# fetch_unit

[config.mk]
export PLATFORM = sky130hd
export DESIGN_NAME = fetch_unit
export DESIGN_NICKNAME = d
export VERILOG_FILES = /design/src/rtl/fetch_pkg.sv /design/src/rtl/fetch_unit_cla.sv /design/src/rtl/fetch_unit.sv
export SDC_FILE = /design/constraint.sdc
export NUM_CORES = 1
export LEC_CHECK = 0
export CAP_MARGIN = 20
export CORE_MARGIN = 5
export CORE_UTILIZATION = 48
export DETAILED_ROUTE_END_ITERATION = 7
export PLACE_DENSITY_LB_ADDON = 0.15
export SLEW_MARGIN = 20
export SYNTH_ARGS = -nofsm -noshare
export SYNTH_HDL_FRONTEND = slang
export SYNTH_SLANG_ARGS = --single-unit
[constraint.sdc]
create_clock -name clk -period 4 [get_ports clk]
set_clock_uncertainty 0.05 [all_clocks]
set_input_delay 1.2 -clock clk [delete_from_list [all_inputs] [get_ports clk]]
set_output_delay 1.2 -clock clk [all_outputs]
set_load 0.005 [all_outputs]
[src/rtl/fetch_pkg.sv]
// Shared definitions for the instruction-fetch stage: state encoding and
// default constants.
package fetch_pkg;

  typedef enum logic [1:0] {
    REQ    = 2'd0,
    WAIT   = 2'd1,
    HOLD   = 2'd2,
    HALTED = 2'd3
  } fetch_state_t;

  localparam logic [15:0] NOP_WORD         = 16'h0800;
  localparam logic [15:0] DEFAULT_RESET_PC = 16'h0000;
  localparam logic [15:0] PC_STEP          = 16'h0002;

endpackage

[src/rtl/fetch_unit_cla.sv]
// 16-bit carry-lookahead adder (cla_16b): four 4-bit lookahead groups with
// group generate/propagate chained between groups.
module cla_16b (
  input  logic [15:0] a,
  input  logic [15:0] b,
  input  logic        c_in,
  output logic [15:0] sum,
  output logic        c_out
);

  logic [15:0] g;
  logic [15:0] p;
  logic [16:0] c;
  logic [4:0]  c_grp;
  logic [3:0]  grp_g;
  logic [3:0]  grp_p;

  assign g = a & b;
  assign p = a ^ b;

  always_comb begin
    c     = '0;
    grp_g = '0;
    grp_p = '0;
    c_grp = '0;
    c_grp[0] = c_in;
    for (int k = 0; k < 4; k++) begin
      grp_g[k] = g[4*k+3]
               | (p[4*k+3] & g[4*k+2])
               | (p[4*k+3] & p[4*k+2] & g[4*k+1])
               | (p[4*k+3] & p[4*k+2] & p[4*k+1] & g[4*k]);
      grp_p[k] = &p[4*k +: 4];
      c_grp[k+1] = grp_g[k] | (grp_p[k] & c_grp[k]);
      c[4*k] = c_grp[k];
      for (int i = 0; i < 3; i++) begin
        c[4*k+i+1] = g[4*k+i] | (p[4*k+i] & c[4*k+i]);
      end
    end
    c[16] = c_grp[4];
  end

  assign sum   = p ^ c[15:0];
  assign c_out = c[16];

endmodule

[src/rtl/fetch_unit.sv]
// Instruction-fetch stage: owns the PC, runs the multi-cycle memory handshake
// and hands one instruction at a time to decode. Optional FETCH_ALIGN_CHK_EN.
module fetch_unit
  import fetch_pkg::*;
#(
  parameter logic [15:0] RESET_PC  = DEFAULT_RESET_PC,
  parameter logic [15:0] NOP_INSTR = NOP_WORD
) (
  input  logic        clk,
  input  logic        rst,
  input  logic        redirect,
  input  logic [15:0] redirect_pc,
  input  logic        halt,
  input  logic        stall_in,
  output logic        mem_rd,
  output logic [15:0] mem_addr,
  input  logic [15:0] mem_data,
  input  logic        mem_done,
  input  logic        mem_stall,
  output logic [15:0] instr,
  output logic        instr_valid,
  output logic [15:0] pc_out,
  output logic [15:0] pc_inc,
  output logic        err
);

  localparam logic [15:0] RESET_PC_INC = RESET_PC + PC_STEP;

  fetch_state_t state_q, state_d;
  logic [15:0]  pc_q, pc_d;
  logic         kill_q, kill_d;
  logic [15:0]  instr_p1, pc_out_p1, pc_inc_p1;
  logic [15:0]  pc_plus2;
  logic         pc_add_cout_unused;
  logic         load_out;
  logic         rd_req;
  logic         misalign;
  logic         err_set;

  cla_16b u_pc_adder (
    .a     (pc_q),
    .b     (PC_STEP),
    .c_in  (1'b0),
    .sum   (pc_plus2),
    .c_out (pc_add_cout_unused)
  );

`ifdef FETCH_ALIGN_CHK_EN
  logic err_q;
  assign misalign = pc_q[0];
  assign mem_addr = pc_q;
  assign err      = err_q;
`else
  assign misalign = 1'b0;
  assign mem_addr = {pc_q[15:1], 1'b0};
  assign err      = 1'b0;
`endif

  always_comb begin
    state_d  = state_q;
    pc_d     = pc_q;
    kill_d   = kill_q;
    load_out = 1'b0;
    rd_req   = 1'b0;
    err_set  = 1'b0;
    case (state_q)
      REQ: begin
        if (redirect) begin
          pc_d = redirect_pc;
        end else if (misalign) begin
          state_d = HALTED;
          err_set = 1'b1;
        end else begin
          rd_req = 1'b1;
          if (!mem_stall) state_d = WAIT;
        end
      end
      WAIT: begin
        if (redirect) pc_d = redirect_pc;
        // A redirect arriving with mem_done kills that return just like kill_q.
        if (mem_done) begin
          if (kill_q || redirect) begin
            kill_d  = 1'b0;
            state_d = REQ;
          end else begin
            load_out = 1'b1;
            state_d  = HOLD;
          end
        end else if (redirect) begin
          kill_d = 1'b1;
        end
      end
      HOLD: begin
        if (!stall_in) begin
          if (halt) begin
            state_d = HALTED;
          end else if (redirect) begin
            pc_d    = redirect_pc;
            state_d = REQ;
          end else begin
            pc_d    = pc_plus2;
            state_d = REQ;
          end
        end else if (redirect) begin
          pc_d    = redirect_pc;
          state_d = REQ;
        end
      end
      default: begin
        state_d = HALTED;
      end
    endcase
  end

  always_ff @(posedge clk) begin
    if (rst) begin
      state_q   <= REQ;
      pc_q      <= RESET_PC;
      kill_q    <= 1'b0;
      instr_p1  <= NOP_INSTR;
      pc_out_p1 <= RESET_PC;
      pc_inc_p1 <= RESET_PC_INC;
    end else begin
      state_q <= state_d;
      pc_q    <= pc_d;
      kill_q  <= kill_d;
      // Memory return -> decode-facing output stage
      if (load_out) begin
        instr_p1  <= mem_data;
        pc_out_p1 <= pc_q;
        pc_inc_p1 <= pc_plus2;
      end
    end
  end

`ifdef FETCH_ALIGN_CHK_EN
  always_ff @(posedge clk) begin
    if (rst) err_q <= 1'b0;
    else if (err_set) err_q <= 1'b1;
  end
`endif

  assign mem_rd      = rd_req & ~rst;
  assign instr_valid = (state_q == HOLD);
  assign instr       = instr_valid ? instr_p1 : NOP_INSTR;
  assign pc_out      = pc_out_p1;
  assign pc_inc      = pc_inc_p1;

endmodule

# dmem_ctrl

## src/rtl/dmem_ctrl_pkg.sv

```systemverilog
// Shared widths, response codes and FSM state encoding for the data-memory controller.
package dmem_ctrl_pkg;

    localparam int unsigned ADDR_W      = 32;
    localparam int unsigned WORD_W      = 32;
    localparam int unsigned MEM_CODE_W  = 2;
    localparam int unsigned MEM_COUNT_W = 3;

    typedef enum logic [MEM_CODE_W-1:0] {
        MEM_CODE_NONE     = 2'd0,
        MEM_CODE_OK       = 2'd1,
        MEM_CODE_MISALIGN = 2'd2,
        MEM_CODE_BUS_ERR  = 2'd3
    } mem_code_e;

    typedef enum logic [1:0] {
        ST_IDLE,
        ST_REQ,
        ST_RESP
    } state_e;

endpackage

```

## src/rtl/dmem_lane_align.sv

```systemverilog
// Combinational byte-lane helper: write strobes, store replication, misalign check
// on the request side and right-justified zero-extended extraction on the read side.
module dmem_lane_align
    import dmem_ctrl_pkg::*;
(
    input  logic [1:0]             req_lane_i,
    input  logic [MEM_COUNT_W-1:0] req_count_i,
    input  logic [WORD_W-1:0]      req_wdata_i,
    output logic [3:0]             wstrb_o,
    output logic [WORD_W-1:0]      wdata_o,
    output logic                   misalign_o,
    input  logic [1:0]             rsp_lane_i,
    input  logic [MEM_COUNT_W-1:0] rsp_count_i,
    input  logic [WORD_W-1:0]      rsp_rdata_i,
    output logic [WORD_W-1:0]      rd_data_o
);

    logic [WORD_W-1:0] shifted;

    // Any count other than 1/2/4 is reported through the misalign flag.
    always_comb begin
        wstrb_o    = '0;
        wdata_o    = req_wdata_i;
        misalign_o = 1'b1;
        case (req_count_i)
            3'd1: begin
                wstrb_o    = 4'b0001 << req_lane_i;
                wdata_o    = {4{req_wdata_i[7:0]}};
                misalign_o = 1'b0;
            end
            3'd2: begin
                wstrb_o    = 4'b0011 << req_lane_i;
                wdata_o    = {2{req_wdata_i[15:0]}};
                misalign_o = req_lane_i[0];
            end
            3'd4: begin
                wstrb_o    = 4'hF;
                misalign_o = (req_lane_i != 2'd0);
            end
            default: ;
        endcase
    end

    always_comb begin
        shifted   = rsp_rdata_i >> {rsp_lane_i, 3'b000};
        rd_data_o = rsp_rdata_i;
        case (rsp_count_i)
            3'd1:    rd_data_o = {{(WORD_W-8){1'b0}}, shifted[7:0]};
            3'd2:    rd_data_o = {{(WORD_W-16){1'b0}}, shifted[15:0]};
            default: ;
        endcase
    end

endmodule

```

## src/rtl/dmem_ctrl.sv

```systemverilog
// Data-memory controller: runs one EX-stage request as a single valid/ready bus
// transaction, stalls the pipeline while it is outstanding and returns a one-cycle response.
module dmem_ctrl
    import dmem_ctrl_pkg::*;
#(
    parameter int unsigned TIMEOUT_CYCLES = 256,
    parameter int unsigned TO_W           = 9
) (
    input  logic                   clk,
    input  logic                   aresetn,
    input  logic [ADDR_W-1:0]      i_req_addr,
    input  logic [WORD_W-1:0]      i_req_wr_data,
    input  logic                   i_req_wr_en,
    input  logic [MEM_COUNT_W-1:0] i_req_count,
    output logic [WORD_W-1:0]      o_res_rd_data,
    output logic [MEM_CODE_W-1:0]  o_res_code,
    output logic                   o_stall,
    output logic                   o_bus_valid,
    output logic [ADDR_W-1:0]      o_bus_addr,
    output logic                   o_bus_we,
    output logic [3:0]             o_bus_wstrb,
    output logic [WORD_W-1:0]      o_bus_wdata,
    input  logic                   i_bus_ready,
    input  logic [WORD_W-1:0]      i_bus_rdata,
    input  logic                   i_bus_err
);

    state_e                 state_q, state_d;
    mem_code_e              code_q, code_d;
    logic [WORD_W-1:0]      rd_q, rd_d;
    logic [TO_W-1:0]        to_q, to_d;
    logic [ADDR_W-1:0]      addr_q;
    logic                   we_q;
    logic [3:0]             wstrb_q;
    logic [WORD_W-1:0]      wdata_q;
    logic [1:0]             lane_q;
    logic [MEM_COUNT_W-1:0] count_q;

    logic              accept, load_req, timeout;
    logic [3:0]        al_wstrb;
    logic [WORD_W-1:0] al_wdata, al_rdata;
    logic              al_misalign;

    dmem_lane_align u_align (
        .req_lane_i  (i_req_addr[1:0]),
        .req_count_i (i_req_count),
        .req_wdata_i (i_req_wr_data),
        .wstrb_o     (al_wstrb),
        .wdata_o     (al_wdata),
        .misalign_o  (al_misalign),
        .rsp_lane_i  (lane_q),
        .rsp_count_i (count_q),
        .rsp_rdata_i (i_bus_rdata),
        .rd_data_o   (al_rdata)
    );

    assign accept   = (state_q != ST_REQ) && (i_req_count != '0);
    assign load_req = accept && !al_misalign;
    assign timeout  = (to_q == TO_W'(TIMEOUT_CYCLES - 1));

    always_ff @(posedge clk or negedge aresetn) begin
        if (!aresetn) begin
            state_q <= ST_IDLE;
            code_q  <= MEM_CODE_NONE;
            rd_q    <= '0;
            to_q    <= '0;
            addr_q  <= '0;
            we_q    <= 1'b0;
            wstrb_q <= '0;
            wdata_q <= '0;
            lane_q  <= '0;
            count_q <= '0;
        end else begin
            state_q <= state_d;
            code_q  <= code_d;
            rd_q    <= rd_d;
            to_q    <= to_d;
            if (load_req) begin
                addr_q  <= {i_req_addr[ADDR_W-1:2], 2'b00};
                we_q    <= i_req_wr_en;
                wstrb_q <= i_req_wr_en ? al_wstrb : '0;
                wdata_q <= al_wdata;
                lane_q  <= i_req_addr[1:0];
                count_q <= i_req_count;
            end
        end
    end

    // code_q is only non-NONE in the single cycle spent in RESP.
    always_comb begin
        state_d = state_q;
        code_d  = MEM_CODE_NONE;
        rd_d    = rd_q;
        to_d    = '0;
        case (state_q)
            ST_REQ: begin
                if (i_bus_ready) begin
                    state_d = ST_RESP;
                    code_d  = i_bus_err ? MEM_CODE_BUS_ERR : MEM_CODE_OK;
                    rd_d    = (i_bus_err || we_q) ? '0 : al_rdata;
                end else if (timeout) begin
                    state_d = ST_RESP;
                    code_d  = MEM_CODE_BUS_ERR;
                    rd_d    = '0;
                end else begin
                    to_d = to_q + 1'b1;
                end
            end
            default: begin
                state_d = ST_IDLE;
                if (accept) begin
                    if (al_misalign) begin
                        state_d = ST_RESP;
                        code_d  = MEM_CODE_MISALIGN;
                        rd_d    = '0;
                    end else begin
                        state_d = ST_REQ;
                    end
                end
            end
        endcase
    end

    always_comb begin
        o_bus_valid = (state_q == ST_REQ);
        o_stall     = (state_q == ST_REQ) || load_req;
        o_res_code  = code_q;
    end

    assign o_res_rd_data = rd_q;
    assign o_bus_addr    = addr_q;
    assign o_bus_we      = we_q;
    assign o_bus_wstrb   = wstrb_q;
    assign o_bus_wdata   = wdata_q;

endmodule

```

## config.mk

```make
export PLATFORM = sky130hd
export DESIGN_NAME = dmem_ctrl
export DESIGN_NICKNAME = d
export VERILOG_FILES = /design/src/rtl/dmem_ctrl_pkg.sv /design/src/rtl/dmem_lane_align.sv /design/src/rtl/dmem_ctrl.sv
export SDC_FILE = /design/constraint.sdc
export NUM_CORES = 1
export LEC_CHECK = 0
export CELL_PAD_IN_SITES_DETAIL_PLACEMENT = 1
export CELL_PAD_IN_SITES_GLOBAL_PLACEMENT = 2
export CORE_ASPECT_RATIO = 1.25
export CORE_MARGIN = 5
export CORE_UTILIZATION = 29
export DETAILED_ROUTE_END_ITERATION = 8
export GPL_TIMING_DRIVEN = 1
export PLACE_DENSITY = 0.88
export SLEW_MARGIN = 15
export SYNTH_ARGS = -nofsm -noshare
export SYNTH_HDL_FRONTEND = slang
export SYNTH_SLANG_ARGS = --single-unit
```

## constraint.sdc

```tcl
create_clock -name clk -period 3.8 [get_ports clk]
set_input_delay 0.38 -clock clk [delete_from_list [all_inputs] [get_ports clk]]
set_output_delay 0.38 -clock clk [all_outputs]
set_load 0.005 [all_outputs]
```

# branch_predictor_gshare

File: src/rtl/branch_predictor_gshare.sv
// Gshare / bimodal branch direction predictor.
// Table of saturating counters, swept to weakly-not-taken after reset.
package bp_pkg;
    typedef enum logic {
        NOT_TAKEN = 1'b0,
        TAKEN     = 1'b1
    } branch_outcome_t;
endpackage

module branch_predictor_gshare
    import bp_pkg::*;
#(
    parameter int INDEX_BITS = 6,
    parameter int HIST_BITS  = 6,
    parameter int CTR_BITS   = 2,
    parameter int MODE       = 1,
    parameter int ADDR_WIDTH = 32
) (
    input  logic                  clk,
    input  logic                  rst_n,
    input  logic                  i_req_valid,
    input  logic [ADDR_WIDTH-1:0] i_req_pc,
    output branch_outcome_t       o_req_prediction,
    input  logic                  i_fb_valid,
    input  logic [ADDR_WIDTH-1:0] i_fb_pc,
    input  branch_outcome_t       i_fb_prediction,
    input  branch_outcome_t       i_fb_outcome,
    output logic                  o_ready,
    output logic [31:0]           o_mispredict_cnt
);

    localparam int ENTRIES = 1 << INDEX_BITS;

    localparam logic [CTR_BITS-1:0] C_WEAK =
        CTR_BITS'((1 << (CTR_BITS - 1)) - 1);
    localparam logic [CTR_BITS-1:0] C_MAX  = '1;
    localparam logic [CTR_BITS-1:0] C_MIN  = '0;

    typedef enum logic {
        S_INIT,
        S_RUN
    } state_t;

    state_t                  r_state;
    state_t                  w_state_nxt;
    logic [INDEX_BITS-1:0]   r_ptr;
    logic [INDEX_BITS-1:0]   w_ptr_nxt;
    logic [HIST_BITS-1:0]    r_hist;
    logic [HIST_BITS-1:0]    w_hist_nxt;
    logic [31:0]             r_mis_cnt;
    logic [31:0]             w_mis_cnt_nxt;

    logic [CTR_BITS-1:0]     r_tbl [ENTRIES];

    logic                    w_we;
    logic [INDEX_BITS-1:0]   w_waddr;
    logic [CTR_BITS-1:0]     w_wdata;

    logic [INDEX_BITS-1:0]   w_hist_ext;
    logic [INDEX_BITS-1:0]   w_req_base;
    logic [INDEX_BITS-1:0]   w_fb_base;
    logic [INDEX_BITS-1:0]   w_req_idx;
    logic [INDEX_BITS-1:0]   w_fb_idx;
    logic [CTR_BITS-1:0]     w_fb_ctr;
    logic [CTR_BITS-1:0]     w_fb_ctr_nxt;
    logic                    w_fb_taken;
    logic                    w_fb_miss;
    branch_outcome_t         w_pred;
    logic                    w_ready;
    logic                    w_unused;

    // Request valid and PC bits outside the index never affect the result.
    assign w_unused = ^{i_req_valid, i_req_pc, i_fb_pc};

    assign w_hist_ext = INDEX_BITS'(r_hist);
    assign w_req_base = i_req_pc[INDEX_BITS+1:2];
    assign w_fb_base  = i_fb_pc[INDEX_BITS+1:2];

    // History only folds into the index in gshare mode.
    assign w_req_idx = (MODE == 1) ? (w_req_base ^ w_hist_ext)
                                   : w_req_base;
    assign w_fb_idx  = (MODE == 1) ? (w_fb_base ^ w_hist_ext)
                                   : w_fb_base;

    assign w_fb_taken = (i_fb_outcome == TAKEN);
    assign w_fb_miss  = (i_fb_prediction != i_fb_outcome);
    assign w_fb_ctr   = r_tbl[w_fb_idx];

    // Saturating up/down step of the counter hit by feedback.
    always_comb begin
        w_fb_ctr_nxt = w_fb_ctr;
        if (w_fb_taken) begin
            if (w_fb_ctr != C_MAX) begin
                w_fb_ctr_nxt = w_fb_ctr + 1'b1;
            end
        end else begin
            if (w_fb_ctr != C_MIN) begin
                w_fb_ctr_nxt = w_fb_ctr - 1'b1;
            end
        end
    end

    // State, sweep pointer, history and miss counter registers.
    always_ff @(posedge clk or negedge rst_n) begin
        if (!rst_n) begin
            r_state   <= S_INIT;
            r_ptr     <= '0;
            r_hist    <= '0;
            r_mis_cnt <= '0;
        end else begin
            r_state   <= w_state_nxt;
            r_ptr     <= w_ptr_nxt;
            r_hist    <= w_hist_nxt;
            r_mis_cnt <= w_mis_cnt_nxt;
        end
    end

    // Next state, single table write port and outputs.
    always_comb begin
        w_state_nxt   = r_state;
        w_ptr_nxt     = r_ptr;
        w_hist_nxt    = r_hist;
        w_mis_cnt_nxt = r_mis_cnt;
        w_we          = 1'b0;
        w_waddr       = r_ptr;
        w_wdata       = C_WEAK;
        w_ready       = 1'b0;
        w_pred        = NOT_TAKEN;
        unique case (r_state)
            S_INIT: begin
                w_we      = 1'b1;
                w_waddr   = r_ptr;
                w_wdata   = C_WEAK;
                w_ptr_nxt = r_ptr + 1'b1;
                if (&r_ptr) begin
                    w_state_nxt = S_RUN;
                end
            end
            S_RUN: begin
                w_ready = 1'b1;
                w_pred  = r_tbl[w_req_idx][CTR_BITS-1]
                          ? TAKEN : NOT_TAKEN;
                if (i_fb_valid) begin
                    w_we       = 1'b1;
                    w_waddr    = w_fb_idx;
                    w_wdata    = w_fb_ctr_nxt;
                    w_hist_nxt = HIST_BITS'({r_hist, w_fb_taken});
                    if (w_fb_miss && (r_mis_cnt != 32'hFFFF_FFFF)) begin
                        w_mis_cnt_nxt = r_mis_cnt + 32'd1;
                    end
                end
            end
        endcase
    end

    // Counter table: one write port, no reset so it maps to LUT RAM.
    always_ff @(posedge clk) begin
        if (w_we) begin
            r_tbl[w_waddr] <= w_wdata;
        end
    end

    assign o_ready          = w_ready;
    assign o_req_prediction = w_pred;
    assign o_mispredict_cnt = r_mis_cnt;

endmodule

File: config.mk
export PLATFORM = sky130hd
export DESIGN_NAME = branch_predictor_gshare
export DESIGN_NICKNAME = d
export VERILOG_FILES = /design/src/rtl/branch_predictor_gshare.sv
export SDC_FILE = /design/constraint.sdc
export NUM_CORES = 1
export LEC_CHECK = 0
export ABC_CLOCK_PERIOD_IN_PS = 5300
export CAP_MARGIN = 40
export CORE_ASPECT_RATIO = 0.7
export CORE_UTILIZATION = 55
export DETAILED_ROUTE_END_ITERATION = 12
export PLACE_DENSITY = 0.85
export SYNTH_ARGS = -nofsm -noshare
export SYNTH_HDL_FRONTEND = slang
export SYNTH_SLANG_ARGS = --single-unit
File: constraint.sdc
create_clock -name clk -period 5.3 [get_ports clk]
set_input_delay 1.06 -clock clk [delete_from_list [all_inputs] [get_ports clk]]
set_output_delay 1.06 -clock clk [all_outputs]
set_load 0.02 [all_outputs]
fetch_unit, routed metal, one colour a layer:
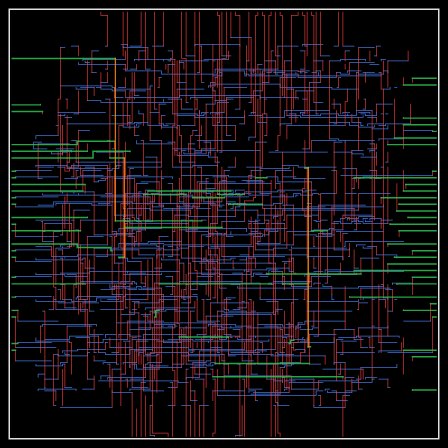
green -> met3  # wire length 631 um
red -> met2  # wire length 3770 um
blue -> met1  # wire length 3480 um
orange -> met4  # wire length 90.4 um

==> flow_summary_export.csv, fetch_unit <==
group,metric,value,unit
min_path,hold_path.class,"flip-flop to flip-flop",
finish,layout.cells.non_filler,539,
finish,diodes,0,
timing,slew-limit-headroom,0.519,
die,ioPinCount,106,
critical_path,endpoint_kind,"output pin",
synthesis,async_reset_ff_frac,0,
timing,tightest_slew,722,ps
grt,grt_most_used_layer,"met2",
detailed_routing,drtAntennaViolNets,0,
synthesis,ys_ff,66,
timing,whs,401,ps
synthesis,ys_warn_count,0,
timing,hold_viol,0,
critical_path,cp.arrival,2410,ps
power_and_ir_drop,total_power,1.36,mW
power_and_ir_drop,power.internal,1.03,mW
detailed_routing,drt-vias-per-instance,5.26,
grt,grt_pass1_vias,2701,
run_status,status,"finished, final reports clean",
clock_tree,cts.path.max_buffers,2,
detailed_routing,top_layer,"met4",
die,row_count,28,
critical_path,worst-path-max-fanout,2,
synthesis,ys_seq_frac,0.455,
clock_tree,holdBufCountCts,0,
die,die_h,87.8,um
detailed_routing,drcViolationCount,0,
grt,use_met3,0.0649,
finish,lay_top_count,"clkdlybuf4s50_1",
placement,io_buffers,103,
clock_tree,clockRootBuffer,"clkbuf_8",
critical_path,slowest_delay,550,ps
power_and_ir_drop,p_per_area,329,nW/um^2
clock_tree,clk_pin_slew_worst_paths,70,ps
power_and_ir_drop,power_leakage,1.50,nW
die,die_area,7710,um^2
timing,period_used_share,0.914,
detailed_routing,drt-met1-wl,3480,um
timing,slew_violations,0,
clock_tree,post_cts_buffers,0,
synthesis,logic_family,"simple AND/OR/NAND/NOR gates",
critical_path,path_class,"input port to output pin",
critical_path,rr_startpoint,"pc_q[3]$_SDFFE_PP0P_",
placement,placed_area,3950,um^2
placement,dpl.cell_count,525,
finish,fin_util,0.697,
critical_path,required,2750,ps
fetch_unit: cell usage after synthesis (all sizes together) (2+ instances only):
cell type   n  area (um^2)
a2bb2oi     3         26.3
and2       16          100
nor2b       6         37.5
and3b       2         17.5
nand2b      4         25.0
ha         10          125
nand4       2         12.5
a22oi       3         22.5
o21ai       8         40.0
nor4        7         43.8
nor3       13         65.1
clkbuf     16         60.1
nand2      87          327
inv         9         33.8
xnor2       4         35.0
buf        12         70.1
o2bb2ai     4         35.0
nand3       5         25.0
a21oi      54          270
a211oi      6         45.0
nor2       23         86.3
dfxtp      66         1320
fetch_unit: registers in the layout, indices dropped and copies added (netlist names):
signal    cells
instr_p1     16
pc_out       16
pc_q         16
pc_inc       15
state_q       2
kill_q        1
fetch_unit: worst max-delay path, delay by kind of cell:
kind	cells	cell delay, ps
buf+inv	2	970
simple gates	1	240
fetch_unit: cell type report:
type,count,area (um^2),share of cell area
multi-input cells,267,1430,0.345
inverters,9,33.8,0.00818
clock buffers,12,165,0.0400
well taps,75,93.8,0.0227
repair buffers,108,1080,0.261
flip-flops and latches,66,1320,0.320
clock inverters,2,12.5,0.00303
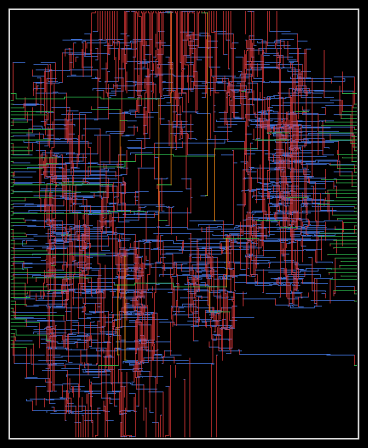
dmem_ctrl: routed metal, one colour a layer
blue -> met1  # wire length 7380 um
orange -> met4  # wire length 322 um
green -> met3  # wire length 1270 um
red -> met2  # wire length 9520 um

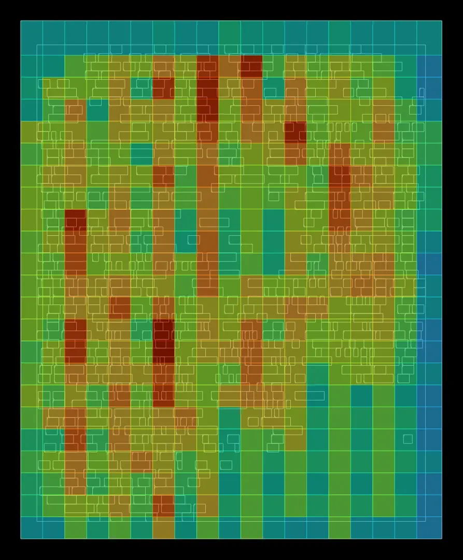
dmem_ctrl: routing congestion
Util after Layout: 0.454
M3 GR Usage: 0.0584
drt wl/cell: 20.7 um
gr busiest metal: met2

==> flow_summary_export.csv, dmem_ctrl <==
group,metric,value,unit
detailed_routing,route.met2.wl,9520,um
clock_tree,clockRootBuffer,"clkbuf_16",
die,die_area,21500,um^2
synthesis,yosys.area_share.simple,0.0586,
timing,setup_ws,763,ps
finish,diodes,0,
power_and_ir_drop,power.share.clock,0.392,
finish,nets,756,
synthesis,ff_type,"dfrtp_1",
clock_tree,cts_resized,0,
critical_path,worstSetupStartpointType,"input port",
power_and_ir_drop,power_leakage,3.46,nW
die,row_count,55,
timing,period_used_share,0.799,
run_status,status,"finished, final reports clean",
critical_path,r2r_cells,5,
die,fp.coreArea,18200,um^2
detailed_routing,drt_iter0_drc,178,
power_and_ir_drop,switchingPower,1.17,mW
finish,drive_gt1_frac,0.157,
synthesis,ys_sh_xor,0.0130,
clock_tree,cts_tree,"done",
[dmem_ctrl: final cells by class]
cell class	count	area [um^2]
clock inverter	13	173
sequential	117	2930
fill	1931	9950
tap	228	285
inverter	12	45.0
multi-input combinational	287	2270
timing repair buffer	216	2130
clock buffer	19	453
[dmem_ctrl: cell usage after synthesis, types with 6 or more instances]
| cell | n | share of area |
|---|---|---|
| mux2_2 | 42 | 0.088 |
| nand2_1 | 15 | 0.010 |
| mux2i_1 | 30 | 0.056 |
| buf_2 | 14 | 0.013 |
| inv_1 | 10 | 0.0069 |
| a22oi_1 | 16 | 0.022 |
| mux2_4 | 10 | 0.028 |
| a22o_1 | 17 | 0.028 |
| o21ai_1 | 18 | 0.017 |
| xor2_1 | 6 | 0.0097 |
| o21ai_0 | 31 | 0.029 |
| clkbuf_1 | 12 | 0.0083 |
| o22ai_1 | 7 | 0.0081 |
| o2bb2ai_1 | 22 | 0.036 |
| dfrtp_1 | 117 | 0.54 |
| nor2_1 | 16 | 0.011 |
| a21oi_1 | 9 | 0.0083 |
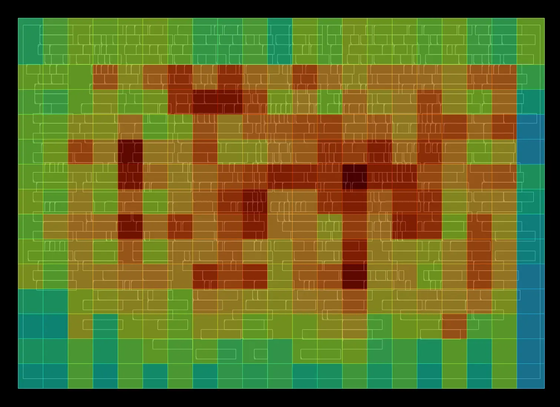
branch_predictor_gshare: routing congestion
grt met1 use: 0.388
met2 Resource Use GR: 0.401
Total GRT Usage: 0.268

==> flow_summary_export.csv, branch_predictor_gshare <==
group,metric,value,unit
power_and_ir_drop,power_leakage,2.96,nW
synthesis,yosys.area.top_type_share,0.484,
clock_tree,clock-sinks,173,
grt,grt_pass1_wl,28900,um
finish,drive_gt1_frac,0.167,
timing,slew-limit-headroom,0.365,
critical_path,worstSetupStartpointType,"input port",
finish,largest_cell_class,"flip-flops and latches",
grt,grt_most_used_layer,"met2",
critical_path,endpoint_kind,"output pin",
timing,tightest_slew,949,ps
clock_tree,cts_resized,1,
finish,seq_cells,173,
run_status,status,"finished, final reports clean",
timing,hold_viol,0,
[branch_predictor_gshare: critical path: stages]
cell,delay [ps]
clkdlybuf4s50_1,500
xor2_2,260
bufbuf_16,340
mux4_2,560
mux4_2,470
mux4_2,470
and2_1,170
dlygate4sd2_1,320
[branch_predictor_gshare: power groups by stage]
stage	Combinational (mW)	Clock (mW)	Sequential, mW
after floorplan	0.0573	0	1.47
after global placement	0.0975	0	1.47
after detailed placement	0.103	0	1.47
after CTS	0.107	1.22	1.44
after global routing	0.114	1.28	1.44
final	0.108	1.22	1.44
[branch_predictor_gshare: stage by stage]
step                      area (um^2)  utilization  TNS (ps)
after floorplan                  7940            -         0
after CTS                        9360        0.668         0
final                            9360        0.668         0
after detailed placement         8750        0.625     -34.0
after global routing             9360        0.668         0
after global placement           8730        0.624     -13.4
[branch_predictor_gshare: cell families (layout without fill, tap and decap cells)]
kind of cell / count (synthesis) / count (layout) / synth area share
AOI/OAI and AO/OA: 44 / 44 / 0.0373
adders and majority gates: 2 / 2 / 0.00315
buffers and inverters: 23 / 97 / 0.0145
and+or+nand+nor: 189 / 189 / 0.107
DFF: 173 / 173 / 0.626
muxes: 56 / 56 / 0.154
xor gates and xnor gates: 51 / 51 / 0.0581

==> gallery <==
Clock network drawn from the DEF.
(a)
The bar under the picture is 20 um long.
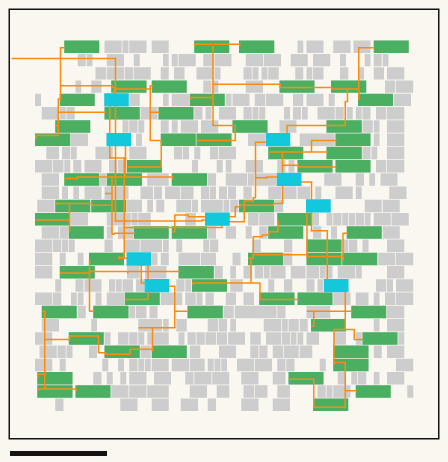
(b)
The bar under the picture is 50 um long.
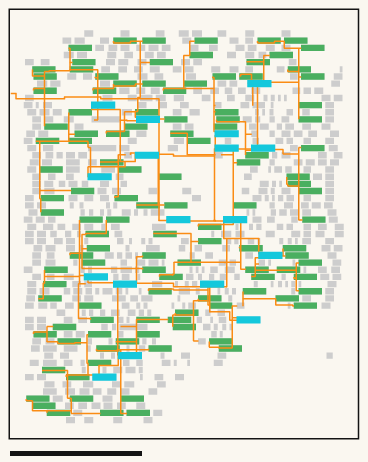
(c)
The bar under the picture is 50 um long.
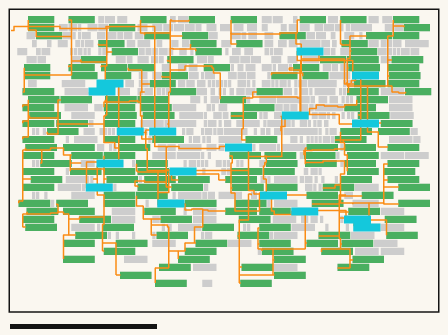
- dmem_ctrl = (b)
- fetch_unit = (a)
- branch_predictor_gshare = (c)


# id_exe_stage_reg

id_exe_stage_reg, routing congestion:
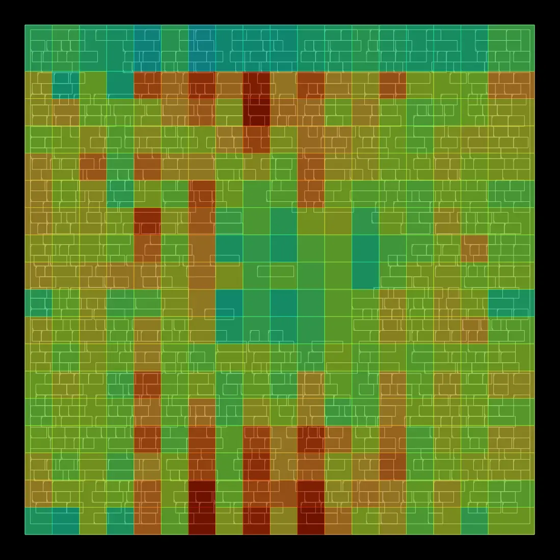

`config.mk`:
```
export PLATFORM = sky130hd
export DESIGN_NAME = id_exe_stage_reg
export DESIGN_NICKNAME = d
export VERILOG_FILES = /design/src/rtl/id_exe_stage_reg.sv
export SDC_FILE = /design/constraint.sdc
export NUM_CORES = 1
export LEC_CHECK = 0
export CAP_MARGIN = 20
export CORE_UTILIZATION = 35
export CTS_BUF_LIST = sky130_fd_sc_hd__clkbuf_16
export CTS_CLUSTER_DIAMETER = 200
export DETAILED_ROUTE_END_ITERATION = 12
export GPL_TIMING_DRIVEN = 1
export PLACE_DENSITY_LB_ADDON = 0.1
export SYNTH_ARGS = -nofsm -noshare
export SYNTH_HDL_FRONTEND = slang
export SYNTH_SLANG_ARGS = --single-unit
```
`constraint.sdc`:
```
create_clock -name clk -period 1.25 [get_ports clk]
set_clock_uncertainty 0.2 [all_clocks]
set_input_delay 0.1875 -clock clk [delete_from_list [all_inputs] [get_ports clk]]
set_output_delay 0.1875 -clock clk [all_outputs]
set_load 0.02 [all_outputs]
```
`src/rtl/id_exe_stage_reg.sv`:
```
// ID->EXE pipeline register: one-cycle stage with bubble insertion, flush and freeze.
// Define ID_EXE_PERF_EN to add saturating bubble/flush event counters.
module id_exe_stage_reg #(
   parameter int unsigned DATA_W = 32,
   parameter int unsigned CNT_W  = 16
) (
   input  logic              clk,
   input  logic              rst,
   input  logic              freeze,
   input  logic              flush,
   input  logic              hazard,
   input  logic              valid_in,
   input  logic              WB_EN_in,
   input  logic              MEM_R_EN_in,
   input  logic              MEM_W_EN_in,
   input  logic              B_in,
   input  logic              S_in,
   input  logic [3:0]        EXE_CMD_in,
   input  logic [DATA_W-1:0] PC_in,
   input  logic [DATA_W-1:0] Val_Rn_in,
   input  logic [DATA_W-1:0] Val_Rm_in,
   input  logic              imm_in,
   input  logic [11:0]       shift_operand_in,
   input  logic [23:0]       simm24_in,
   input  logic [3:0]        dest_in,
   input  logic [3:0]        SR_in,
   output logic              WB_EN_out,
   output logic              MEM_R_EN_out,
   output logic              MEM_W_EN_out,
   output logic              B_out,
   output logic              S_out,
   output logic [3:0]        EXE_CMD_out,
   output logic [DATA_W-1:0] PC_out,
   output logic [DATA_W-1:0] Val_Rn_out,
   output logic [DATA_W-1:0] Val_Rm_out,
   output logic              imm_out,
   output logic [11:0]       shift_operand_out,
   output logic [23:0]       simm24_out,
   output logic [3:0]        dest_out,
   output logic [3:0]        SR_out,
   output logic              valid_out
`ifdef ID_EXE_PERF_EN
  ,output logic [CNT_W-1:0]  bubble_count,
   output logic [CNT_W-1:0]  flush_count
`endif
);

   // A bubble, a flush and an invalid ID slot all present a side-effect-free NOP to EXE.
   logic kill;

   always_comb begin
      kill = flush | hazard | ~valid_in;
   end

   always_ff @(posedge clk) begin
      if (!rst) begin
         WB_EN_out         <= 1'b0;
         MEM_R_EN_out      <= 1'b0;
         MEM_W_EN_out      <= 1'b0;
         B_out             <= 1'b0;
         S_out             <= 1'b0;
         EXE_CMD_out       <= '0;
         PC_out            <= '0;
         Val_Rn_out        <= '0;
         Val_Rm_out        <= '0;
         imm_out           <= 1'b0;
         shift_operand_out <= '0;
         simm24_out        <= '0;
         dest_out          <= '0;
         SR_out            <= '0;
         valid_out         <= 1'b0;
      end else if (!freeze) begin
         WB_EN_out         <= WB_EN_in    & ~kill;
         MEM_R_EN_out      <= MEM_R_EN_in & ~kill;
         MEM_W_EN_out      <= MEM_W_EN_in & ~kill;
         B_out             <= B_in        & ~kill;
         S_out             <= S_in        & ~kill;
         EXE_CMD_out       <= kill ? 4'd0 : EXE_CMD_in;
         valid_out         <= ~kill;
         // Datapath fields load unconditionally; they are don't-care when valid_out=0.
         PC_out            <= PC_in;
         Val_Rn_out        <= Val_Rn_in;
         Val_Rm_out        <= Val_Rm_in;
         imm_out           <= imm_in;
         shift_operand_out <= shift_operand_in;
         simm24_out        <= simm24_in;
         dest_out          <= dest_in;
         SR_out            <= SR_in;
      end
   end

`ifdef ID_EXE_PERF_EN
   always_ff @(posedge clk) begin
      if (!rst) begin
         bubble_count <= '0;
         flush_count  <= '0;
      end else if (!freeze) begin
         // Flush outranks hazard, so a cycle with both counts only as a flush.
         if (flush) begin
            if (flush_count != '1) flush_count <= flush_count + 1'b1;
         end else if (hazard) begin
            if (bubble_count != '1) bubble_count <= bubble_count + 1'b1;
         end
      end
   end
`endif

endmodule

```
# single_bus_arbiter

**src/rtl/single_bus_pkg.sv**
```systemverilog
// Shared definitions for the two-master single-bus arbiter.
// Holds the sequencer state encoding, the chip-select address prefixes,
// the master index constants and the round-robin pick helper.
package single_bus_pkg;

    typedef enum logic [1:0] {
        ST_IDLE   = 2'd0,
        ST_ACCESS = 2'd1,
        ST_RDWAIT = 2'd2
    } arb_state_e;

    // Address prefixes compared against the top bits of the granted address.
    localparam logic [0:0] CS_ROM_PREFIX = 1'b1;
    localparam logic [1:0] CS_RAM_PREFIX = 2'b01;
    localparam logic [2:0] CS_IO_PREFIX  = 3'b001;

    localparam logic MST_M0 = 1'b0;
    localparam logic MST_M1 = 1'b1;

    // Winner of an arbitration round: a lone requester wins outright, a tie
    // goes to the master that was not served last.
    function automatic logic rr_pick(input logic req0, input logic req1, input logic last);
        if (req0 && req1) begin
            return ~last;
        end
        return req1;
    endfunction

endpackage

```
**src/rtl/single_bus_addr_decode.sv**
```systemverilog
// Chip-select decoder for the shared bus.
// Purely combinational; looks only at the three most significant address bits.
// Ports:
//   addr_msb_i  top three bits of the granted slave address
//   rom_cs_o    ROM select  (prefix 1)
//   ram_cs_o    RAM select  (prefix 01)
//   io_cs_o     PIO select  (prefix 001)
// Prefix 000 is unmapped and selects nothing.
module single_bus_addr_decode
    import single_bus_pkg::*;
(
    input  logic [2:0] addr_msb_i,
    output logic       rom_cs_o,
    output logic       ram_cs_o,
    output logic       io_cs_o
);

    assign rom_cs_o = (addr_msb_i[2 -: 1] == CS_ROM_PREFIX);
    assign ram_cs_o = (addr_msb_i[2 -: 2] == CS_RAM_PREFIX);
    assign io_cs_o  = (addr_msb_i[2 -: 3] == CS_IO_PREFIX);

endmodule

```
**src/rtl/single_bus_arbiter.sv**
```systemverilog
// Two-master round-robin arbiter and sequencer for the shared program/data bus.
// One transaction at a time; reads get an extra wait cycle when the slaves
// are synchronous (READ_LATENCY=1). The granted address is decoded into
// ROM/RAM/PIO chip selects.
// Ports:
//   clk, rst                   clock, synchronous active-high reset
//   m0_*/m1_*                  master request, address, write data, strobes,
//                              read data and single-cycle ack
//   s_addr, s_wdata, s_write_* granted request towards the slaves
//   s_rdata                    OR-combined slave read data
//   rom_cs, ram_cs, io_cs      chip selects
//   m0_lock, m1_lock           bus lock, only with SINGLE_BUS_ARB_LOCK_EN defined
// Build option: SINGLE_BUS_ARB_LOCK_EN lets a locking owner keep the bus at
// transaction completion even while the other master is waiting.
module single_bus_arbiter
    import single_bus_pkg::*;
#(
    parameter int ADDR_BUS_WIDTH = 16,
    parameter int DATA_WIDTH     = 32,
    parameter int READ_LATENCY   = 1
) (
    input  logic                      clk,
    input  logic                      rst,
    input  logic                      m0_req,
    input  logic [ADDR_BUS_WIDTH-1:0] m0_addr,
    input  logic [DATA_WIDTH-1:0]     m0_wdata,
    input  logic                      m0_write_w,
    input  logic                      m0_write_h,
    input  logic                      m0_write_b,
    output logic [DATA_WIDTH-1:0]     m0_rdata,
    output logic                      m0_ack,
    input  logic                      m1_req,
    input  logic [ADDR_BUS_WIDTH-1:0] m1_addr,
    input  logic [DATA_WIDTH-1:0]     m1_wdata,
    input  logic                      m1_write_w,
    input  logic                      m1_write_h,
    input  logic                      m1_write_b,
    output logic [DATA_WIDTH-1:0]     m1_rdata,
    output logic                      m1_ack,
    output logic [ADDR_BUS_WIDTH-1:0] s_addr,
    output logic [DATA_WIDTH-1:0]     s_wdata,
    output logic                      s_write_w,
    output logic                      s_write_h,
    output logic                      s_write_b,
    input  logic [DATA_WIDTH-1:0]     s_rdata,
    output logic                      rom_cs,
    output logic                      ram_cs,
    output logic                      io_cs
`ifdef SINGLE_BUS_ARB_LOCK_EN
    ,
    input  logic                      m0_lock,
    input  logic                      m1_lock
`endif
);

    arb_state_e state_q, state_d;
    logic       owner_q, owner_d;
    logic       last_q, last_d;

    logic                      own_req, oth_req, own_lock, own_write;
    logic [ADDR_BUS_WIDTH-1:0] own_addr;
    logic [DATA_WIDTH-1:0]     own_wdata;
    logic [2:0]                own_strb;
    logic                      drive, done, arb;

    always_comb begin
        own_req   = owner_q ? m1_req : m0_req;
        oth_req   = owner_q ? m0_req : m1_req;
        own_addr  = owner_q ? m1_addr : m0_addr;
        own_wdata = owner_q ? m1_wdata : m0_wdata;
        own_strb  = owner_q ? {m1_write_w, m1_write_h, m1_write_b}
                            : {m0_write_w, m0_write_h, m0_write_b};
        own_write = |own_strb;
`ifdef SINGLE_BUS_ARB_LOCK_EN
        own_lock  = owner_q ? m1_lock : m0_lock;
`else
        own_lock  = 1'b0;
`endif
    end

    always_comb begin
        state_d   = state_q;
        owner_d   = owner_q;
        last_d    = last_q;
        drive     = 1'b0;
        done      = 1'b0;
        arb       = 1'b0;
        s_write_w = 1'b0;
        s_write_h = 1'b0;
        s_write_b = 1'b0;

        case (state_q)
            ST_IDLE: arb = 1'b1;
            ST_ACCESS: begin
                // Owner kept after completion but has since dropped its request:
                // this cycle behaves as IDLE so a waiting master is not delayed further.
                if (!own_req) begin
                    arb = 1'b1;
                end else begin
                    drive = 1'b1;
                    if (own_write) begin
                        {s_write_w, s_write_h, s_write_b} = own_strb;
                        done = 1'b1;
                    end else if (READ_LATENCY == 0) begin
                        done = 1'b1;
                    end else begin
                        state_d = ST_RDWAIT;
                    end
                end
            end
            ST_RDWAIT: begin
                drive = 1'b1;
                done  = 1'b1;
            end
            default: state_d = ST_IDLE;
        endcase

        if (arb) begin
            if (m0_req || m1_req) begin
                owner_d = rr_pick(m0_req, m1_req, last_q);
                state_d = ST_ACCESS;
            end else begin
                state_d = ST_IDLE;
            end
        end

        if (done) begin
            last_d = owner_q;
            if (own_req && own_lock) begin
                state_d = ST_ACCESS;
            end else if (oth_req) begin
                owner_d = ~owner_q;
                state_d = ST_ACCESS;
            end else if (own_req) begin
                state_d = ST_ACCESS;
            end else begin
                state_d = ST_IDLE;
            end
        end
    end

    always_ff @(posedge clk) begin
        if (rst) begin
            state_q <= ST_IDLE;
            owner_q <= MST_M0;
            last_q  <= MST_M1;
        end else begin
            state_q <= state_d;
            owner_q <= owner_d;
            last_q  <= last_d;
        end
    end

    assign s_addr  = drive ? own_addr : '0;
    assign s_wdata = drive ? own_wdata : '0;

    // A completion coinciding with reset is abandoned, so no ack escapes.
    assign m0_ack   = done & ~rst & (owner_q == MST_M0);
    assign m1_ack   = done & ~rst & (owner_q == MST_M1);
    assign m0_rdata = s_rdata;
    assign m1_rdata = s_rdata;

    single_bus_addr_decode u_decode (
        .addr_msb_i (s_addr[ADDR_BUS_WIDTH-1 -: 3]),
        .rom_cs_o   (rom_cs),
        .ram_cs_o   (ram_cs),
        .io_cs_o    (io_cs)
    );

endmodule
```
**config.mk**
```make
export PLATFORM = sky130hd
export DESIGN_NAME = single_bus_arbiter
export DESIGN_NICKNAME = d
export VERILOG_FILES = /design/src/rtl/single_bus_pkg.sv /design/src/rtl/single_bus_addr_decode.sv /design/src/rtl/single_bus_arbiter.sv
export SDC_FILE = /design/constraint.sdc
export NUM_CORES = 1
export LEC_CHECK = 0
export CAP_MARGIN = 0
export CELL_PAD_IN_SITES_DETAIL_PLACEMENT = 2
export CELL_PAD_IN_SITES_GLOBAL_PLACEMENT = 2
export CORE_UTILIZATION = 10
export DETAILED_ROUTE_END_ITERATION = 8
export GPL_ROUTABILITY_DRIVEN = 0
export HOLD_SLACK_MARGIN = 0.08
export PLACE_DENSITY_LB_ADDON = 0.1
export SLEW_MARGIN = 20
export SYNTH_ARGS = -nofsm -noshare
export SYNTH_HDL_FRONTEND = slang
export SYNTH_HIERARCHICAL = 1
export SYNTH_SLANG_ARGS = --single-unit
```
**constraint.sdc**
```tcl
create_clock -name clk -period 1.55 [get_ports clk]
set_input_delay 0.155 -clock clk [delete_from_list [all_inputs] [get_ports clk]]
set_output_delay 0.155 -clock clk [all_outputs]
set_load 0.01 [all_outputs]
```
single_bus_arbiter, supply network:
The bar under the picture is 50 um long. Pins as bars on the die edge.
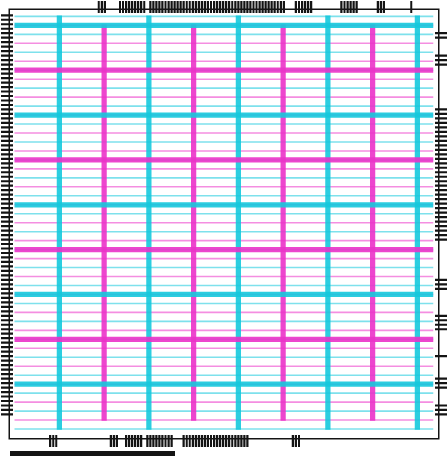
cyan -> VSS
magenta -> VDD
signal pins = 258
met1 rails = 47
met5 straps = 9

==> flow_summary_export.csv, single_bus_arbiter <==
group,metric,value,unit
finish,seqAreaFraction,0.0232,
clock_tree,cts.path.max_buffers,2,
synthesis,yosys.area_share.simple,0.200,
power_and_ir_drop,pg_seq,125,uW
detailed_routing,vias,2001,
placement,pre_cts_ws,-722,ps
run_status,status,"complete, but fails checks",
timing,finalSetupViolations,59,
synthesis,synth_cells,229,
timing,period_minus_slack,1900,ps
finish,syn2layout_area_growth,134,%
detailed_routing,drtAntennaViolNets,0,
synthesis,yosys.area.top_type_share,0.313,
run_status,violations,"setup timing",
finish,sh_comb_area,0.357,
timing,hold_viol,0,
finish,layout.cells.non_filler,577,
critical_path,path_delay_family,"flip-flops",
finish,final.clkbuf_count,4,
timing,setup_ws,-348,ps
critical_path,endpoint_kind,"output pin",
timing,fin_setup_tns,-13110,ps
clock_tree,clockRootBuffer,"clkbuf_16",
clock_tree,clock-sinks,4,
single_bus_arbiter: routing by layer:
metal | GRT usage | wire, um | vias to the layer above
met2 | 0.182 | 4610 | 80
met4 | 0.0198 | 138 | 0
met3 | 0.0262 | 732 | 17
met1 | 0.102 | 2950 | 935
met5 | 0 | 0 | -
li1 | - | - | 969
single_bus_arbiter: repair_timing:
item,4_1_cts,5_1_grt
hold buffers,0,0
endpoints found under the setup margin,60,60
gates cloned,3,0
endpoints found under the hold margin,0,0
setup buffers,7,8
pin swaps,13,21
gates resized,262,62
single_bus_arbiter: state kept, by name, indices dropped and copies added, names as in the netlist:
register  cells
last_q        1
owner_q       1
state_q       2
single_bus_arbiter: worst paths after layout:
kind | startpoint | to | slack (ps) | cells past startpoint
worst min-delay path | s_rdata[8] | m0_rdata[8] | 310 | 0
worst max register to register | state_q[0]$_SDFFE_PP0P_ | owner_q$_SDFF_PP0_ | -320 | 7
worst max-delay path | state_q[0]$_SDFFE_PP0P_ | io_cs | -350 | 8
worst min register to register | last_q$_SDFFE_PP1P_ | last_q$_SDFFE_PP1P_ | 480 | 2
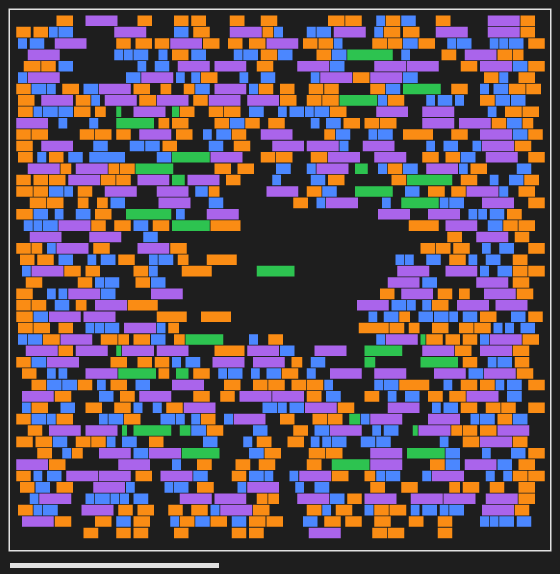
id_exe_stage_reg: cell classes on the final placement
The bar under the picture is 50 um long.
green -> clock drivers and dummy loads  # cells 32
orange -> other buffers and delay cells  # cells 346
blue -> all other logic  # cells 294
purple -> flip-flops  # cells 151

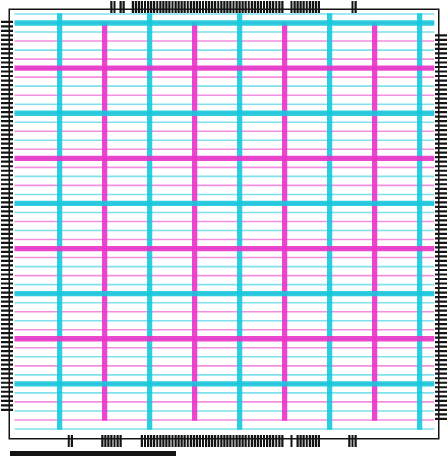
id_exe_stage_reg: supply network
The bar under the picture is 50 um long. Pins as bars on the die edge.
magenta -> VDD
cyan -> VSS
signal pins = 307
met4 straps = 9
met1 rails = 47
met5 straps = 9
rows = 46

Notes on 'routing congestion' of id_exe_stage_reg above:
Total GRT Usage: 0.191
Util after Layout: 0.643
met2 Resource Use GR: 0.333

==> flow_summary_export.csv, id_exe_stage_reg <==
group,metric,value,unit
finish,fillCellCount,1250,
finish,buffers,346,
flow_run,warnings,28,
finish,comb_area,2420,um^2
die,die_area,16700,um^2
grt,use_met1,0.193,
run_status,status,"complete, but fails checks",
run_status,violations,"setup timing",
detailed_routing,wire_per_inst,15.5,um
detailed_routing,route.met2.wl,8090,um
clock_tree,clk_pin_slew_worst_paths,60,ps
detailed_routing,met3WireLength,1760,um
grt,grt_most_used_layer,"met2",
synthesis,synth_area,5650,um^2
power_and_ir_drop,vdd_drop_max,0.835,mV
detailed_routing,drtAntennaViolNets,0,
detailed_routing,drt_iter0_drc,123,
critical_path,endpoint_kind,"output pin",
timing,slew_violations,0,
clock_tree,cts.path.max_buffers,2,
die,row_count,46,
power_and_ir_drop,power_leakage,4.48,nW
critical_path,cp.depth,1,
critical_path,path_delay_family,"flip-flops",
synthesis,ys_ff,151,
synthesis,async_reset_ff_frac,0,
timing,finalSetupViolations,36,
timing,fin_setup_tns,-160,ps
synthesis,top_cell,"dfxtp_1",
finish,final_area,10200,um^2
detailed_routing,drt-met1-wl,5840,um
power_and_ir_drop,p_sw_frac,0.242,
timing,setup_ws,-24.8,ps
die,ioPinCount,307,
grt,use_met3,0.0917,
placement,placed_area,9110,um^2
synthesis,ys_seq_frac,0.535,
synthesis,ys_warn_count,0,
finish,layout.cells.non_filler,1039,
-- id_exe_stage_reg: registers in the layout, indices dropped and copies added, names as in the netlist, 4 cells and up --
signal and cells:
shift_operand_out 12, EXE_CMD_out 4, PC_out 32, Val_Rn_out 32, simm24_out 24, Val_Rm_out 32, dest_out 4, SR_out 4
-- id_exe_stage_reg: cell families (layout without fill, tap and decap cells) --
| group | after synthesis | after routing | share of synthesized area |
|---|---|---|---|
| AOI/OAI and AO/OA | 10 | 10 | 0.0175 |
| DFF | 151 | 151 | 0.535 |
| muxes | 141 | 141 | 0.250 |
| buffers and inverters | 34 | 378 | 0.0361 |
| and+or+nand+nor | 143 | 143 | 0.161 |
-- id_exe_stage_reg: power groups by stage --
stage                     registers, mW  clock network, mW  logic (mW)
after floorplan                    5.66                  0       0.635
after global placement             5.32                  0        2.16
after detailed placement           5.33                  0        2.19
after CTS                          5.34               5.22        2.28
after global routing               5.37               5.44        2.42
final                              5.34               5.09        2.27
-- id_exe_stage_reg: worst reg2reg max path, stage by stage (launching register included) --
cell and delay (ps):
dfxtp_2 320, buf_4 120, buf_4 120, mux2i_1 150, nor2b_1 60

## Gallery

Routed metal, one colour a layer.
picture 1
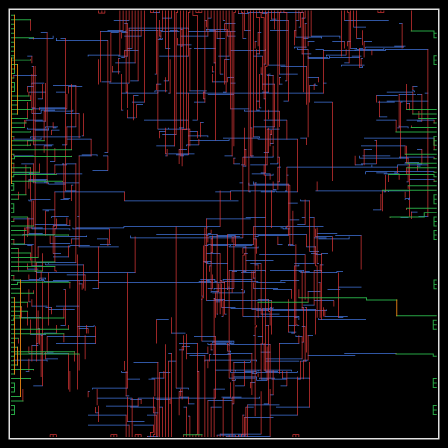
picture 2
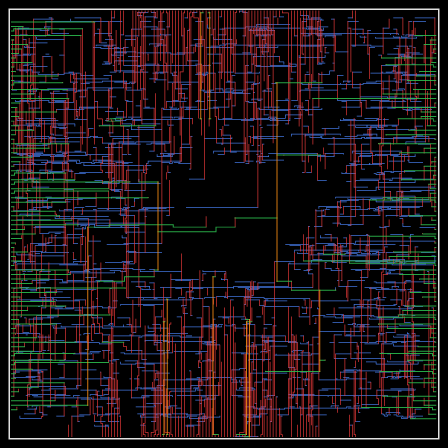
single_bus_arbiter is picture 1.
id_exe_stage_reg is picture 2.
Of these, most wire: picture 2

Key to picture 1:
blue -> met1  # wire length 2950 um
orange -> met4  # wire length 138 um
green -> met3  # wire length 733 um
red -> met2  # wire length 4610 um


# morse_letter_decoder_flat

morse_letter_decoder_flat, supply network:
The bar under the picture is 20 um long. Pins as bars on the die edge.
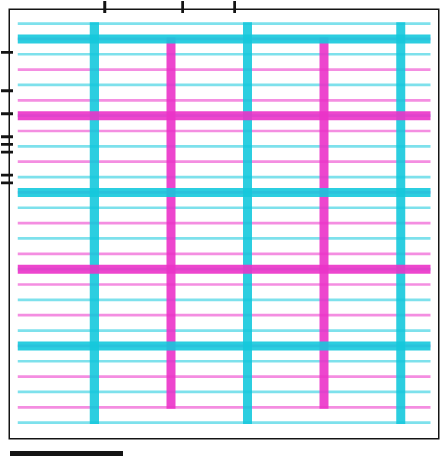

`config.mk`:
```
export PLATFORM = sky130hd
export DESIGN_NAME = morse_letter_decoder_flat
export DESIGN_NICKNAME = d
export VERILOG_FILES = /design/src/rtl/morse_letter_decoder_pkg.sv /design/src/rtl/morse_letter_decoder_if.sv /design/src/rtl/morse_letter_decoder_lut.sv /design/src/rtl/morse_letter_decoder.sv /design/src/flat_wrapper.sv
export SDC_FILE = /design/constraint.sdc
export NUM_CORES = 1
export LEC_CHECK = 0
export CORE_UTILIZATION = 55
export DETAILED_ROUTE_END_ITERATION = 8
export DONT_BUFFER_PORTS = 1
export HOLD_SLACK_MARGIN = 0.05
export MAX_ROUTING_LAYER = met4
export PLACE_DENSITY = 0.81
export SLEW_MARGIN = 20
export SYNTH_ARGS = -nofsm -noshare
export SYNTH_HDL_FRONTEND = slang
export SYNTH_SLANG_ARGS = --single-unit
```
`constraint.sdc`:
```
create_clock -name clk -period 3.1 [get_ports clk]
set_input_delay 0.62 -clock clk [delete_from_list [all_inputs] [get_ports clk]]
set_output_delay 0.62 -clock clk [all_outputs]
set_load 0.05 [all_outputs]
```
`src/rtl/morse_letter_decoder_pkg.sv`:
```
// Shared constants, widths and FSM state type for the Morse letter decoder.
package morse_pkg;

  localparam int unsigned LETTER_W    = 5;
  localparam int unsigned PAT_W       = 4;
  localparam int unsigned LEN_W       = 3;
  localparam int unsigned MAX_SYMBOLS = 4;

  localparam logic                SYM_DOT      = 1'b0;
  localparam logic                SYM_DASH     = 1'b1;
  localparam logic [LETTER_W-1:0] LETTER_BLANK = 5'd0;

  typedef enum logic [1:0] {
    IDLE  = 2'd0,
    MARK  = 2'd1,
    SPACE = 2'd2,
    EMIT  = 2'd3
  } state_t;

endpackage

```
`src/rtl/morse_letter_decoder_if.sv`:
```
// Key input and decoded-letter outputs of the Morse decoder.
// master = decoder side, slave = key source / letter consumer.
interface morse_letter_decoder_if;
  import morse_pkg::*;

  logic                key;
  logic [LETTER_W-1:0] letter;
  logic                letter_valid;
  logic                err;
  logic                busy;

  modport master (
    input  key,
    output letter,
    output letter_valid,
    output err,
    output busy
  );

  modport slave (
    output key,
    input  letter,
    input  letter_valid,
    input  err,
    input  busy
  );

endinterface

```
`src/rtl/morse_letter_decoder_lut.sv`:
```
// Maps a dot/dash pattern (first symbol in bit len-1) to a letter code, 0 if none.
module morse_lut
  import morse_pkg::*;
(
  input  logic [PAT_W-1:0]    i_pattern,
  input  logic [LEN_W-1:0]    i_len,
  output logic [LETTER_W-1:0] o_letter
);

  // Pure table lookup, qualified by symbol count
  always_comb begin
    o_letter = LETTER_BLANK;
    case (i_len)
      3'd1: begin
        case (i_pattern[0])
          1'b0: o_letter = 5'd5;   // E .
          1'b1: o_letter = 5'd20;  // T -
          default: o_letter = LETTER_BLANK;
        endcase
      end
      3'd2: begin
        case (i_pattern[1:0])
          2'b01: o_letter = 5'd1;  // A .-
          2'b00: o_letter = 5'd9;  // I ..
          2'b11: o_letter = 5'd13; // M --
          2'b10: o_letter = 5'd14; // N -.
          default: o_letter = LETTER_BLANK;
        endcase
      end
      3'd3: begin
        case (i_pattern[2:0])
          3'b100: o_letter = 5'd4;  // D -..
          3'b110: o_letter = 5'd7;  // G --.
          3'b101: o_letter = 5'd11; // K -.-
          3'b111: o_letter = 5'd15; // O ---
          3'b010: o_letter = 5'd18; // R .-.
          3'b000: o_letter = 5'd19; // S ...
          3'b001: o_letter = 5'd21; // U ..-
          3'b011: o_letter = 5'd23; // W .--
          default: o_letter = LETTER_BLANK;
        endcase
      end
      3'd4: begin
        case (i_pattern)
          4'b1000: o_letter = 5'd2;  // B -...
          4'b1010: o_letter = 5'd3;  // C -.-.
          4'b0010: o_letter = 5'd6;  // F ..-.
          4'b0000: o_letter = 5'd8;  // H ....
          4'b0111: o_letter = 5'd10; // J .---
          4'b0100: o_letter = 5'd12; // L .-..
          4'b0110: o_letter = 5'd16; // P .--.
          4'b1101: o_letter = 5'd17; // Q --.-
          4'b0001: o_letter = 5'd22; // V ...-
          4'b1001: o_letter = 5'd24; // X -..-
          4'b1011: o_letter = 5'd25; // Y -.--
          4'b1100: o_letter = 5'd26; // Z --..
          default: o_letter = LETTER_BLANK;
        endcase
      end
      default: o_letter = LETTER_BLANK;
    endcase
  end

endmodule

```
`src/rtl/morse_letter_decoder.sv`:
```
// Times Morse key presses/gaps, collects up to 4 symbols and emits a letter code.
module morse_letter_decoder
  import morse_pkg::*;
#(
  parameter int unsigned MIN_MARK    = 500000,
  parameter int unsigned DASH_CYCLES = 10000000,
  parameter int unsigned GAP_CYCLES  = 15000000
) (
  input  logic                          clk,
  input  logic                          rst,
  morse_letter_decoder_if.master        bus
);

  localparam int unsigned MAX_CYC = (DASH_CYCLES > GAP_CYCLES) ? DASH_CYCLES : GAP_CYCLES;
  localparam int unsigned CNT_W   = $clog2(MAX_CYC + 1);

  localparam logic [CNT_W-1:0] CNT_ONE  = CNT_W'(1);
  localparam logic [CNT_W-1:0] CNT_MAX  = {CNT_W{1'b1}};
  localparam logic [CNT_W-1:0] CNT_MIN  = CNT_W'(MIN_MARK);
  localparam logic [CNT_W-1:0] CNT_DASH = CNT_W'(DASH_CYCLES);
  // Last SPACE count before the gap completes; the emit lands on the GAP_CYCLES-th key-up cycle
  localparam logic [CNT_W-1:0] CNT_GAP_LAST = CNT_W'(GAP_CYCLES - 1);

  logic                r_sync1;
  logic                r_key_s;
  logic                r_key_prev;
  state_t              r_state;
  logic [CNT_W-1:0]    r_cnt;
  logic [PAT_W-1:0]    r_pattern;
  logic [LEN_W-1:0]    r_len;
  logic                r_ovf;
  logic [LETTER_W-1:0] r_letter;
  logic                r_valid;
  logic                r_err;
  logic                r_busy;

  logic                w_rise;
  logic                w_sym;
  logic [CNT_W-1:0]    w_cnt_inc;
  logic [LETTER_W-1:0] w_lut_letter;

  assign w_rise    = r_key_s & ~r_key_prev;
  assign w_sym     = (r_cnt < CNT_DASH) ? SYM_DOT : SYM_DASH;
  assign w_cnt_inc = (r_cnt == CNT_MAX) ? r_cnt : r_cnt + CNT_ONE;

  morse_lut u_lut (
    .i_pattern (r_pattern),
    .i_len     (r_len),
    .o_letter  (w_lut_letter)
  );

  // Two-flop synchroniser plus edge history; reset to 1 so a held key is not a press
  always_ff @(posedge clk) begin
    if (rst) begin
      r_sync1    <= 1'b1;
      r_key_s    <= 1'b1;
      r_key_prev <= 1'b1;
    end else begin
      r_sync1    <= bus.key;
      r_key_s    <= r_sync1;
      r_key_prev <= r_key_s;
    end
  end

  // Mark/space timing FSM with symbol collection and registered letter outputs
  always_ff @(posedge clk) begin
    if (rst) begin
      r_state   <= IDLE;
      r_cnt     <= '0;
      r_pattern <= '0;
      r_len     <= '0;
      r_ovf     <= 1'b0;
      r_letter  <= LETTER_BLANK;
      r_valid   <= 1'b0;
      r_err     <= 1'b0;
      r_busy    <= 1'b0;
    end else begin
      r_valid <= 1'b0;
      case (r_state)
        IDLE: begin
          if (w_rise) begin
            r_state <= MARK;
            r_cnt   <= CNT_ONE;
            r_busy  <= 1'b1;
          end
        end
        MARK: begin
          if (r_key_s) begin
            r_cnt <= w_cnt_inc;
          end else if (r_cnt < CNT_MIN) begin
            // Glitch: drop it, but keep an in-progress letter alive
            if (r_len == '0) begin
              r_state <= IDLE;
              r_busy  <= 1'b0;
            end else begin
              r_state <= SPACE;
              r_cnt   <= CNT_ONE;
            end
          end else begin
            if (r_len == LEN_W'(MAX_SYMBOLS)) begin
              r_ovf <= 1'b1;
            end else begin
              r_pattern <= {r_pattern[PAT_W-2:0], w_sym};
              r_len     <= r_len + LEN_W'(1);
            end
            r_state <= SPACE;
            r_cnt   <= CNT_ONE;
          end
        end
        SPACE: begin
          if (r_cnt >= CNT_GAP_LAST) begin
            r_state <= EMIT;
            r_valid <= 1'b1;
            if (r_ovf || (w_lut_letter == LETTER_BLANK)) begin
              r_letter <= LETTER_BLANK;
              r_err    <= 1'b1;
            end else begin
              r_letter <= w_lut_letter;
              r_err    <= 1'b0;
            end
          end else if (w_rise) begin
            r_state <= MARK;
            r_cnt   <= CNT_ONE;
          end else begin
            r_cnt <= w_cnt_inc;
          end
        end
        EMIT: begin
          r_pattern <= '0;
          r_len     <= '0;
          r_ovf     <= 1'b0;
          r_cnt     <= '0;
          r_state   <= IDLE;
          r_busy    <= 1'b0;
        end
        default: begin
          r_state <= IDLE;
          r_busy  <= 1'b0;
        end
      endcase
    end
  end

  assign bus.letter       = r_letter;
  assign bus.letter_valid = r_valid;
  assign bus.err          = r_err;
  assign bus.busy         = r_busy;

endmodule

```
`src/flat_wrapper.sv`:
```
// flat-port wrapper written by rule: the top's interface ports become plain ports
module morse_letter_decoder_flat import morse_pkg::*;
#(
  parameter int unsigned MIN_MARK    = 500000,
  parameter int unsigned DASH_CYCLES = 10000000,
  parameter int unsigned GAP_CYCLES  = 15000000
)
  (clk, rst, bus_key, bus_letter, bus_letter_valid, bus_err, bus_busy);
  morse_letter_decoder_if bus_i ();
  input  logic clk;
  input  logic rst;
  input wire logic [$bits(bus_i.key)-1:0] bus_key;
  output wire logic [$bits(bus_i.letter)-1:0] bus_letter;
  output wire logic [$bits(bus_i.letter_valid)-1:0] bus_letter_valid;
  output wire logic [$bits(bus_i.err)-1:0] bus_err;
  output wire logic [$bits(bus_i.busy)-1:0] bus_busy;
  assign bus_i.key = bus_key;
  assign bus_letter = bus_i.letter;
  assign bus_letter_valid = bus_i.letter_valid;
  assign bus_err = bus_i.err;
  assign bus_busy = bus_i.busy;
  morse_letter_decoder #(.MIN_MARK(MIN_MARK), .DASH_CYCLES(DASH_CYCLES), .GAP_CYCLES(GAP_CYCLES)) u_core (.clk(clk), .rst(rst), .bus(bus_i));
endmodule
```
# if_stage_flat

$ cat src/rtl/cpu_pkg.sv
// Shared CPU definitions: datapath width, the canonical NOP and the fetch-stage state encoding.
package cpu_pkg;

  localparam int unsigned XLEN = 32;
  localparam logic [31:0] NOP_INSTR = 32'h0000_0013;

  typedef enum logic [1:0] {
    IDLE = 2'd0,
    REQ  = 2'd1,
    WAIT = 2'd2,
    HOLD = 2'd3
  } if_state_t;

  // Instruction fetches are always word-aligned; low two address bits are forced to zero.
  function automatic logic [XLEN-1:0] word_align(input logic [XLEN-1:0] addr);
    return addr & {{(XLEN-2){1'b1}}, 2'b00};
  endfunction

endpackage

$ cat src/rtl/if_stage_if.sv
// Instruction-memory request/response bus between the fetch stage (master) and memory (slave).
interface if_stage_if;
  import cpu_pkg::*;

  logic            req;
  logic [XLEN-1:0] addr;
  logic            rvalid;
  logic [31:0]     rdata;

  modport master (output req, output addr, input rvalid, input rdata);
  modport slave  (input req, input addr, output rvalid, output rdata);

endinterface

$ cat src/rtl/if_stage.sv
// Instruction-fetch stage: owns the PC, keeps one imem request in flight and presents a
// registered {pc, instr, valid} bundle, honouring stall and branch redirect.
module if_stage
  import cpu_pkg::*;
#(
  parameter logic [XLEN-1:0] RESET_PC = 32'h0000_0000
) (
  input  logic            clk_i,
  input  logic            rst_n_i,
  input  logic            start_i,
  input  logic            stall_i,
  input  logic            branch_i,
  input  logic [XLEN-1:0] branch_target_i,
  if_stage_if.master      imem,
  output logic [XLEN-1:0] pc_o,
  output logic [31:0]     instr_o,
  output logic            valid_o
);

  localparam logic [XLEN-1:0] PC_STEP = XLEN'(4);

  if_state_t       state_q, state_d;
  logic [XLEN-1:0] pc_q, pc_d;
  logic            drop_q, drop_d;
  logic [31:0]     buf_q, buf_d;
  logic [XLEN-1:0] pc_out_q, pc_out_d;
  logic [31:0]     instr_q, instr_d;
  logic            valid_q, valid_d;

  // State and datapath registers.
  always_ff @(posedge clk_i or negedge rst_n_i) begin
    if (!rst_n_i) begin
      state_q  <= IDLE;
      pc_q     <= RESET_PC;
      drop_q   <= 1'b0;
      buf_q    <= NOP_INSTR;
      pc_out_q <= {XLEN{1'b0}};
      instr_q  <= NOP_INSTR;
      valid_q  <= 1'b0;
    end else begin
      state_q  <= state_d;
      pc_q     <= pc_d;
      drop_q   <= drop_d;
      buf_q    <= buf_d;
      pc_out_q <= pc_out_d;
      instr_q  <= instr_d;
      valid_q  <= valid_d;
    end
  end

  // Next-state, PC, drop flag, hold buffer and output bundle.
  always_comb begin
    state_d  = state_q;
    pc_d     = pc_q;
    drop_d   = drop_q;
    buf_d    = buf_q;
    pc_out_d = pc_out_q;
    instr_d  = instr_q;
    valid_d  = valid_q;

    // Redirect squashes the bundle even under stall; stall alone freezes it.
    if (branch_i) begin
      pc_d    = word_align(branch_target_i);
      instr_d = NOP_INSTR;
      valid_d = 1'b0;
    end else if (stall_i) begin
      valid_d = valid_q;
    end else begin
      instr_d = NOP_INSTR;
      valid_d = 1'b0;
    end

    case (state_q)
      IDLE: begin
        if (start_i) state_d = REQ;
        else         state_d = IDLE;
      end
      REQ: begin
        state_d = WAIT;
        if (branch_i) drop_d = 1'b1;
        else          drop_d = drop_q;
      end
      WAIT: begin
        if (imem.rvalid) begin
          state_d = REQ;
          if (branch_i || drop_q) begin
            drop_d = 1'b0;
          end else if (!stall_i) begin
            pc_out_d = pc_q;
            instr_d  = imem.rdata;
            valid_d  = 1'b1;
            pc_d     = pc_q + PC_STEP;
          end else begin
            buf_d   = imem.rdata;
            state_d = HOLD;
          end
        end else if (branch_i) begin
          drop_d = 1'b1;
        end else begin
          state_d = WAIT;
        end
      end
      HOLD: begin
        if (branch_i) begin
          state_d = REQ;
        end else if (!stall_i) begin
          pc_out_d = pc_q;
          instr_d  = buf_q;
          valid_d  = 1'b1;
          pc_d     = pc_q + PC_STEP;
          state_d  = REQ;
        end else begin
          state_d = HOLD;
        end
      end
      default: begin
        state_d = IDLE;
      end
    endcase
  end

  // Request strobe decoded from the registered state.
  always_comb begin
    case (state_q)
      REQ:     imem.req = 1'b1;
      default: imem.req = 1'b0;
    endcase
  end

  assign imem.addr = pc_q;
  assign pc_o      = pc_out_q;
  assign instr_o   = instr_q;
  assign valid_o   = valid_q;

endmodule

$ cat src/flat_wrapper.sv
// flat-port wrapper written by rule: the top's interface ports become plain ports
module if_stage_flat import cpu_pkg::*;
#(
  parameter logic [XLEN-1:0] RESET_PC = 32'h0000_0000
)
  (clk_i, rst_n_i, start_i, stall_i, branch_i, branch_target_i, pc_o, instr_o, valid_o, imem_req, imem_addr, imem_rvalid, imem_rdata);
  if_stage_if imem_i ();
  input  logic clk_i;
  input  logic rst_n_i;
  input  logic start_i;
  input  logic stall_i;
  input  logic branch_i;
  input  logic [XLEN-1:0] branch_target_i;
  output logic [XLEN-1:0] pc_o;
  output logic [31:0] instr_o;
  output logic valid_o;
  output wire logic [$bits(imem_i.req)-1:0] imem_req;
  output wire logic [$bits(imem_i.addr)-1:0] imem_addr;
  input wire logic [$bits(imem_i.rvalid)-1:0] imem_rvalid;
  input wire logic [$bits(imem_i.rdata)-1:0] imem_rdata;
  assign imem_req = imem_i.req;
  assign imem_addr = imem_i.addr;
  assign imem_i.rvalid = imem_rvalid;
  assign imem_i.rdata = imem_rdata;
  if_stage #(.RESET_PC(RESET_PC)) u_core (.clk_i(clk_i), .rst_n_i(rst_n_i), .start_i(start_i), .stall_i(stall_i), .branch_i(branch_i), .branch_target_i(branch_target_i), .imem(imem_i), .pc_o(pc_o), .instr_o(instr_o), .valid_o(valid_o));
endmodule
$ cat config.mk
export PLATFORM = sky130hd
export DESIGN_NAME = if_stage_flat
export DESIGN_NICKNAME = d
export VERILOG_FILES = /design/src/rtl/cpu_pkg.sv /design/src/rtl/if_stage_if.sv /design/src/rtl/if_stage.sv /design/src/flat_wrapper.sv
export SDC_FILE = /design/constraint.sdc
export NUM_CORES = 1
export LEC_CHECK = 0
export CAP_MARGIN = 15
export CORE_ASPECT_RATIO = 0.9
export CORE_MARGIN = 2
export CORE_UTILIZATION = 36
export DETAILED_ROUTE_END_ITERATION = 6
export GPL_ROUTABILITY_DRIVEN = 0
export HOLD_SLACK_MARGIN = 0.03
export PLACE_DENSITY_LB_ADDON = 0.05
export SYNTH_ARGS = -nofsm -noshare
export SYNTH_HDL_FRONTEND = slang
export SYNTH_SLANG_ARGS = --single-unit
$ cat constraint.sdc
create_clock -name clk_i -period 3.15 [get_ports clk_i]
set_clock_uncertainty 0.15 [all_clocks]
set_input_delay 0.4725 -clock clk_i [delete_from_list [all_inputs] [get_ports clk_i]]
set_output_delay 0.4725 -clock clk_i [all_outputs]
set_load 0.05 [all_outputs]
# rom_fetch

**src/rtl/rom_fetch.sv**
```systemverilog
// rom_fetch: PC owner and one-entry fetch slot feeding decode via valid/ready, with sticky ROM fault.
// Optional ROM_FETCH_WRAP_FAULT_EN: fetching past the top address raises a fault instead of wrapping.
module rom_fetch #(
  parameter int unsigned DATA_WIDTH = 16,
  parameter int unsigned ADDR_WIDTH = 8,
  parameter logic [ADDR_WIDTH-1:0] RESET_ADDR = '0
) (
  input  logic                  clk_i,
  input  logic                  rst_i,
  input  logic                  en_i,
  input  logic                  redirect_i,
  input  logic [ADDR_WIDTH-1:0] redirect_addr_i,
  output logic [ADDR_WIDTH-1:0] rom_addr_o,
  input  logic [DATA_WIDTH-1:0] rom_data_i,
  input  logic                  rom_error_i,
  output logic [DATA_WIDTH-1:0] instr_o,
  output logic [ADDR_WIDTH-1:0] pc_o,
  output logic                  valid_o,
  input  logic                  ready_i,
  output logic                  fault_o,
  output logic [ADDR_WIDTH-1:0] fault_addr_o
);
  typedef enum logic [1:0] {IDLE, RUN, FAULT} state_e;
  state_e                state_q;
  logic [ADDR_WIDTH-1:0] pc_q, pc_d, pc_out_q, fault_addr_q;
  logic [DATA_WIDTH-1:0] instr_q;
  logic                  valid_q, fault_q, hs, load;
  assign hs   = valid_q && ready_i;
  assign load = state_q == RUN && en_i && (!valid_q || ready_i) && !redirect_i;
  assign pc_d = pc_q + ADDR_WIDTH'(1);
  always_ff @(posedge clk_i) begin
    if (rst_i) begin
      state_q      <= IDLE;
      pc_q         <= RESET_ADDR;
      instr_q      <= '0;
      pc_out_q     <= '0;
      valid_q      <= 1'b0;
      fault_q      <= 1'b0;
      fault_addr_q <= '0;
    end else if (redirect_i) begin
      pc_q    <= redirect_addr_i;
      valid_q <= 1'b0;
      fault_q <= 1'b0;
      state_q <= en_i ? RUN : IDLE;
    end else if (load && rom_error_i) begin
      fault_q      <= 1'b1;
      fault_addr_q <= pc_q;
      state_q      <= FAULT;
      if (hs) valid_q <= 1'b0;
    end else if (load) begin
      instr_q  <= rom_data_i;
      pc_out_q <= pc_q;
      valid_q  <= 1'b1;
      pc_q     <= pc_d;
`ifdef ROM_FETCH_WRAP_FAULT_EN
      if (&pc_q) begin
        state_q      <= FAULT;
        fault_q      <= 1'b1;
        fault_addr_q <= '0;
      end
`endif
    end else begin
      if (hs) valid_q <= 1'b0;
      if (state_q == IDLE && en_i) state_q <= RUN;
      else if (state_q == RUN && !en_i) state_q <= IDLE;
    end
  end
  assign rom_addr_o   = pc_q;
  assign instr_o      = instr_q;
  assign pc_o         = pc_out_q;
  assign valid_o      = valid_q;
  assign fault_o      = fault_q;
  assign fault_addr_o = fault_addr_q;
endmodule

```
**config.mk**
```make
export PLATFORM = sky130hd
export DESIGN_NAME = rom_fetch
export DESIGN_NICKNAME = d
export VERILOG_FILES = /design/src/rtl/rom_fetch.sv
export SDC_FILE = /design/constraint.sdc
export NUM_CORES = 1
export LEC_CHECK = 0
export CAP_MARGIN = 10
export CORE_MARGIN = 2
export CORE_UTILIZATION = 44
export CTS_BUF_LIST = sky130_fd_sc_hd__clkbuf_8
export CTS_CLUSTER_DIAMETER = 100
export CTS_CLUSTER_SIZE = 16
export DETAILED_ROUTE_END_ITERATION = 10
export PLACE_DENSITY = 0.89
export SYNTH_ARGS = -nofsm -noshare
export SYNTH_HDL_FRONTEND = slang
export SYNTH_SLANG_ARGS = --single-unit
```
**constraint.sdc**
```tcl
create_clock -name clk_i -period 2.4 [get_ports clk_i]
set_input_delay 0.48 -clock clk_i [delete_from_list [all_inputs] [get_ports clk_i]]
set_output_delay 0.48 -clock clk_i [all_outputs]
set_load 0.005 [all_outputs]
```
# sram_arbiter_flat

`src/rtl/sram_arbiter_if.sv`:
```
// Requester, SRAM control block and status signals shared by one arbiter instance.
interface sram_arbiter_if #(
    parameter int unsigned ADDR_W = 19,
    parameter int unsigned DATA_W = 32,
    parameter int unsigned BE_W   = 4
);
    // Instruction-fetch requester
    logic              IF_REQ;
    logic [ADDR_W-1:0] IF_ADDR;
    logic              IF_DONE;
    logic [DATA_W-1:0] IF_RDATA;

    // Data-memory requester
    logic              MEM_REQ;
    logic              MEM_WE;
    logic [BE_W-1:0]   MEM_BE_N;
    logic [ADDR_W-1:0] MEM_ADDR;
    logic [DATA_W-1:0] MEM_WDATA;
    logic              MEM_DONE;
    logic [DATA_W-1:0] MEM_RDATA;

    // SRAM control block (*_I inputs) and its read data
    logic              RAM_CE_N;
    logic              RAM_WE_N;
    logic [BE_W-1:0]   RAM_BE_N;
    logic [ADDR_W-1:0] RAM_PADDR;
    logic [DATA_W-1:0] RAM_WDATA;
    logic [DATA_W-1:0] RAM_RDATA;

    logic              BUSY;

    // Arbiter side
    modport slave (
        input  IF_REQ, IF_ADDR, MEM_REQ, MEM_WE, MEM_BE_N, MEM_ADDR, MEM_WDATA, RAM_RDATA,
        output IF_DONE, IF_RDATA, MEM_DONE, MEM_RDATA,
        output RAM_CE_N, RAM_WE_N, RAM_BE_N, RAM_PADDR, RAM_WDATA, BUSY
    );

    // Environment side: requesters plus the control block
    modport master (
        output IF_REQ, IF_ADDR, MEM_REQ, MEM_WE, MEM_BE_N, MEM_ADDR, MEM_WDATA, RAM_RDATA,
        input  IF_DONE, IF_RDATA, MEM_DONE, MEM_RDATA,
        input  RAM_CE_N, RAM_WE_N, RAM_BE_N, RAM_PADDR, RAM_WDATA, BUSY
    );
endinterface

```
`src/rtl/sram_arbiter.sv`:
```
// Shares one registered SRAM control block between the IF and MEM requesters.
// Each access is IDLE (grant, drive RAM_*) -> ACCESS (capture read data) -> RESP (DONE pulse).
module sram_arbiter #(
    parameter int unsigned ADDR_W = 19,
    parameter int unsigned DATA_W = 32,
    parameter int unsigned BE_W   = 4,
    parameter bit          RR_EN  = 1'b0
) (
    input logic            CLK,
    input logic            RST,
    sram_arbiter_if.slave  bus
);

    typedef enum logic [1:0] {
        StIdle   = 2'd0,
        StAccess = 2'd1,
        StResp   = 2'd2
    } state_e;

    state_e            state_q, state_d;
    logic              grant_mem_q, grant_mem_d;  // 1: MEM owns the current access
    logic              we_q, we_d;                // latched op type of the current access
    logic              last_mem_q, last_mem_d;    // 1: MEM was granted most recently
    logic [DATA_W-1:0] if_rdata_q;
    logic [DATA_W-1:0] mem_rdata_q;
    logic              sel_mem;
    logic              sel_if;

    // Pick a winner in IDLE; a tie goes to MEM unless round-robin says IF's turn.
    always_comb begin
        sel_mem = 1'b0;
        sel_if  = 1'b0;
        if (state_q == StIdle && !RST) begin
            if (bus.MEM_REQ && (!bus.IF_REQ || !RR_EN || !last_mem_q)) begin
                sel_mem = 1'b1;
            end else if (bus.IF_REQ) begin
                sel_if = 1'b1;
            end
        end
    end

    // Next state, grant latching and SRAM/DONE outputs.
    always_comb begin
        state_d       = state_q;
        grant_mem_d   = grant_mem_q;
        we_d          = we_q;
        last_mem_d    = last_mem_q;
        bus.RAM_CE_N  = 1'b1;
        bus.RAM_WE_N  = 1'b1;
        bus.RAM_BE_N  = '1;
        bus.RAM_PADDR = '0;
        bus.RAM_WDATA = '0;
        bus.IF_DONE   = 1'b0;
        bus.MEM_DONE  = 1'b0;
        case (state_q)
            StIdle: begin
                if (sel_mem) begin
                    bus.RAM_CE_N  = 1'b0;
                    bus.RAM_WE_N  = ~bus.MEM_WE;
                    bus.RAM_BE_N  = bus.MEM_BE_N;
                    bus.RAM_PADDR = bus.MEM_ADDR;
                    bus.RAM_WDATA = bus.MEM_WDATA;
                    grant_mem_d   = 1'b1;
                    we_d          = bus.MEM_WE;
                    last_mem_d    = 1'b1;
                    state_d       = StAccess;
                end else if (sel_if) begin
                    bus.RAM_CE_N  = 1'b0;
                    bus.RAM_BE_N  = '0;
                    bus.RAM_PADDR = bus.IF_ADDR;
                    grant_mem_d   = 1'b0;
                    we_d          = 1'b0;
                    last_mem_d    = 1'b0;
                    state_d       = StAccess;
                end
            end
            StAccess: begin
                // Control block is presenting the access; deassert so WE is low one cycle only.
                state_d = StResp;
            end
            StResp: begin
                bus.IF_DONE  = ~grant_mem_q;
                bus.MEM_DONE = grant_mem_q;
                state_d      = StIdle;
            end
            default: begin
                state_d = StIdle;
            end
        endcase
    end

    // State register plus read-data capture at the end of ACCESS.
    always_ff @(posedge CLK) begin
        if (RST) begin
            state_q     <= StIdle;
            grant_mem_q <= 1'b0;
            we_q        <= 1'b0;
            last_mem_q  <= 1'b0;
            if_rdata_q  <= '0;
            mem_rdata_q <= '0;
        end else begin
            state_q     <= state_d;
            grant_mem_q <= grant_mem_d;
            we_q        <= we_d;
            last_mem_q  <= last_mem_d;
            if (state_q == StAccess && !we_q) begin
                if (grant_mem_q) begin
                    mem_rdata_q <= bus.RAM_RDATA;
                end else begin
                    if_rdata_q <= bus.RAM_RDATA;
                end
            end
        end
    end

    assign bus.IF_RDATA  = if_rdata_q;
    assign bus.MEM_RDATA = mem_rdata_q;
    assign bus.BUSY      = (state_q != StIdle);

endmodule

```
`src/flat_wrapper.sv`:
```
// flat-port wrapper written by rule: the top's interface ports become plain ports
module sram_arbiter_flat 
#(
    parameter int unsigned ADDR_W = 19,
    parameter int unsigned DATA_W = 32,
    parameter int unsigned BE_W   = 4,
    parameter bit          RR_EN  = 1'b0
)
  (CLK, RST, bus_IF_REQ, bus_IF_ADDR, bus_MEM_REQ, bus_MEM_WE, bus_MEM_BE_N, bus_MEM_ADDR, bus_MEM_WDATA, bus_RAM_RDATA, bus_IF_DONE, bus_IF_RDATA, bus_MEM_DONE, bus_MEM_RDATA, bus_RAM_CE_N, bus_RAM_WE_N, bus_RAM_BE_N, bus_RAM_PADDR, bus_RAM_WDATA, bus_BUSY);
  sram_arbiter_if #(.ADDR_W(ADDR_W), .DATA_W(DATA_W), .BE_W(BE_W)) bus_i ();
  input logic CLK;
  input logic RST;
  input wire logic [$bits(bus_i.IF_REQ)-1:0] bus_IF_REQ;
  input wire logic [$bits(bus_i.IF_ADDR)-1:0] bus_IF_ADDR;
  input wire logic [$bits(bus_i.MEM_REQ)-1:0] bus_MEM_REQ;
  input wire logic [$bits(bus_i.MEM_WE)-1:0] bus_MEM_WE;
  input wire logic [$bits(bus_i.MEM_BE_N)-1:0] bus_MEM_BE_N;
  input wire logic [$bits(bus_i.MEM_ADDR)-1:0] bus_MEM_ADDR;
  input wire logic [$bits(bus_i.MEM_WDATA)-1:0] bus_MEM_WDATA;
  input wire logic [$bits(bus_i.RAM_RDATA)-1:0] bus_RAM_RDATA;
  output wire logic [$bits(bus_i.IF_DONE)-1:0] bus_IF_DONE;
  output wire logic [$bits(bus_i.IF_RDATA)-1:0] bus_IF_RDATA;
  output wire logic [$bits(bus_i.MEM_DONE)-1:0] bus_MEM_DONE;
  output wire logic [$bits(bus_i.MEM_RDATA)-1:0] bus_MEM_RDATA;
  output wire logic [$bits(bus_i.RAM_CE_N)-1:0] bus_RAM_CE_N;
  output wire logic [$bits(bus_i.RAM_WE_N)-1:0] bus_RAM_WE_N;
  output wire logic [$bits(bus_i.RAM_BE_N)-1:0] bus_RAM_BE_N;
  output wire logic [$bits(bus_i.RAM_PADDR)-1:0] bus_RAM_PADDR;
  output wire logic [$bits(bus_i.RAM_WDATA)-1:0] bus_RAM_WDATA;
  output wire logic [$bits(bus_i.BUSY)-1:0] bus_BUSY;
  assign bus_i.IF_REQ = bus_IF_REQ;
  assign bus_i.IF_ADDR = bus_IF_ADDR;
  assign bus_i.MEM_REQ = bus_MEM_REQ;
  assign bus_i.MEM_WE = bus_MEM_WE;
  assign bus_i.MEM_BE_N = bus_MEM_BE_N;
  assign bus_i.MEM_ADDR = bus_MEM_ADDR;
  assign bus_i.MEM_WDATA = bus_MEM_WDATA;
  assign bus_i.RAM_RDATA = bus_RAM_RDATA;
  assign bus_IF_DONE = bus_i.IF_DONE;
  assign bus_IF_RDATA = bus_i.IF_RDATA;
  assign bus_MEM_DONE = bus_i.MEM_DONE;
  assign bus_MEM_RDATA = bus_i.MEM_RDATA;
  assign bus_RAM_CE_N = bus_i.RAM_CE_N;
  assign bus_RAM_WE_N = bus_i.RAM_WE_N;
  assign bus_RAM_BE_N = bus_i.RAM_BE_N;
  assign bus_RAM_PADDR = bus_i.RAM_PADDR;
  assign bus_RAM_WDATA = bus_i.RAM_WDATA;
  assign bus_BUSY = bus_i.BUSY;
  sram_arbiter #(.ADDR_W(ADDR_W), .DATA_W(DATA_W), .BE_W(BE_W), .RR_EN(RR_EN)) u_core (.CLK(CLK), .RST(RST), .bus(bus_i));
endmodule
```
`config.mk`:
```
export PLATFORM = sky130hd
export DESIGN_NAME = sram_arbiter_flat
export DESIGN_NICKNAME = d
export VERILOG_FILES = /design/src/rtl/sram_arbiter_if.sv /design/src/rtl/sram_arbiter.sv /design/src/flat_wrapper.sv
export SDC_FILE = /design/constraint.sdc
export NUM_CORES = 1
export LEC_CHECK = 0
export CAP_MARGIN = 20
export CORE_MARGIN = 8
export CORE_UTILIZATION = 33
export DETAILED_ROUTE_END_ITERATION = 16
export PLACE_DENSITY = 0.8
export SLEW_MARGIN = 0
export SYNTH_ARGS = -nofsm -noshare
export SYNTH_HDL_FRONTEND = slang
export SYNTH_SLANG_ARGS = --single-unit
```
`constraint.sdc`:
```
create_clock -name CLK -period 1.8 [get_ports CLK]
set_clock_uncertainty 0.05 [all_clocks]
set_input_delay 0.27 -clock CLK [delete_from_list [all_inputs] [get_ports CLK]]
set_output_delay 0.27 -clock CLK [all_outputs]
set_load 0.1 [all_outputs]
```
sram_arbiter_flat, routing congestion:
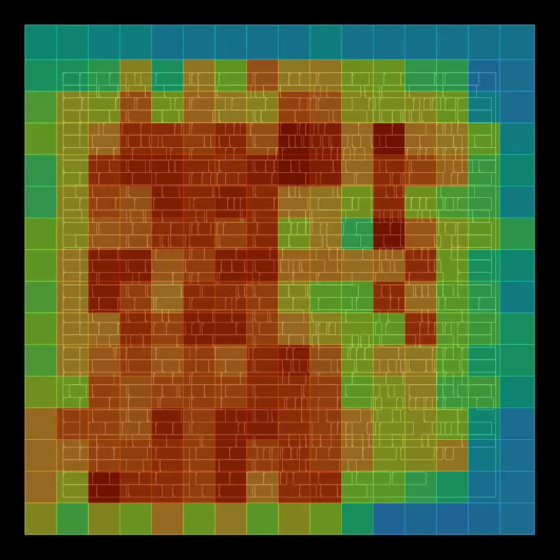
M3 GR Usage: 0.0963
Total GRT Usage: 0.262
met2 Resource Use GR: 0.488
gr busiest metal: met2

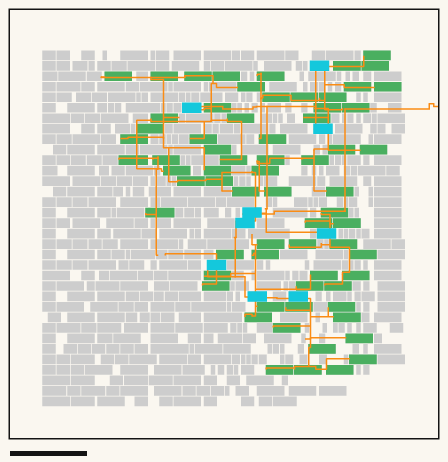
sram_arbiter_flat: clock network drawn from the DEF
The bar under the picture is 20 um long.
green -> flip-flops  # count 68
cyan -> cells driving clock nets  # count 9
orange -> clock wires  # length 893 um
routed clock nets = 10

==> flow_summary_export.csv, sram_arbiter_flat <==
group,metric,value,unit
clock_tree,cts.path.max_buffers,2,
clock_tree,cts_tree,"done",
finish,flop_area,1360,um^2
placement,io_buffers,234,
placement,dpl.cell_count,695,
finish,final_area,7530,um^2
run_status,status,"complete, but fails checks",
timing,setup_ws,-296,ps
flow_run,drv_cap,0,
synthesis,ys_ff,68,
synthesis,synth-edff-count,0,
synthesis,synth_cells,371,
synthesis,ys_seq_frac,0.457,
timing,hold_viol,0,
timing,finalSetupViolations,58,
clock_tree,clockRootBuffer,"clkbuf_8",
synthesis,top_cells_by_count,"100 x nand2_1, 68 x a21oi_1, 68 x dfxtp_1, 32 x and3_1, 30 x nand2_2",
die,ioPinCount,235,
grt,grt_pass1_wl,25100,um
synthesis,synthMuxAreaShare,0,
timing,period_minus_slack,2100,ps
synthesis,ys_warn_count,0,
critical_path,path_delay_family,"simple AND/OR/NAND/NOR gates",
synthesis,aoi_share,0.178,
placement,pre_cts_ws,-217,ps
critical_path,cp_slowest_cell,"dfxtp_2",
finish,layout.cells.non_filler,725,
die,row_count,34,
critical_path,rrSetupSlack,-50,ps
critical_path,required,1480,ps
detailed_routing,drt_wl_total,19600,um
grt,antenna_found_initial,1,
grt,grt_pass1_vias,4111,
critical_path,worstSetupStartpointType,"flip-flop",
finish,fillCellCount,378,
run_status,violations,"setup timing",
timing,fin_setup_tns,-13510,ps
placement,placed_area,6910,um^2
synthesis,yosys.area.top_type_share,0.457,
timing,slew-limit-headroom,0.526,
sram_arbiter_flat: path summary, 6_finish.rpt:
check	to	cells past startpoint	startpoint
hold reg to reg	u_core.bus.MEM_RDATA[19]$_SDFFE_PP0P_	2	u_core.bus.MEM_RDATA[19]$_SDFFE_PP0P_
hold / removal	u_core.bus.MEM_RDATA[19]$_SDFFE_PP0P_	2	u_core.bus.MEM_RDATA[19]$_SDFFE_PP0P_
setup / recovery	bus_RAM_PADDR[13]	6	u_core.state_q[1]$_SDFFE_PP0P_
setup reg to reg	u_core.we_q$_SDFFE_PP0P_	8	u_core.state_q[1]$_SDFFE_PP0P_
sram_arbiter_flat: tightest hold or removal path, delay by kind of cell (launching register included):
kind	cells	cell delay [ps]
AND-OR/OR-AND	1	50
flip-flops	1	330
AND/OR/NAND/NOR	1	60
sram_arbiter_flat: registers in the layout, indices dropped and copies added (netlist names):
name and flops:
u_core.state_q 2, u_core.bus.IF_RDATA 32, u_core.grant_mem_q 1, u_core.we_q 1, u_core.bus.MEM_RDATA 32
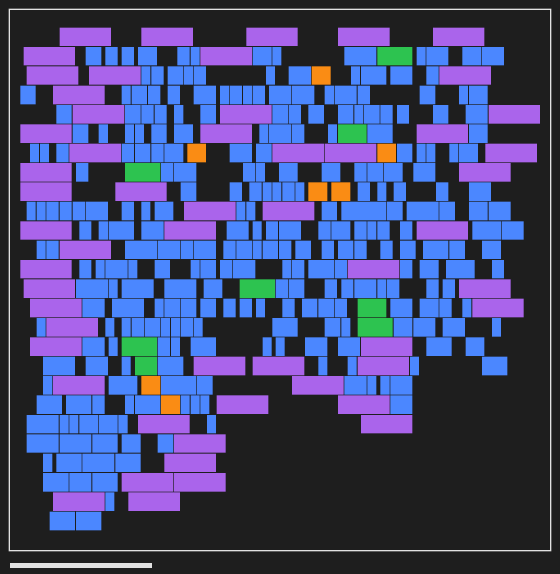
morse_letter_decoder_flat: cell classes on the final placement
The bar under the picture is 20 um long.
purple -> flip-flops  # cells 55
green -> clock drivers and dummy loads  # cells 8
orange -> other buffers and delay cells  # cells 7
blue -> all other logic  # cells 283

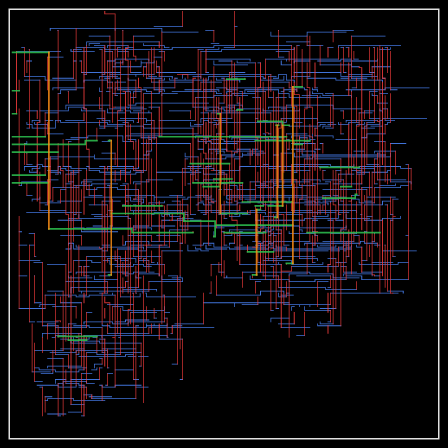
morse_letter_decoder_flat: routed metal, one colour a layer
orange -> met4  # wire length 146 um
green -> met3  # wire length 258 um
red -> met2  # wire length 2990 um
blue -> met1  # wire length 2890 um

Notes on 'supply network' of morse_letter_decoder_flat above:
cyan -> VSS
magenta -> VDD
met1 rails = 27
rows = 26

==> flow_summary_export.csv, morse_letter_decoder_flat <==
group,metric,value,unit
synthesis,synth_cells,357,
die,die_width,75.8,um
placement,placed_area,3040,um^2
grt,track_usage,0.248,
clock_tree,clockRootBuffer,"clkbuf_8",
critical_path,worstSetupStartpointType,"flip-flop",
grt,grt_overflow_total,0,
detailed_routing,drt_iter0_drc,187,
synthesis,synthAdderAreaFrac,0.0459,
critical_path,cp_slowest_cell,"or4_4",
detailed_routing,drt_wl_total,6290,um
detailed_routing,vias,2583,
min_path,min-delay-start,"rst",
critical_path,rrSetupSlack,230,ps
detailed_routing,drt-met1-wl,2890,um
detailed_routing,route.met2.wl,2990,um
clock_tree,holdBufCountCts,0,
die,row_count,26,
power_and_ir_drop,vdd_drop_max,0.323,mV
critical_path,required,3320,ps
run_status,status,"finished, final reports clean",
power_and_ir_drop,total_power,1.23,mW
finish,multi_input_comb_cells,271,
finish,diodes,0,
power_and_ir_drop,switchingPower,312,uW
die,fp.coreArea,5170,um^2
finish,drive_gt1_frac,0.102,
finish,lay_top_count,"dfxtp_1",
finish,seqAreaFraction,0.351,
power_and_ir_drop,seq_power_share,0.600,
-- morse_letter_decoder_flat: per-layer routing --
metal,vias to the layer above,track usage
met2,65,0.394
met1,1219,0.309
met3,16,0.0423
met4,0,0.109
met5,-,-
li1,1283,-
-- morse_letter_decoder_flat: through the flow --
step / hold slack (ps) / util
after floorplan: 389 / -
after global placement: 398 / 0.588
after detailed placement: 412 / 0.588
after CTS: 333 / 0.607
after global routing: 331 / 0.607
final: 344 / 0.607
-- morse_letter_decoder_flat: Yosys cell counts, drive strengths merged (2+ instances only) --
cell,n,area (um^2)
dfxtp,55,1100
nor2,42,158
a21oi,24,139
nand2,24,92.6
nand3,21,110
nor3,17,85.1
mux2i,13,134
inv,12,45.0
o21ai,12,60.1
clkbuf,11,41.3
ha,11,138
buf,8,58.8
or4,8,63.8
xnor2,7,61.3
xor2,7,61.3
nor2b,6,37.5
or3,6,37.5
nand4,5,31.3
nor4,5,31.3
o31ai,5,37.5
or2,5,31.3
and2,4,25.0
and3,4,25.0
nand2b,4,25.0
a211oi,3,27.5
a221oi,3,26.3
a22oi,3,22.5
and4,3,26.3
or3b,3,26.3
a41oi,2,17.5
o21a,2,15.0
o21bai,2,18.8
o41ai,2,17.5
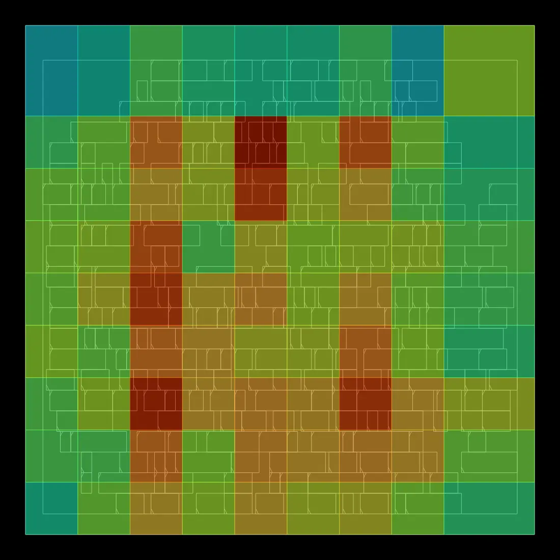
rom_fetch: routing congestion
met2 Resource Use GR: 0.395
Total GRT Usage: 0.231
M3 GR Usage: 0.0633
gr busiest metal: met2

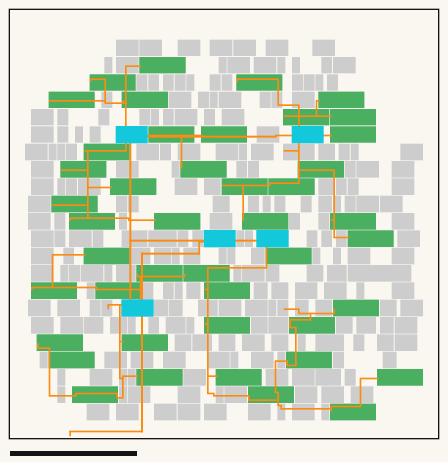
rom_fetch: clock network drawn from the DEF
The bar under the picture is 20 um long.
cyan -> cells driving clock nets  # count 5
orange -> clock wires  # length 498 um
green -> flip-flops  # count 44
flops lie = spread over the die

==> flow_summary_export.csv, rom_fetch <==
group,metric,value,unit
run_status,status,"finished, final reports clean",
detailed_routing,drcViolationCount,0,
detailed_routing,vias,1730,
detailed_routing,drt_wl_total,4840,um
clock_tree,holdBufCountCts,0,
critical_path,r2r_cells,4,
detailed_routing,top_layer,"met4",
critical_path,path_class,"input port to flip-flop",
detailed_routing,first_pass_iters,4,
finish,drive_gt1_frac,0.0935,
min_path,hold_path.class,"flip-flop to flip-flop",
clock_tree,clockRootBuffer,"clkbuf_8",
finish,layout.cells.non_filler,326,
timing,period_used_share,0.895,
grt,use_met1,0.278,
synthesis,synth_cells,201,
min_path,hold_path_depth,2,
critical_path,worstSetupEndpoint,"rom_addr_o[7]$_SDFFE_PP0P_",
timing,fin_setup_tns,0,ps
timing,finalClockSkew,7.20,ps
finish,diodes,0,
detailed_routing,route.met2.wl,2390,um
grt,grt_max_degree,29,
die,fp_util,0.469,
synthesis,ys_area,1750,um^2
critical_path,rr_startpoint,"rom_addr_o[1]$_SDFFE_PP0P_",
finish,syn2layout_area_growth,51.4,%
synthesis,ys_seq_frac,0.502,
synthesis,syn_avg_cell_area,8.73,um^2
synthesis,synth_area,1750,um^2
synthesis,async_reset_ff_frac,0,
power_and_ir_drop,p_per_area,528,nW/um^2
die,row_count,22,
finish,lay_top_cells,"71 x clkdlybuf4s50_1, 44 x dfxtp_1, 28 x nand2_1",
placement,pre_cts_ws,-34.3,ps
==> rom_fetch: cells in the mapped netlist, types with 2 or more instances <==
cell type	n	area, um^2
nor2_1	18	67.6
a211oi_1	5	37.5
a311oi_1	2	17.5
o21ai_0	25	125
clkbuf_1	13	48.8
mux2i_1	9	90.1
dfxtp_1	44	881
nand2_1	28	105
xor2_1	4	35.0
a21oi_1	26	130
nand4_1	2	12.5
and2_1	2	12.5
nand3_1	4	20.0
==> rom_fetch: layout make-up <==
| class | instances | area [um^2] |
|---|---|---|
| clock inverter | 2 | 10.0 |
| fill | 320 | 1090 |
| sequential | 44 | 881 |
| tap | 48 | 60.1 |
| inverter | 1 | 3.75 |
| clock buffer | 6 | 82.6 |
| multi-input combinational | 143 | 826 |
| timing repair buffer | 82 | 793 |
==> rom_fetch: registers in the layout, indices dropped and copies added, names as in the netlist <==
name	cells
instr_o	16
fault_addr_o	8
pc_o	8
rom_addr_o	8
state_q	2
fault_o	1
valid_o	1
==> rom_fetch: critical path, delay by kind of cell <==
kind	cells	cell delay (ps)
AND-OR/OR-AND	1	250
buffers and inverters	1	470
AND/OR/NAND/NOR	3	1160
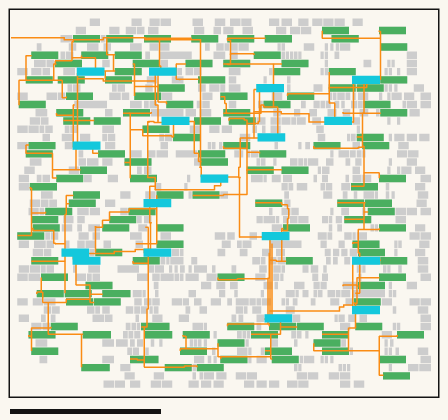
if_stage_flat: clock network drawn from the DEF
The bar under the picture is 50 um long.
cyan -> cells driving clock nets  # count 17
green -> flip-flops  # count 132
orange -> clock wires  # length 1890 um
routed clock nets = 18
flops lie = spread over the die

==> flow_summary_export.csv, if_stage_flat <==
group,metric,value,unit
synthesis,ys_warn_count,0,
synthesis,top_area_cell,"dfrtp_1",
critical_path,worstSetupStartpointType,"flip-flop",
finish,fin_util,0.520,
placement,placed_area,8070,um^2
timing,tightest_slew,704,ps
die,die_area,18100,um^2
synthesis,ys_ff,132,
finish,flop_area,3310,um^2
timing,rsz0062_at_grt,"no",
finish,diodes,0,
synthesis,ys_cells,613,
run_status,status,"finished, final reports clean",
detailed_routing,wire_per_inst,18.3,um
critical_path,worst_r2r_endpoint,"u_core.imem.addr[12]$_DFF_PN0_",
clock_tree,cts_tree,"done",
timing,slew_violations,0,
detailed_routing,route.met2.wl,8920,um
synthesis,synth_area,6130,um^2
power_and_ir_drop,p_comb,2.37,mW
finish,buffers,185,
timing,fin_setup_tns,0,ps
finish,sh_comb_area,0.301,
synthesis,async_reset_ff_frac,1.00,
synthesis,synthDistinctLibCells,57,
critical_path,path_cells,"inv_1 -> ha_1 -> nand3b_1 -> a2111oi_1 -> buf_4 -> a31oi_1 -> a41o_1 -> o21ai_0",
clock_tree,clock_latency,420,ps
timing,whs,323,ps
grt,use_met3,0.0605,
clock_tree,cts_resized,0,
finish,lay_top_cells,"163 x clkdlybuf4s50_1, 126 x dfrtp_1, 120 x nand2_1",
finish,final.clkbuf_count,19,
finish,syn2layout_area_growth,42.2,%
clock_tree,cts.path.max_buffers,2,
die,fp_util,0.366,
finish,layout.cells.non_filler,998,
min_path,hold_path.class,"flip-flop to flip-flop",
critical_path,endpoint_kind,"flip-flop",
power_and_ir_drop,power.internal,4.43,mW
finish,inv_count,13,
detailed_routing,top_layer,"met4",
die,ioPinCount,168,
if_stage_flat: logic make-up after synthesis:
logic type / share of synthesized area
XOR/XNOR: 0.00428
flip-flops: 0.540
AND-OR/OR-AND: 0.200
multiplexers: 0.0620
adder cells (fa/ha/maj): 0.0102
AND/OR/NAND/NOR: 0.147
buffers and inverters: 0.0363
if_stage_flat: worst max-delay path by stage:
stage                                              from                             end  slack [ps]  cells past startpoint
after floorplan           u_core.imem.addr[2]$_DFF_PN0_  u_core.imem.addr[20]$_DFF_PN0_         620                      6
after global placement                      imem_rvalid  u_core.imem.addr[12]$_DFF_PN0_         330                      7
after detailed placement                    imem_rvalid  u_core.imem.addr[12]$_DFF_PN0_         330                      7
after CTS                 u_core.state_q[0]$_DFFE_PN0P_  u_core.imem.addr[12]$_DFF_PN0_         400                      8
after global routing      u_core.state_q[0]$_DFFE_PN0P_  u_core.imem.addr[12]$_DFF_PN0_          60                      8
final                     u_core.state_q[0]$_DFFE_PN0P_  u_core.imem.addr[12]$_DFF_PN0_         370                      8


==> gallery <==
Routed metal, one colour a layer.
Plate I
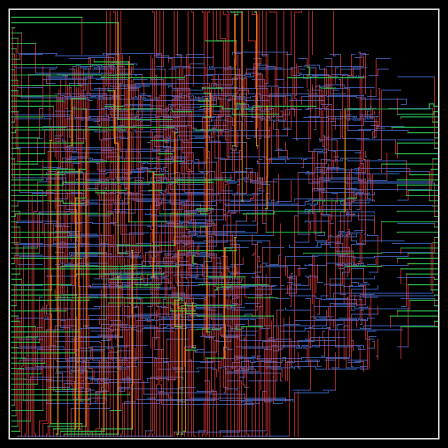
Plate II
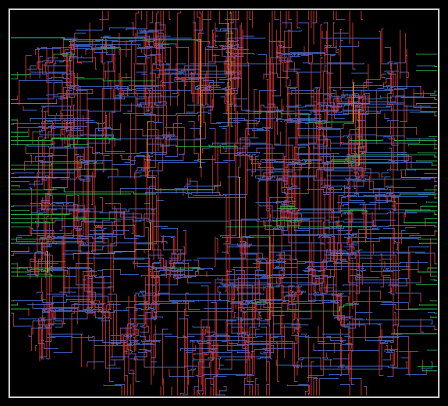
Plate III
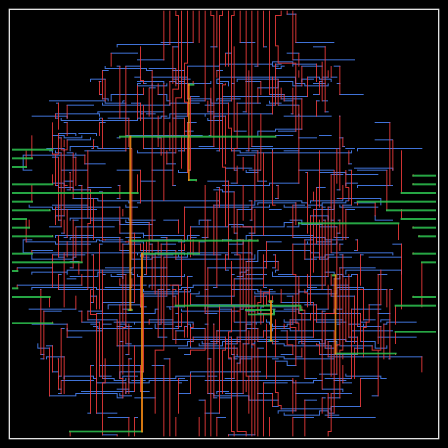
Plate IV
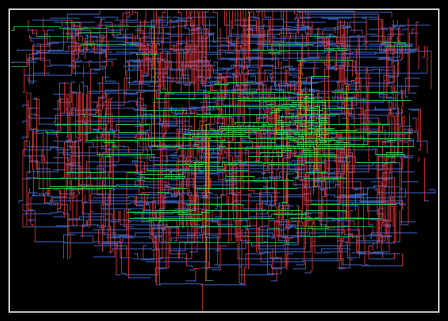
Plate IV comes from branch_predictor_gshare.
Plate I comes from sram_arbiter_flat.
Plate III comes from rom_fetch.
Plate II comes from if_stage_flat.

Key to Plate I:
orange -> met4  # wire length 1080 um
green -> met3  # wire length 1870 um
red -> met2  # wire length 9990 um
blue -> met1  # wire length 6700 um


==> screenshots <==
Clock network drawn from the DEF.
image #1
The bar under the picture is 20 um long.
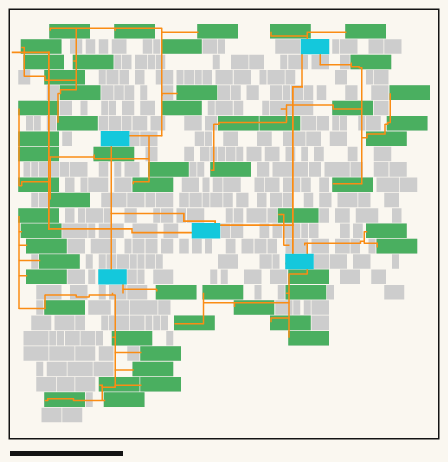
image #2
The bar under the picture is 50 um long.
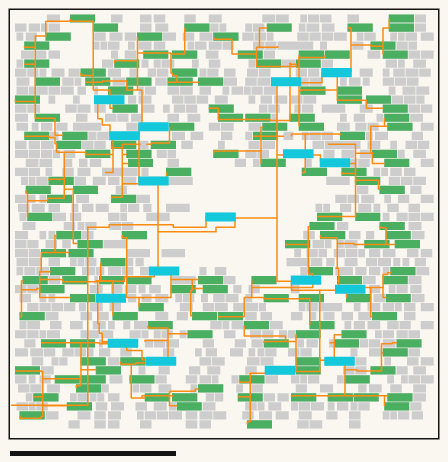
image #3
The bar under the picture is 50 um long.
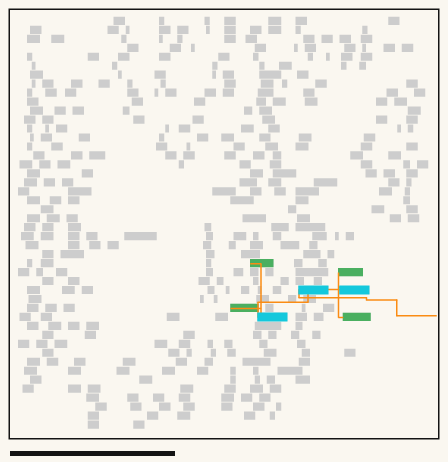
Image #1 comes from morse_letter_decoder_flat.
Image #2 comes from id_exe_stage_reg.
Image #3 comes from single_bus_arbiter.
The one with the fewest sequential cells is image #3.
The one with the most sequential cells is image #2.

Power is estimated from default activity; no workload was simulated.
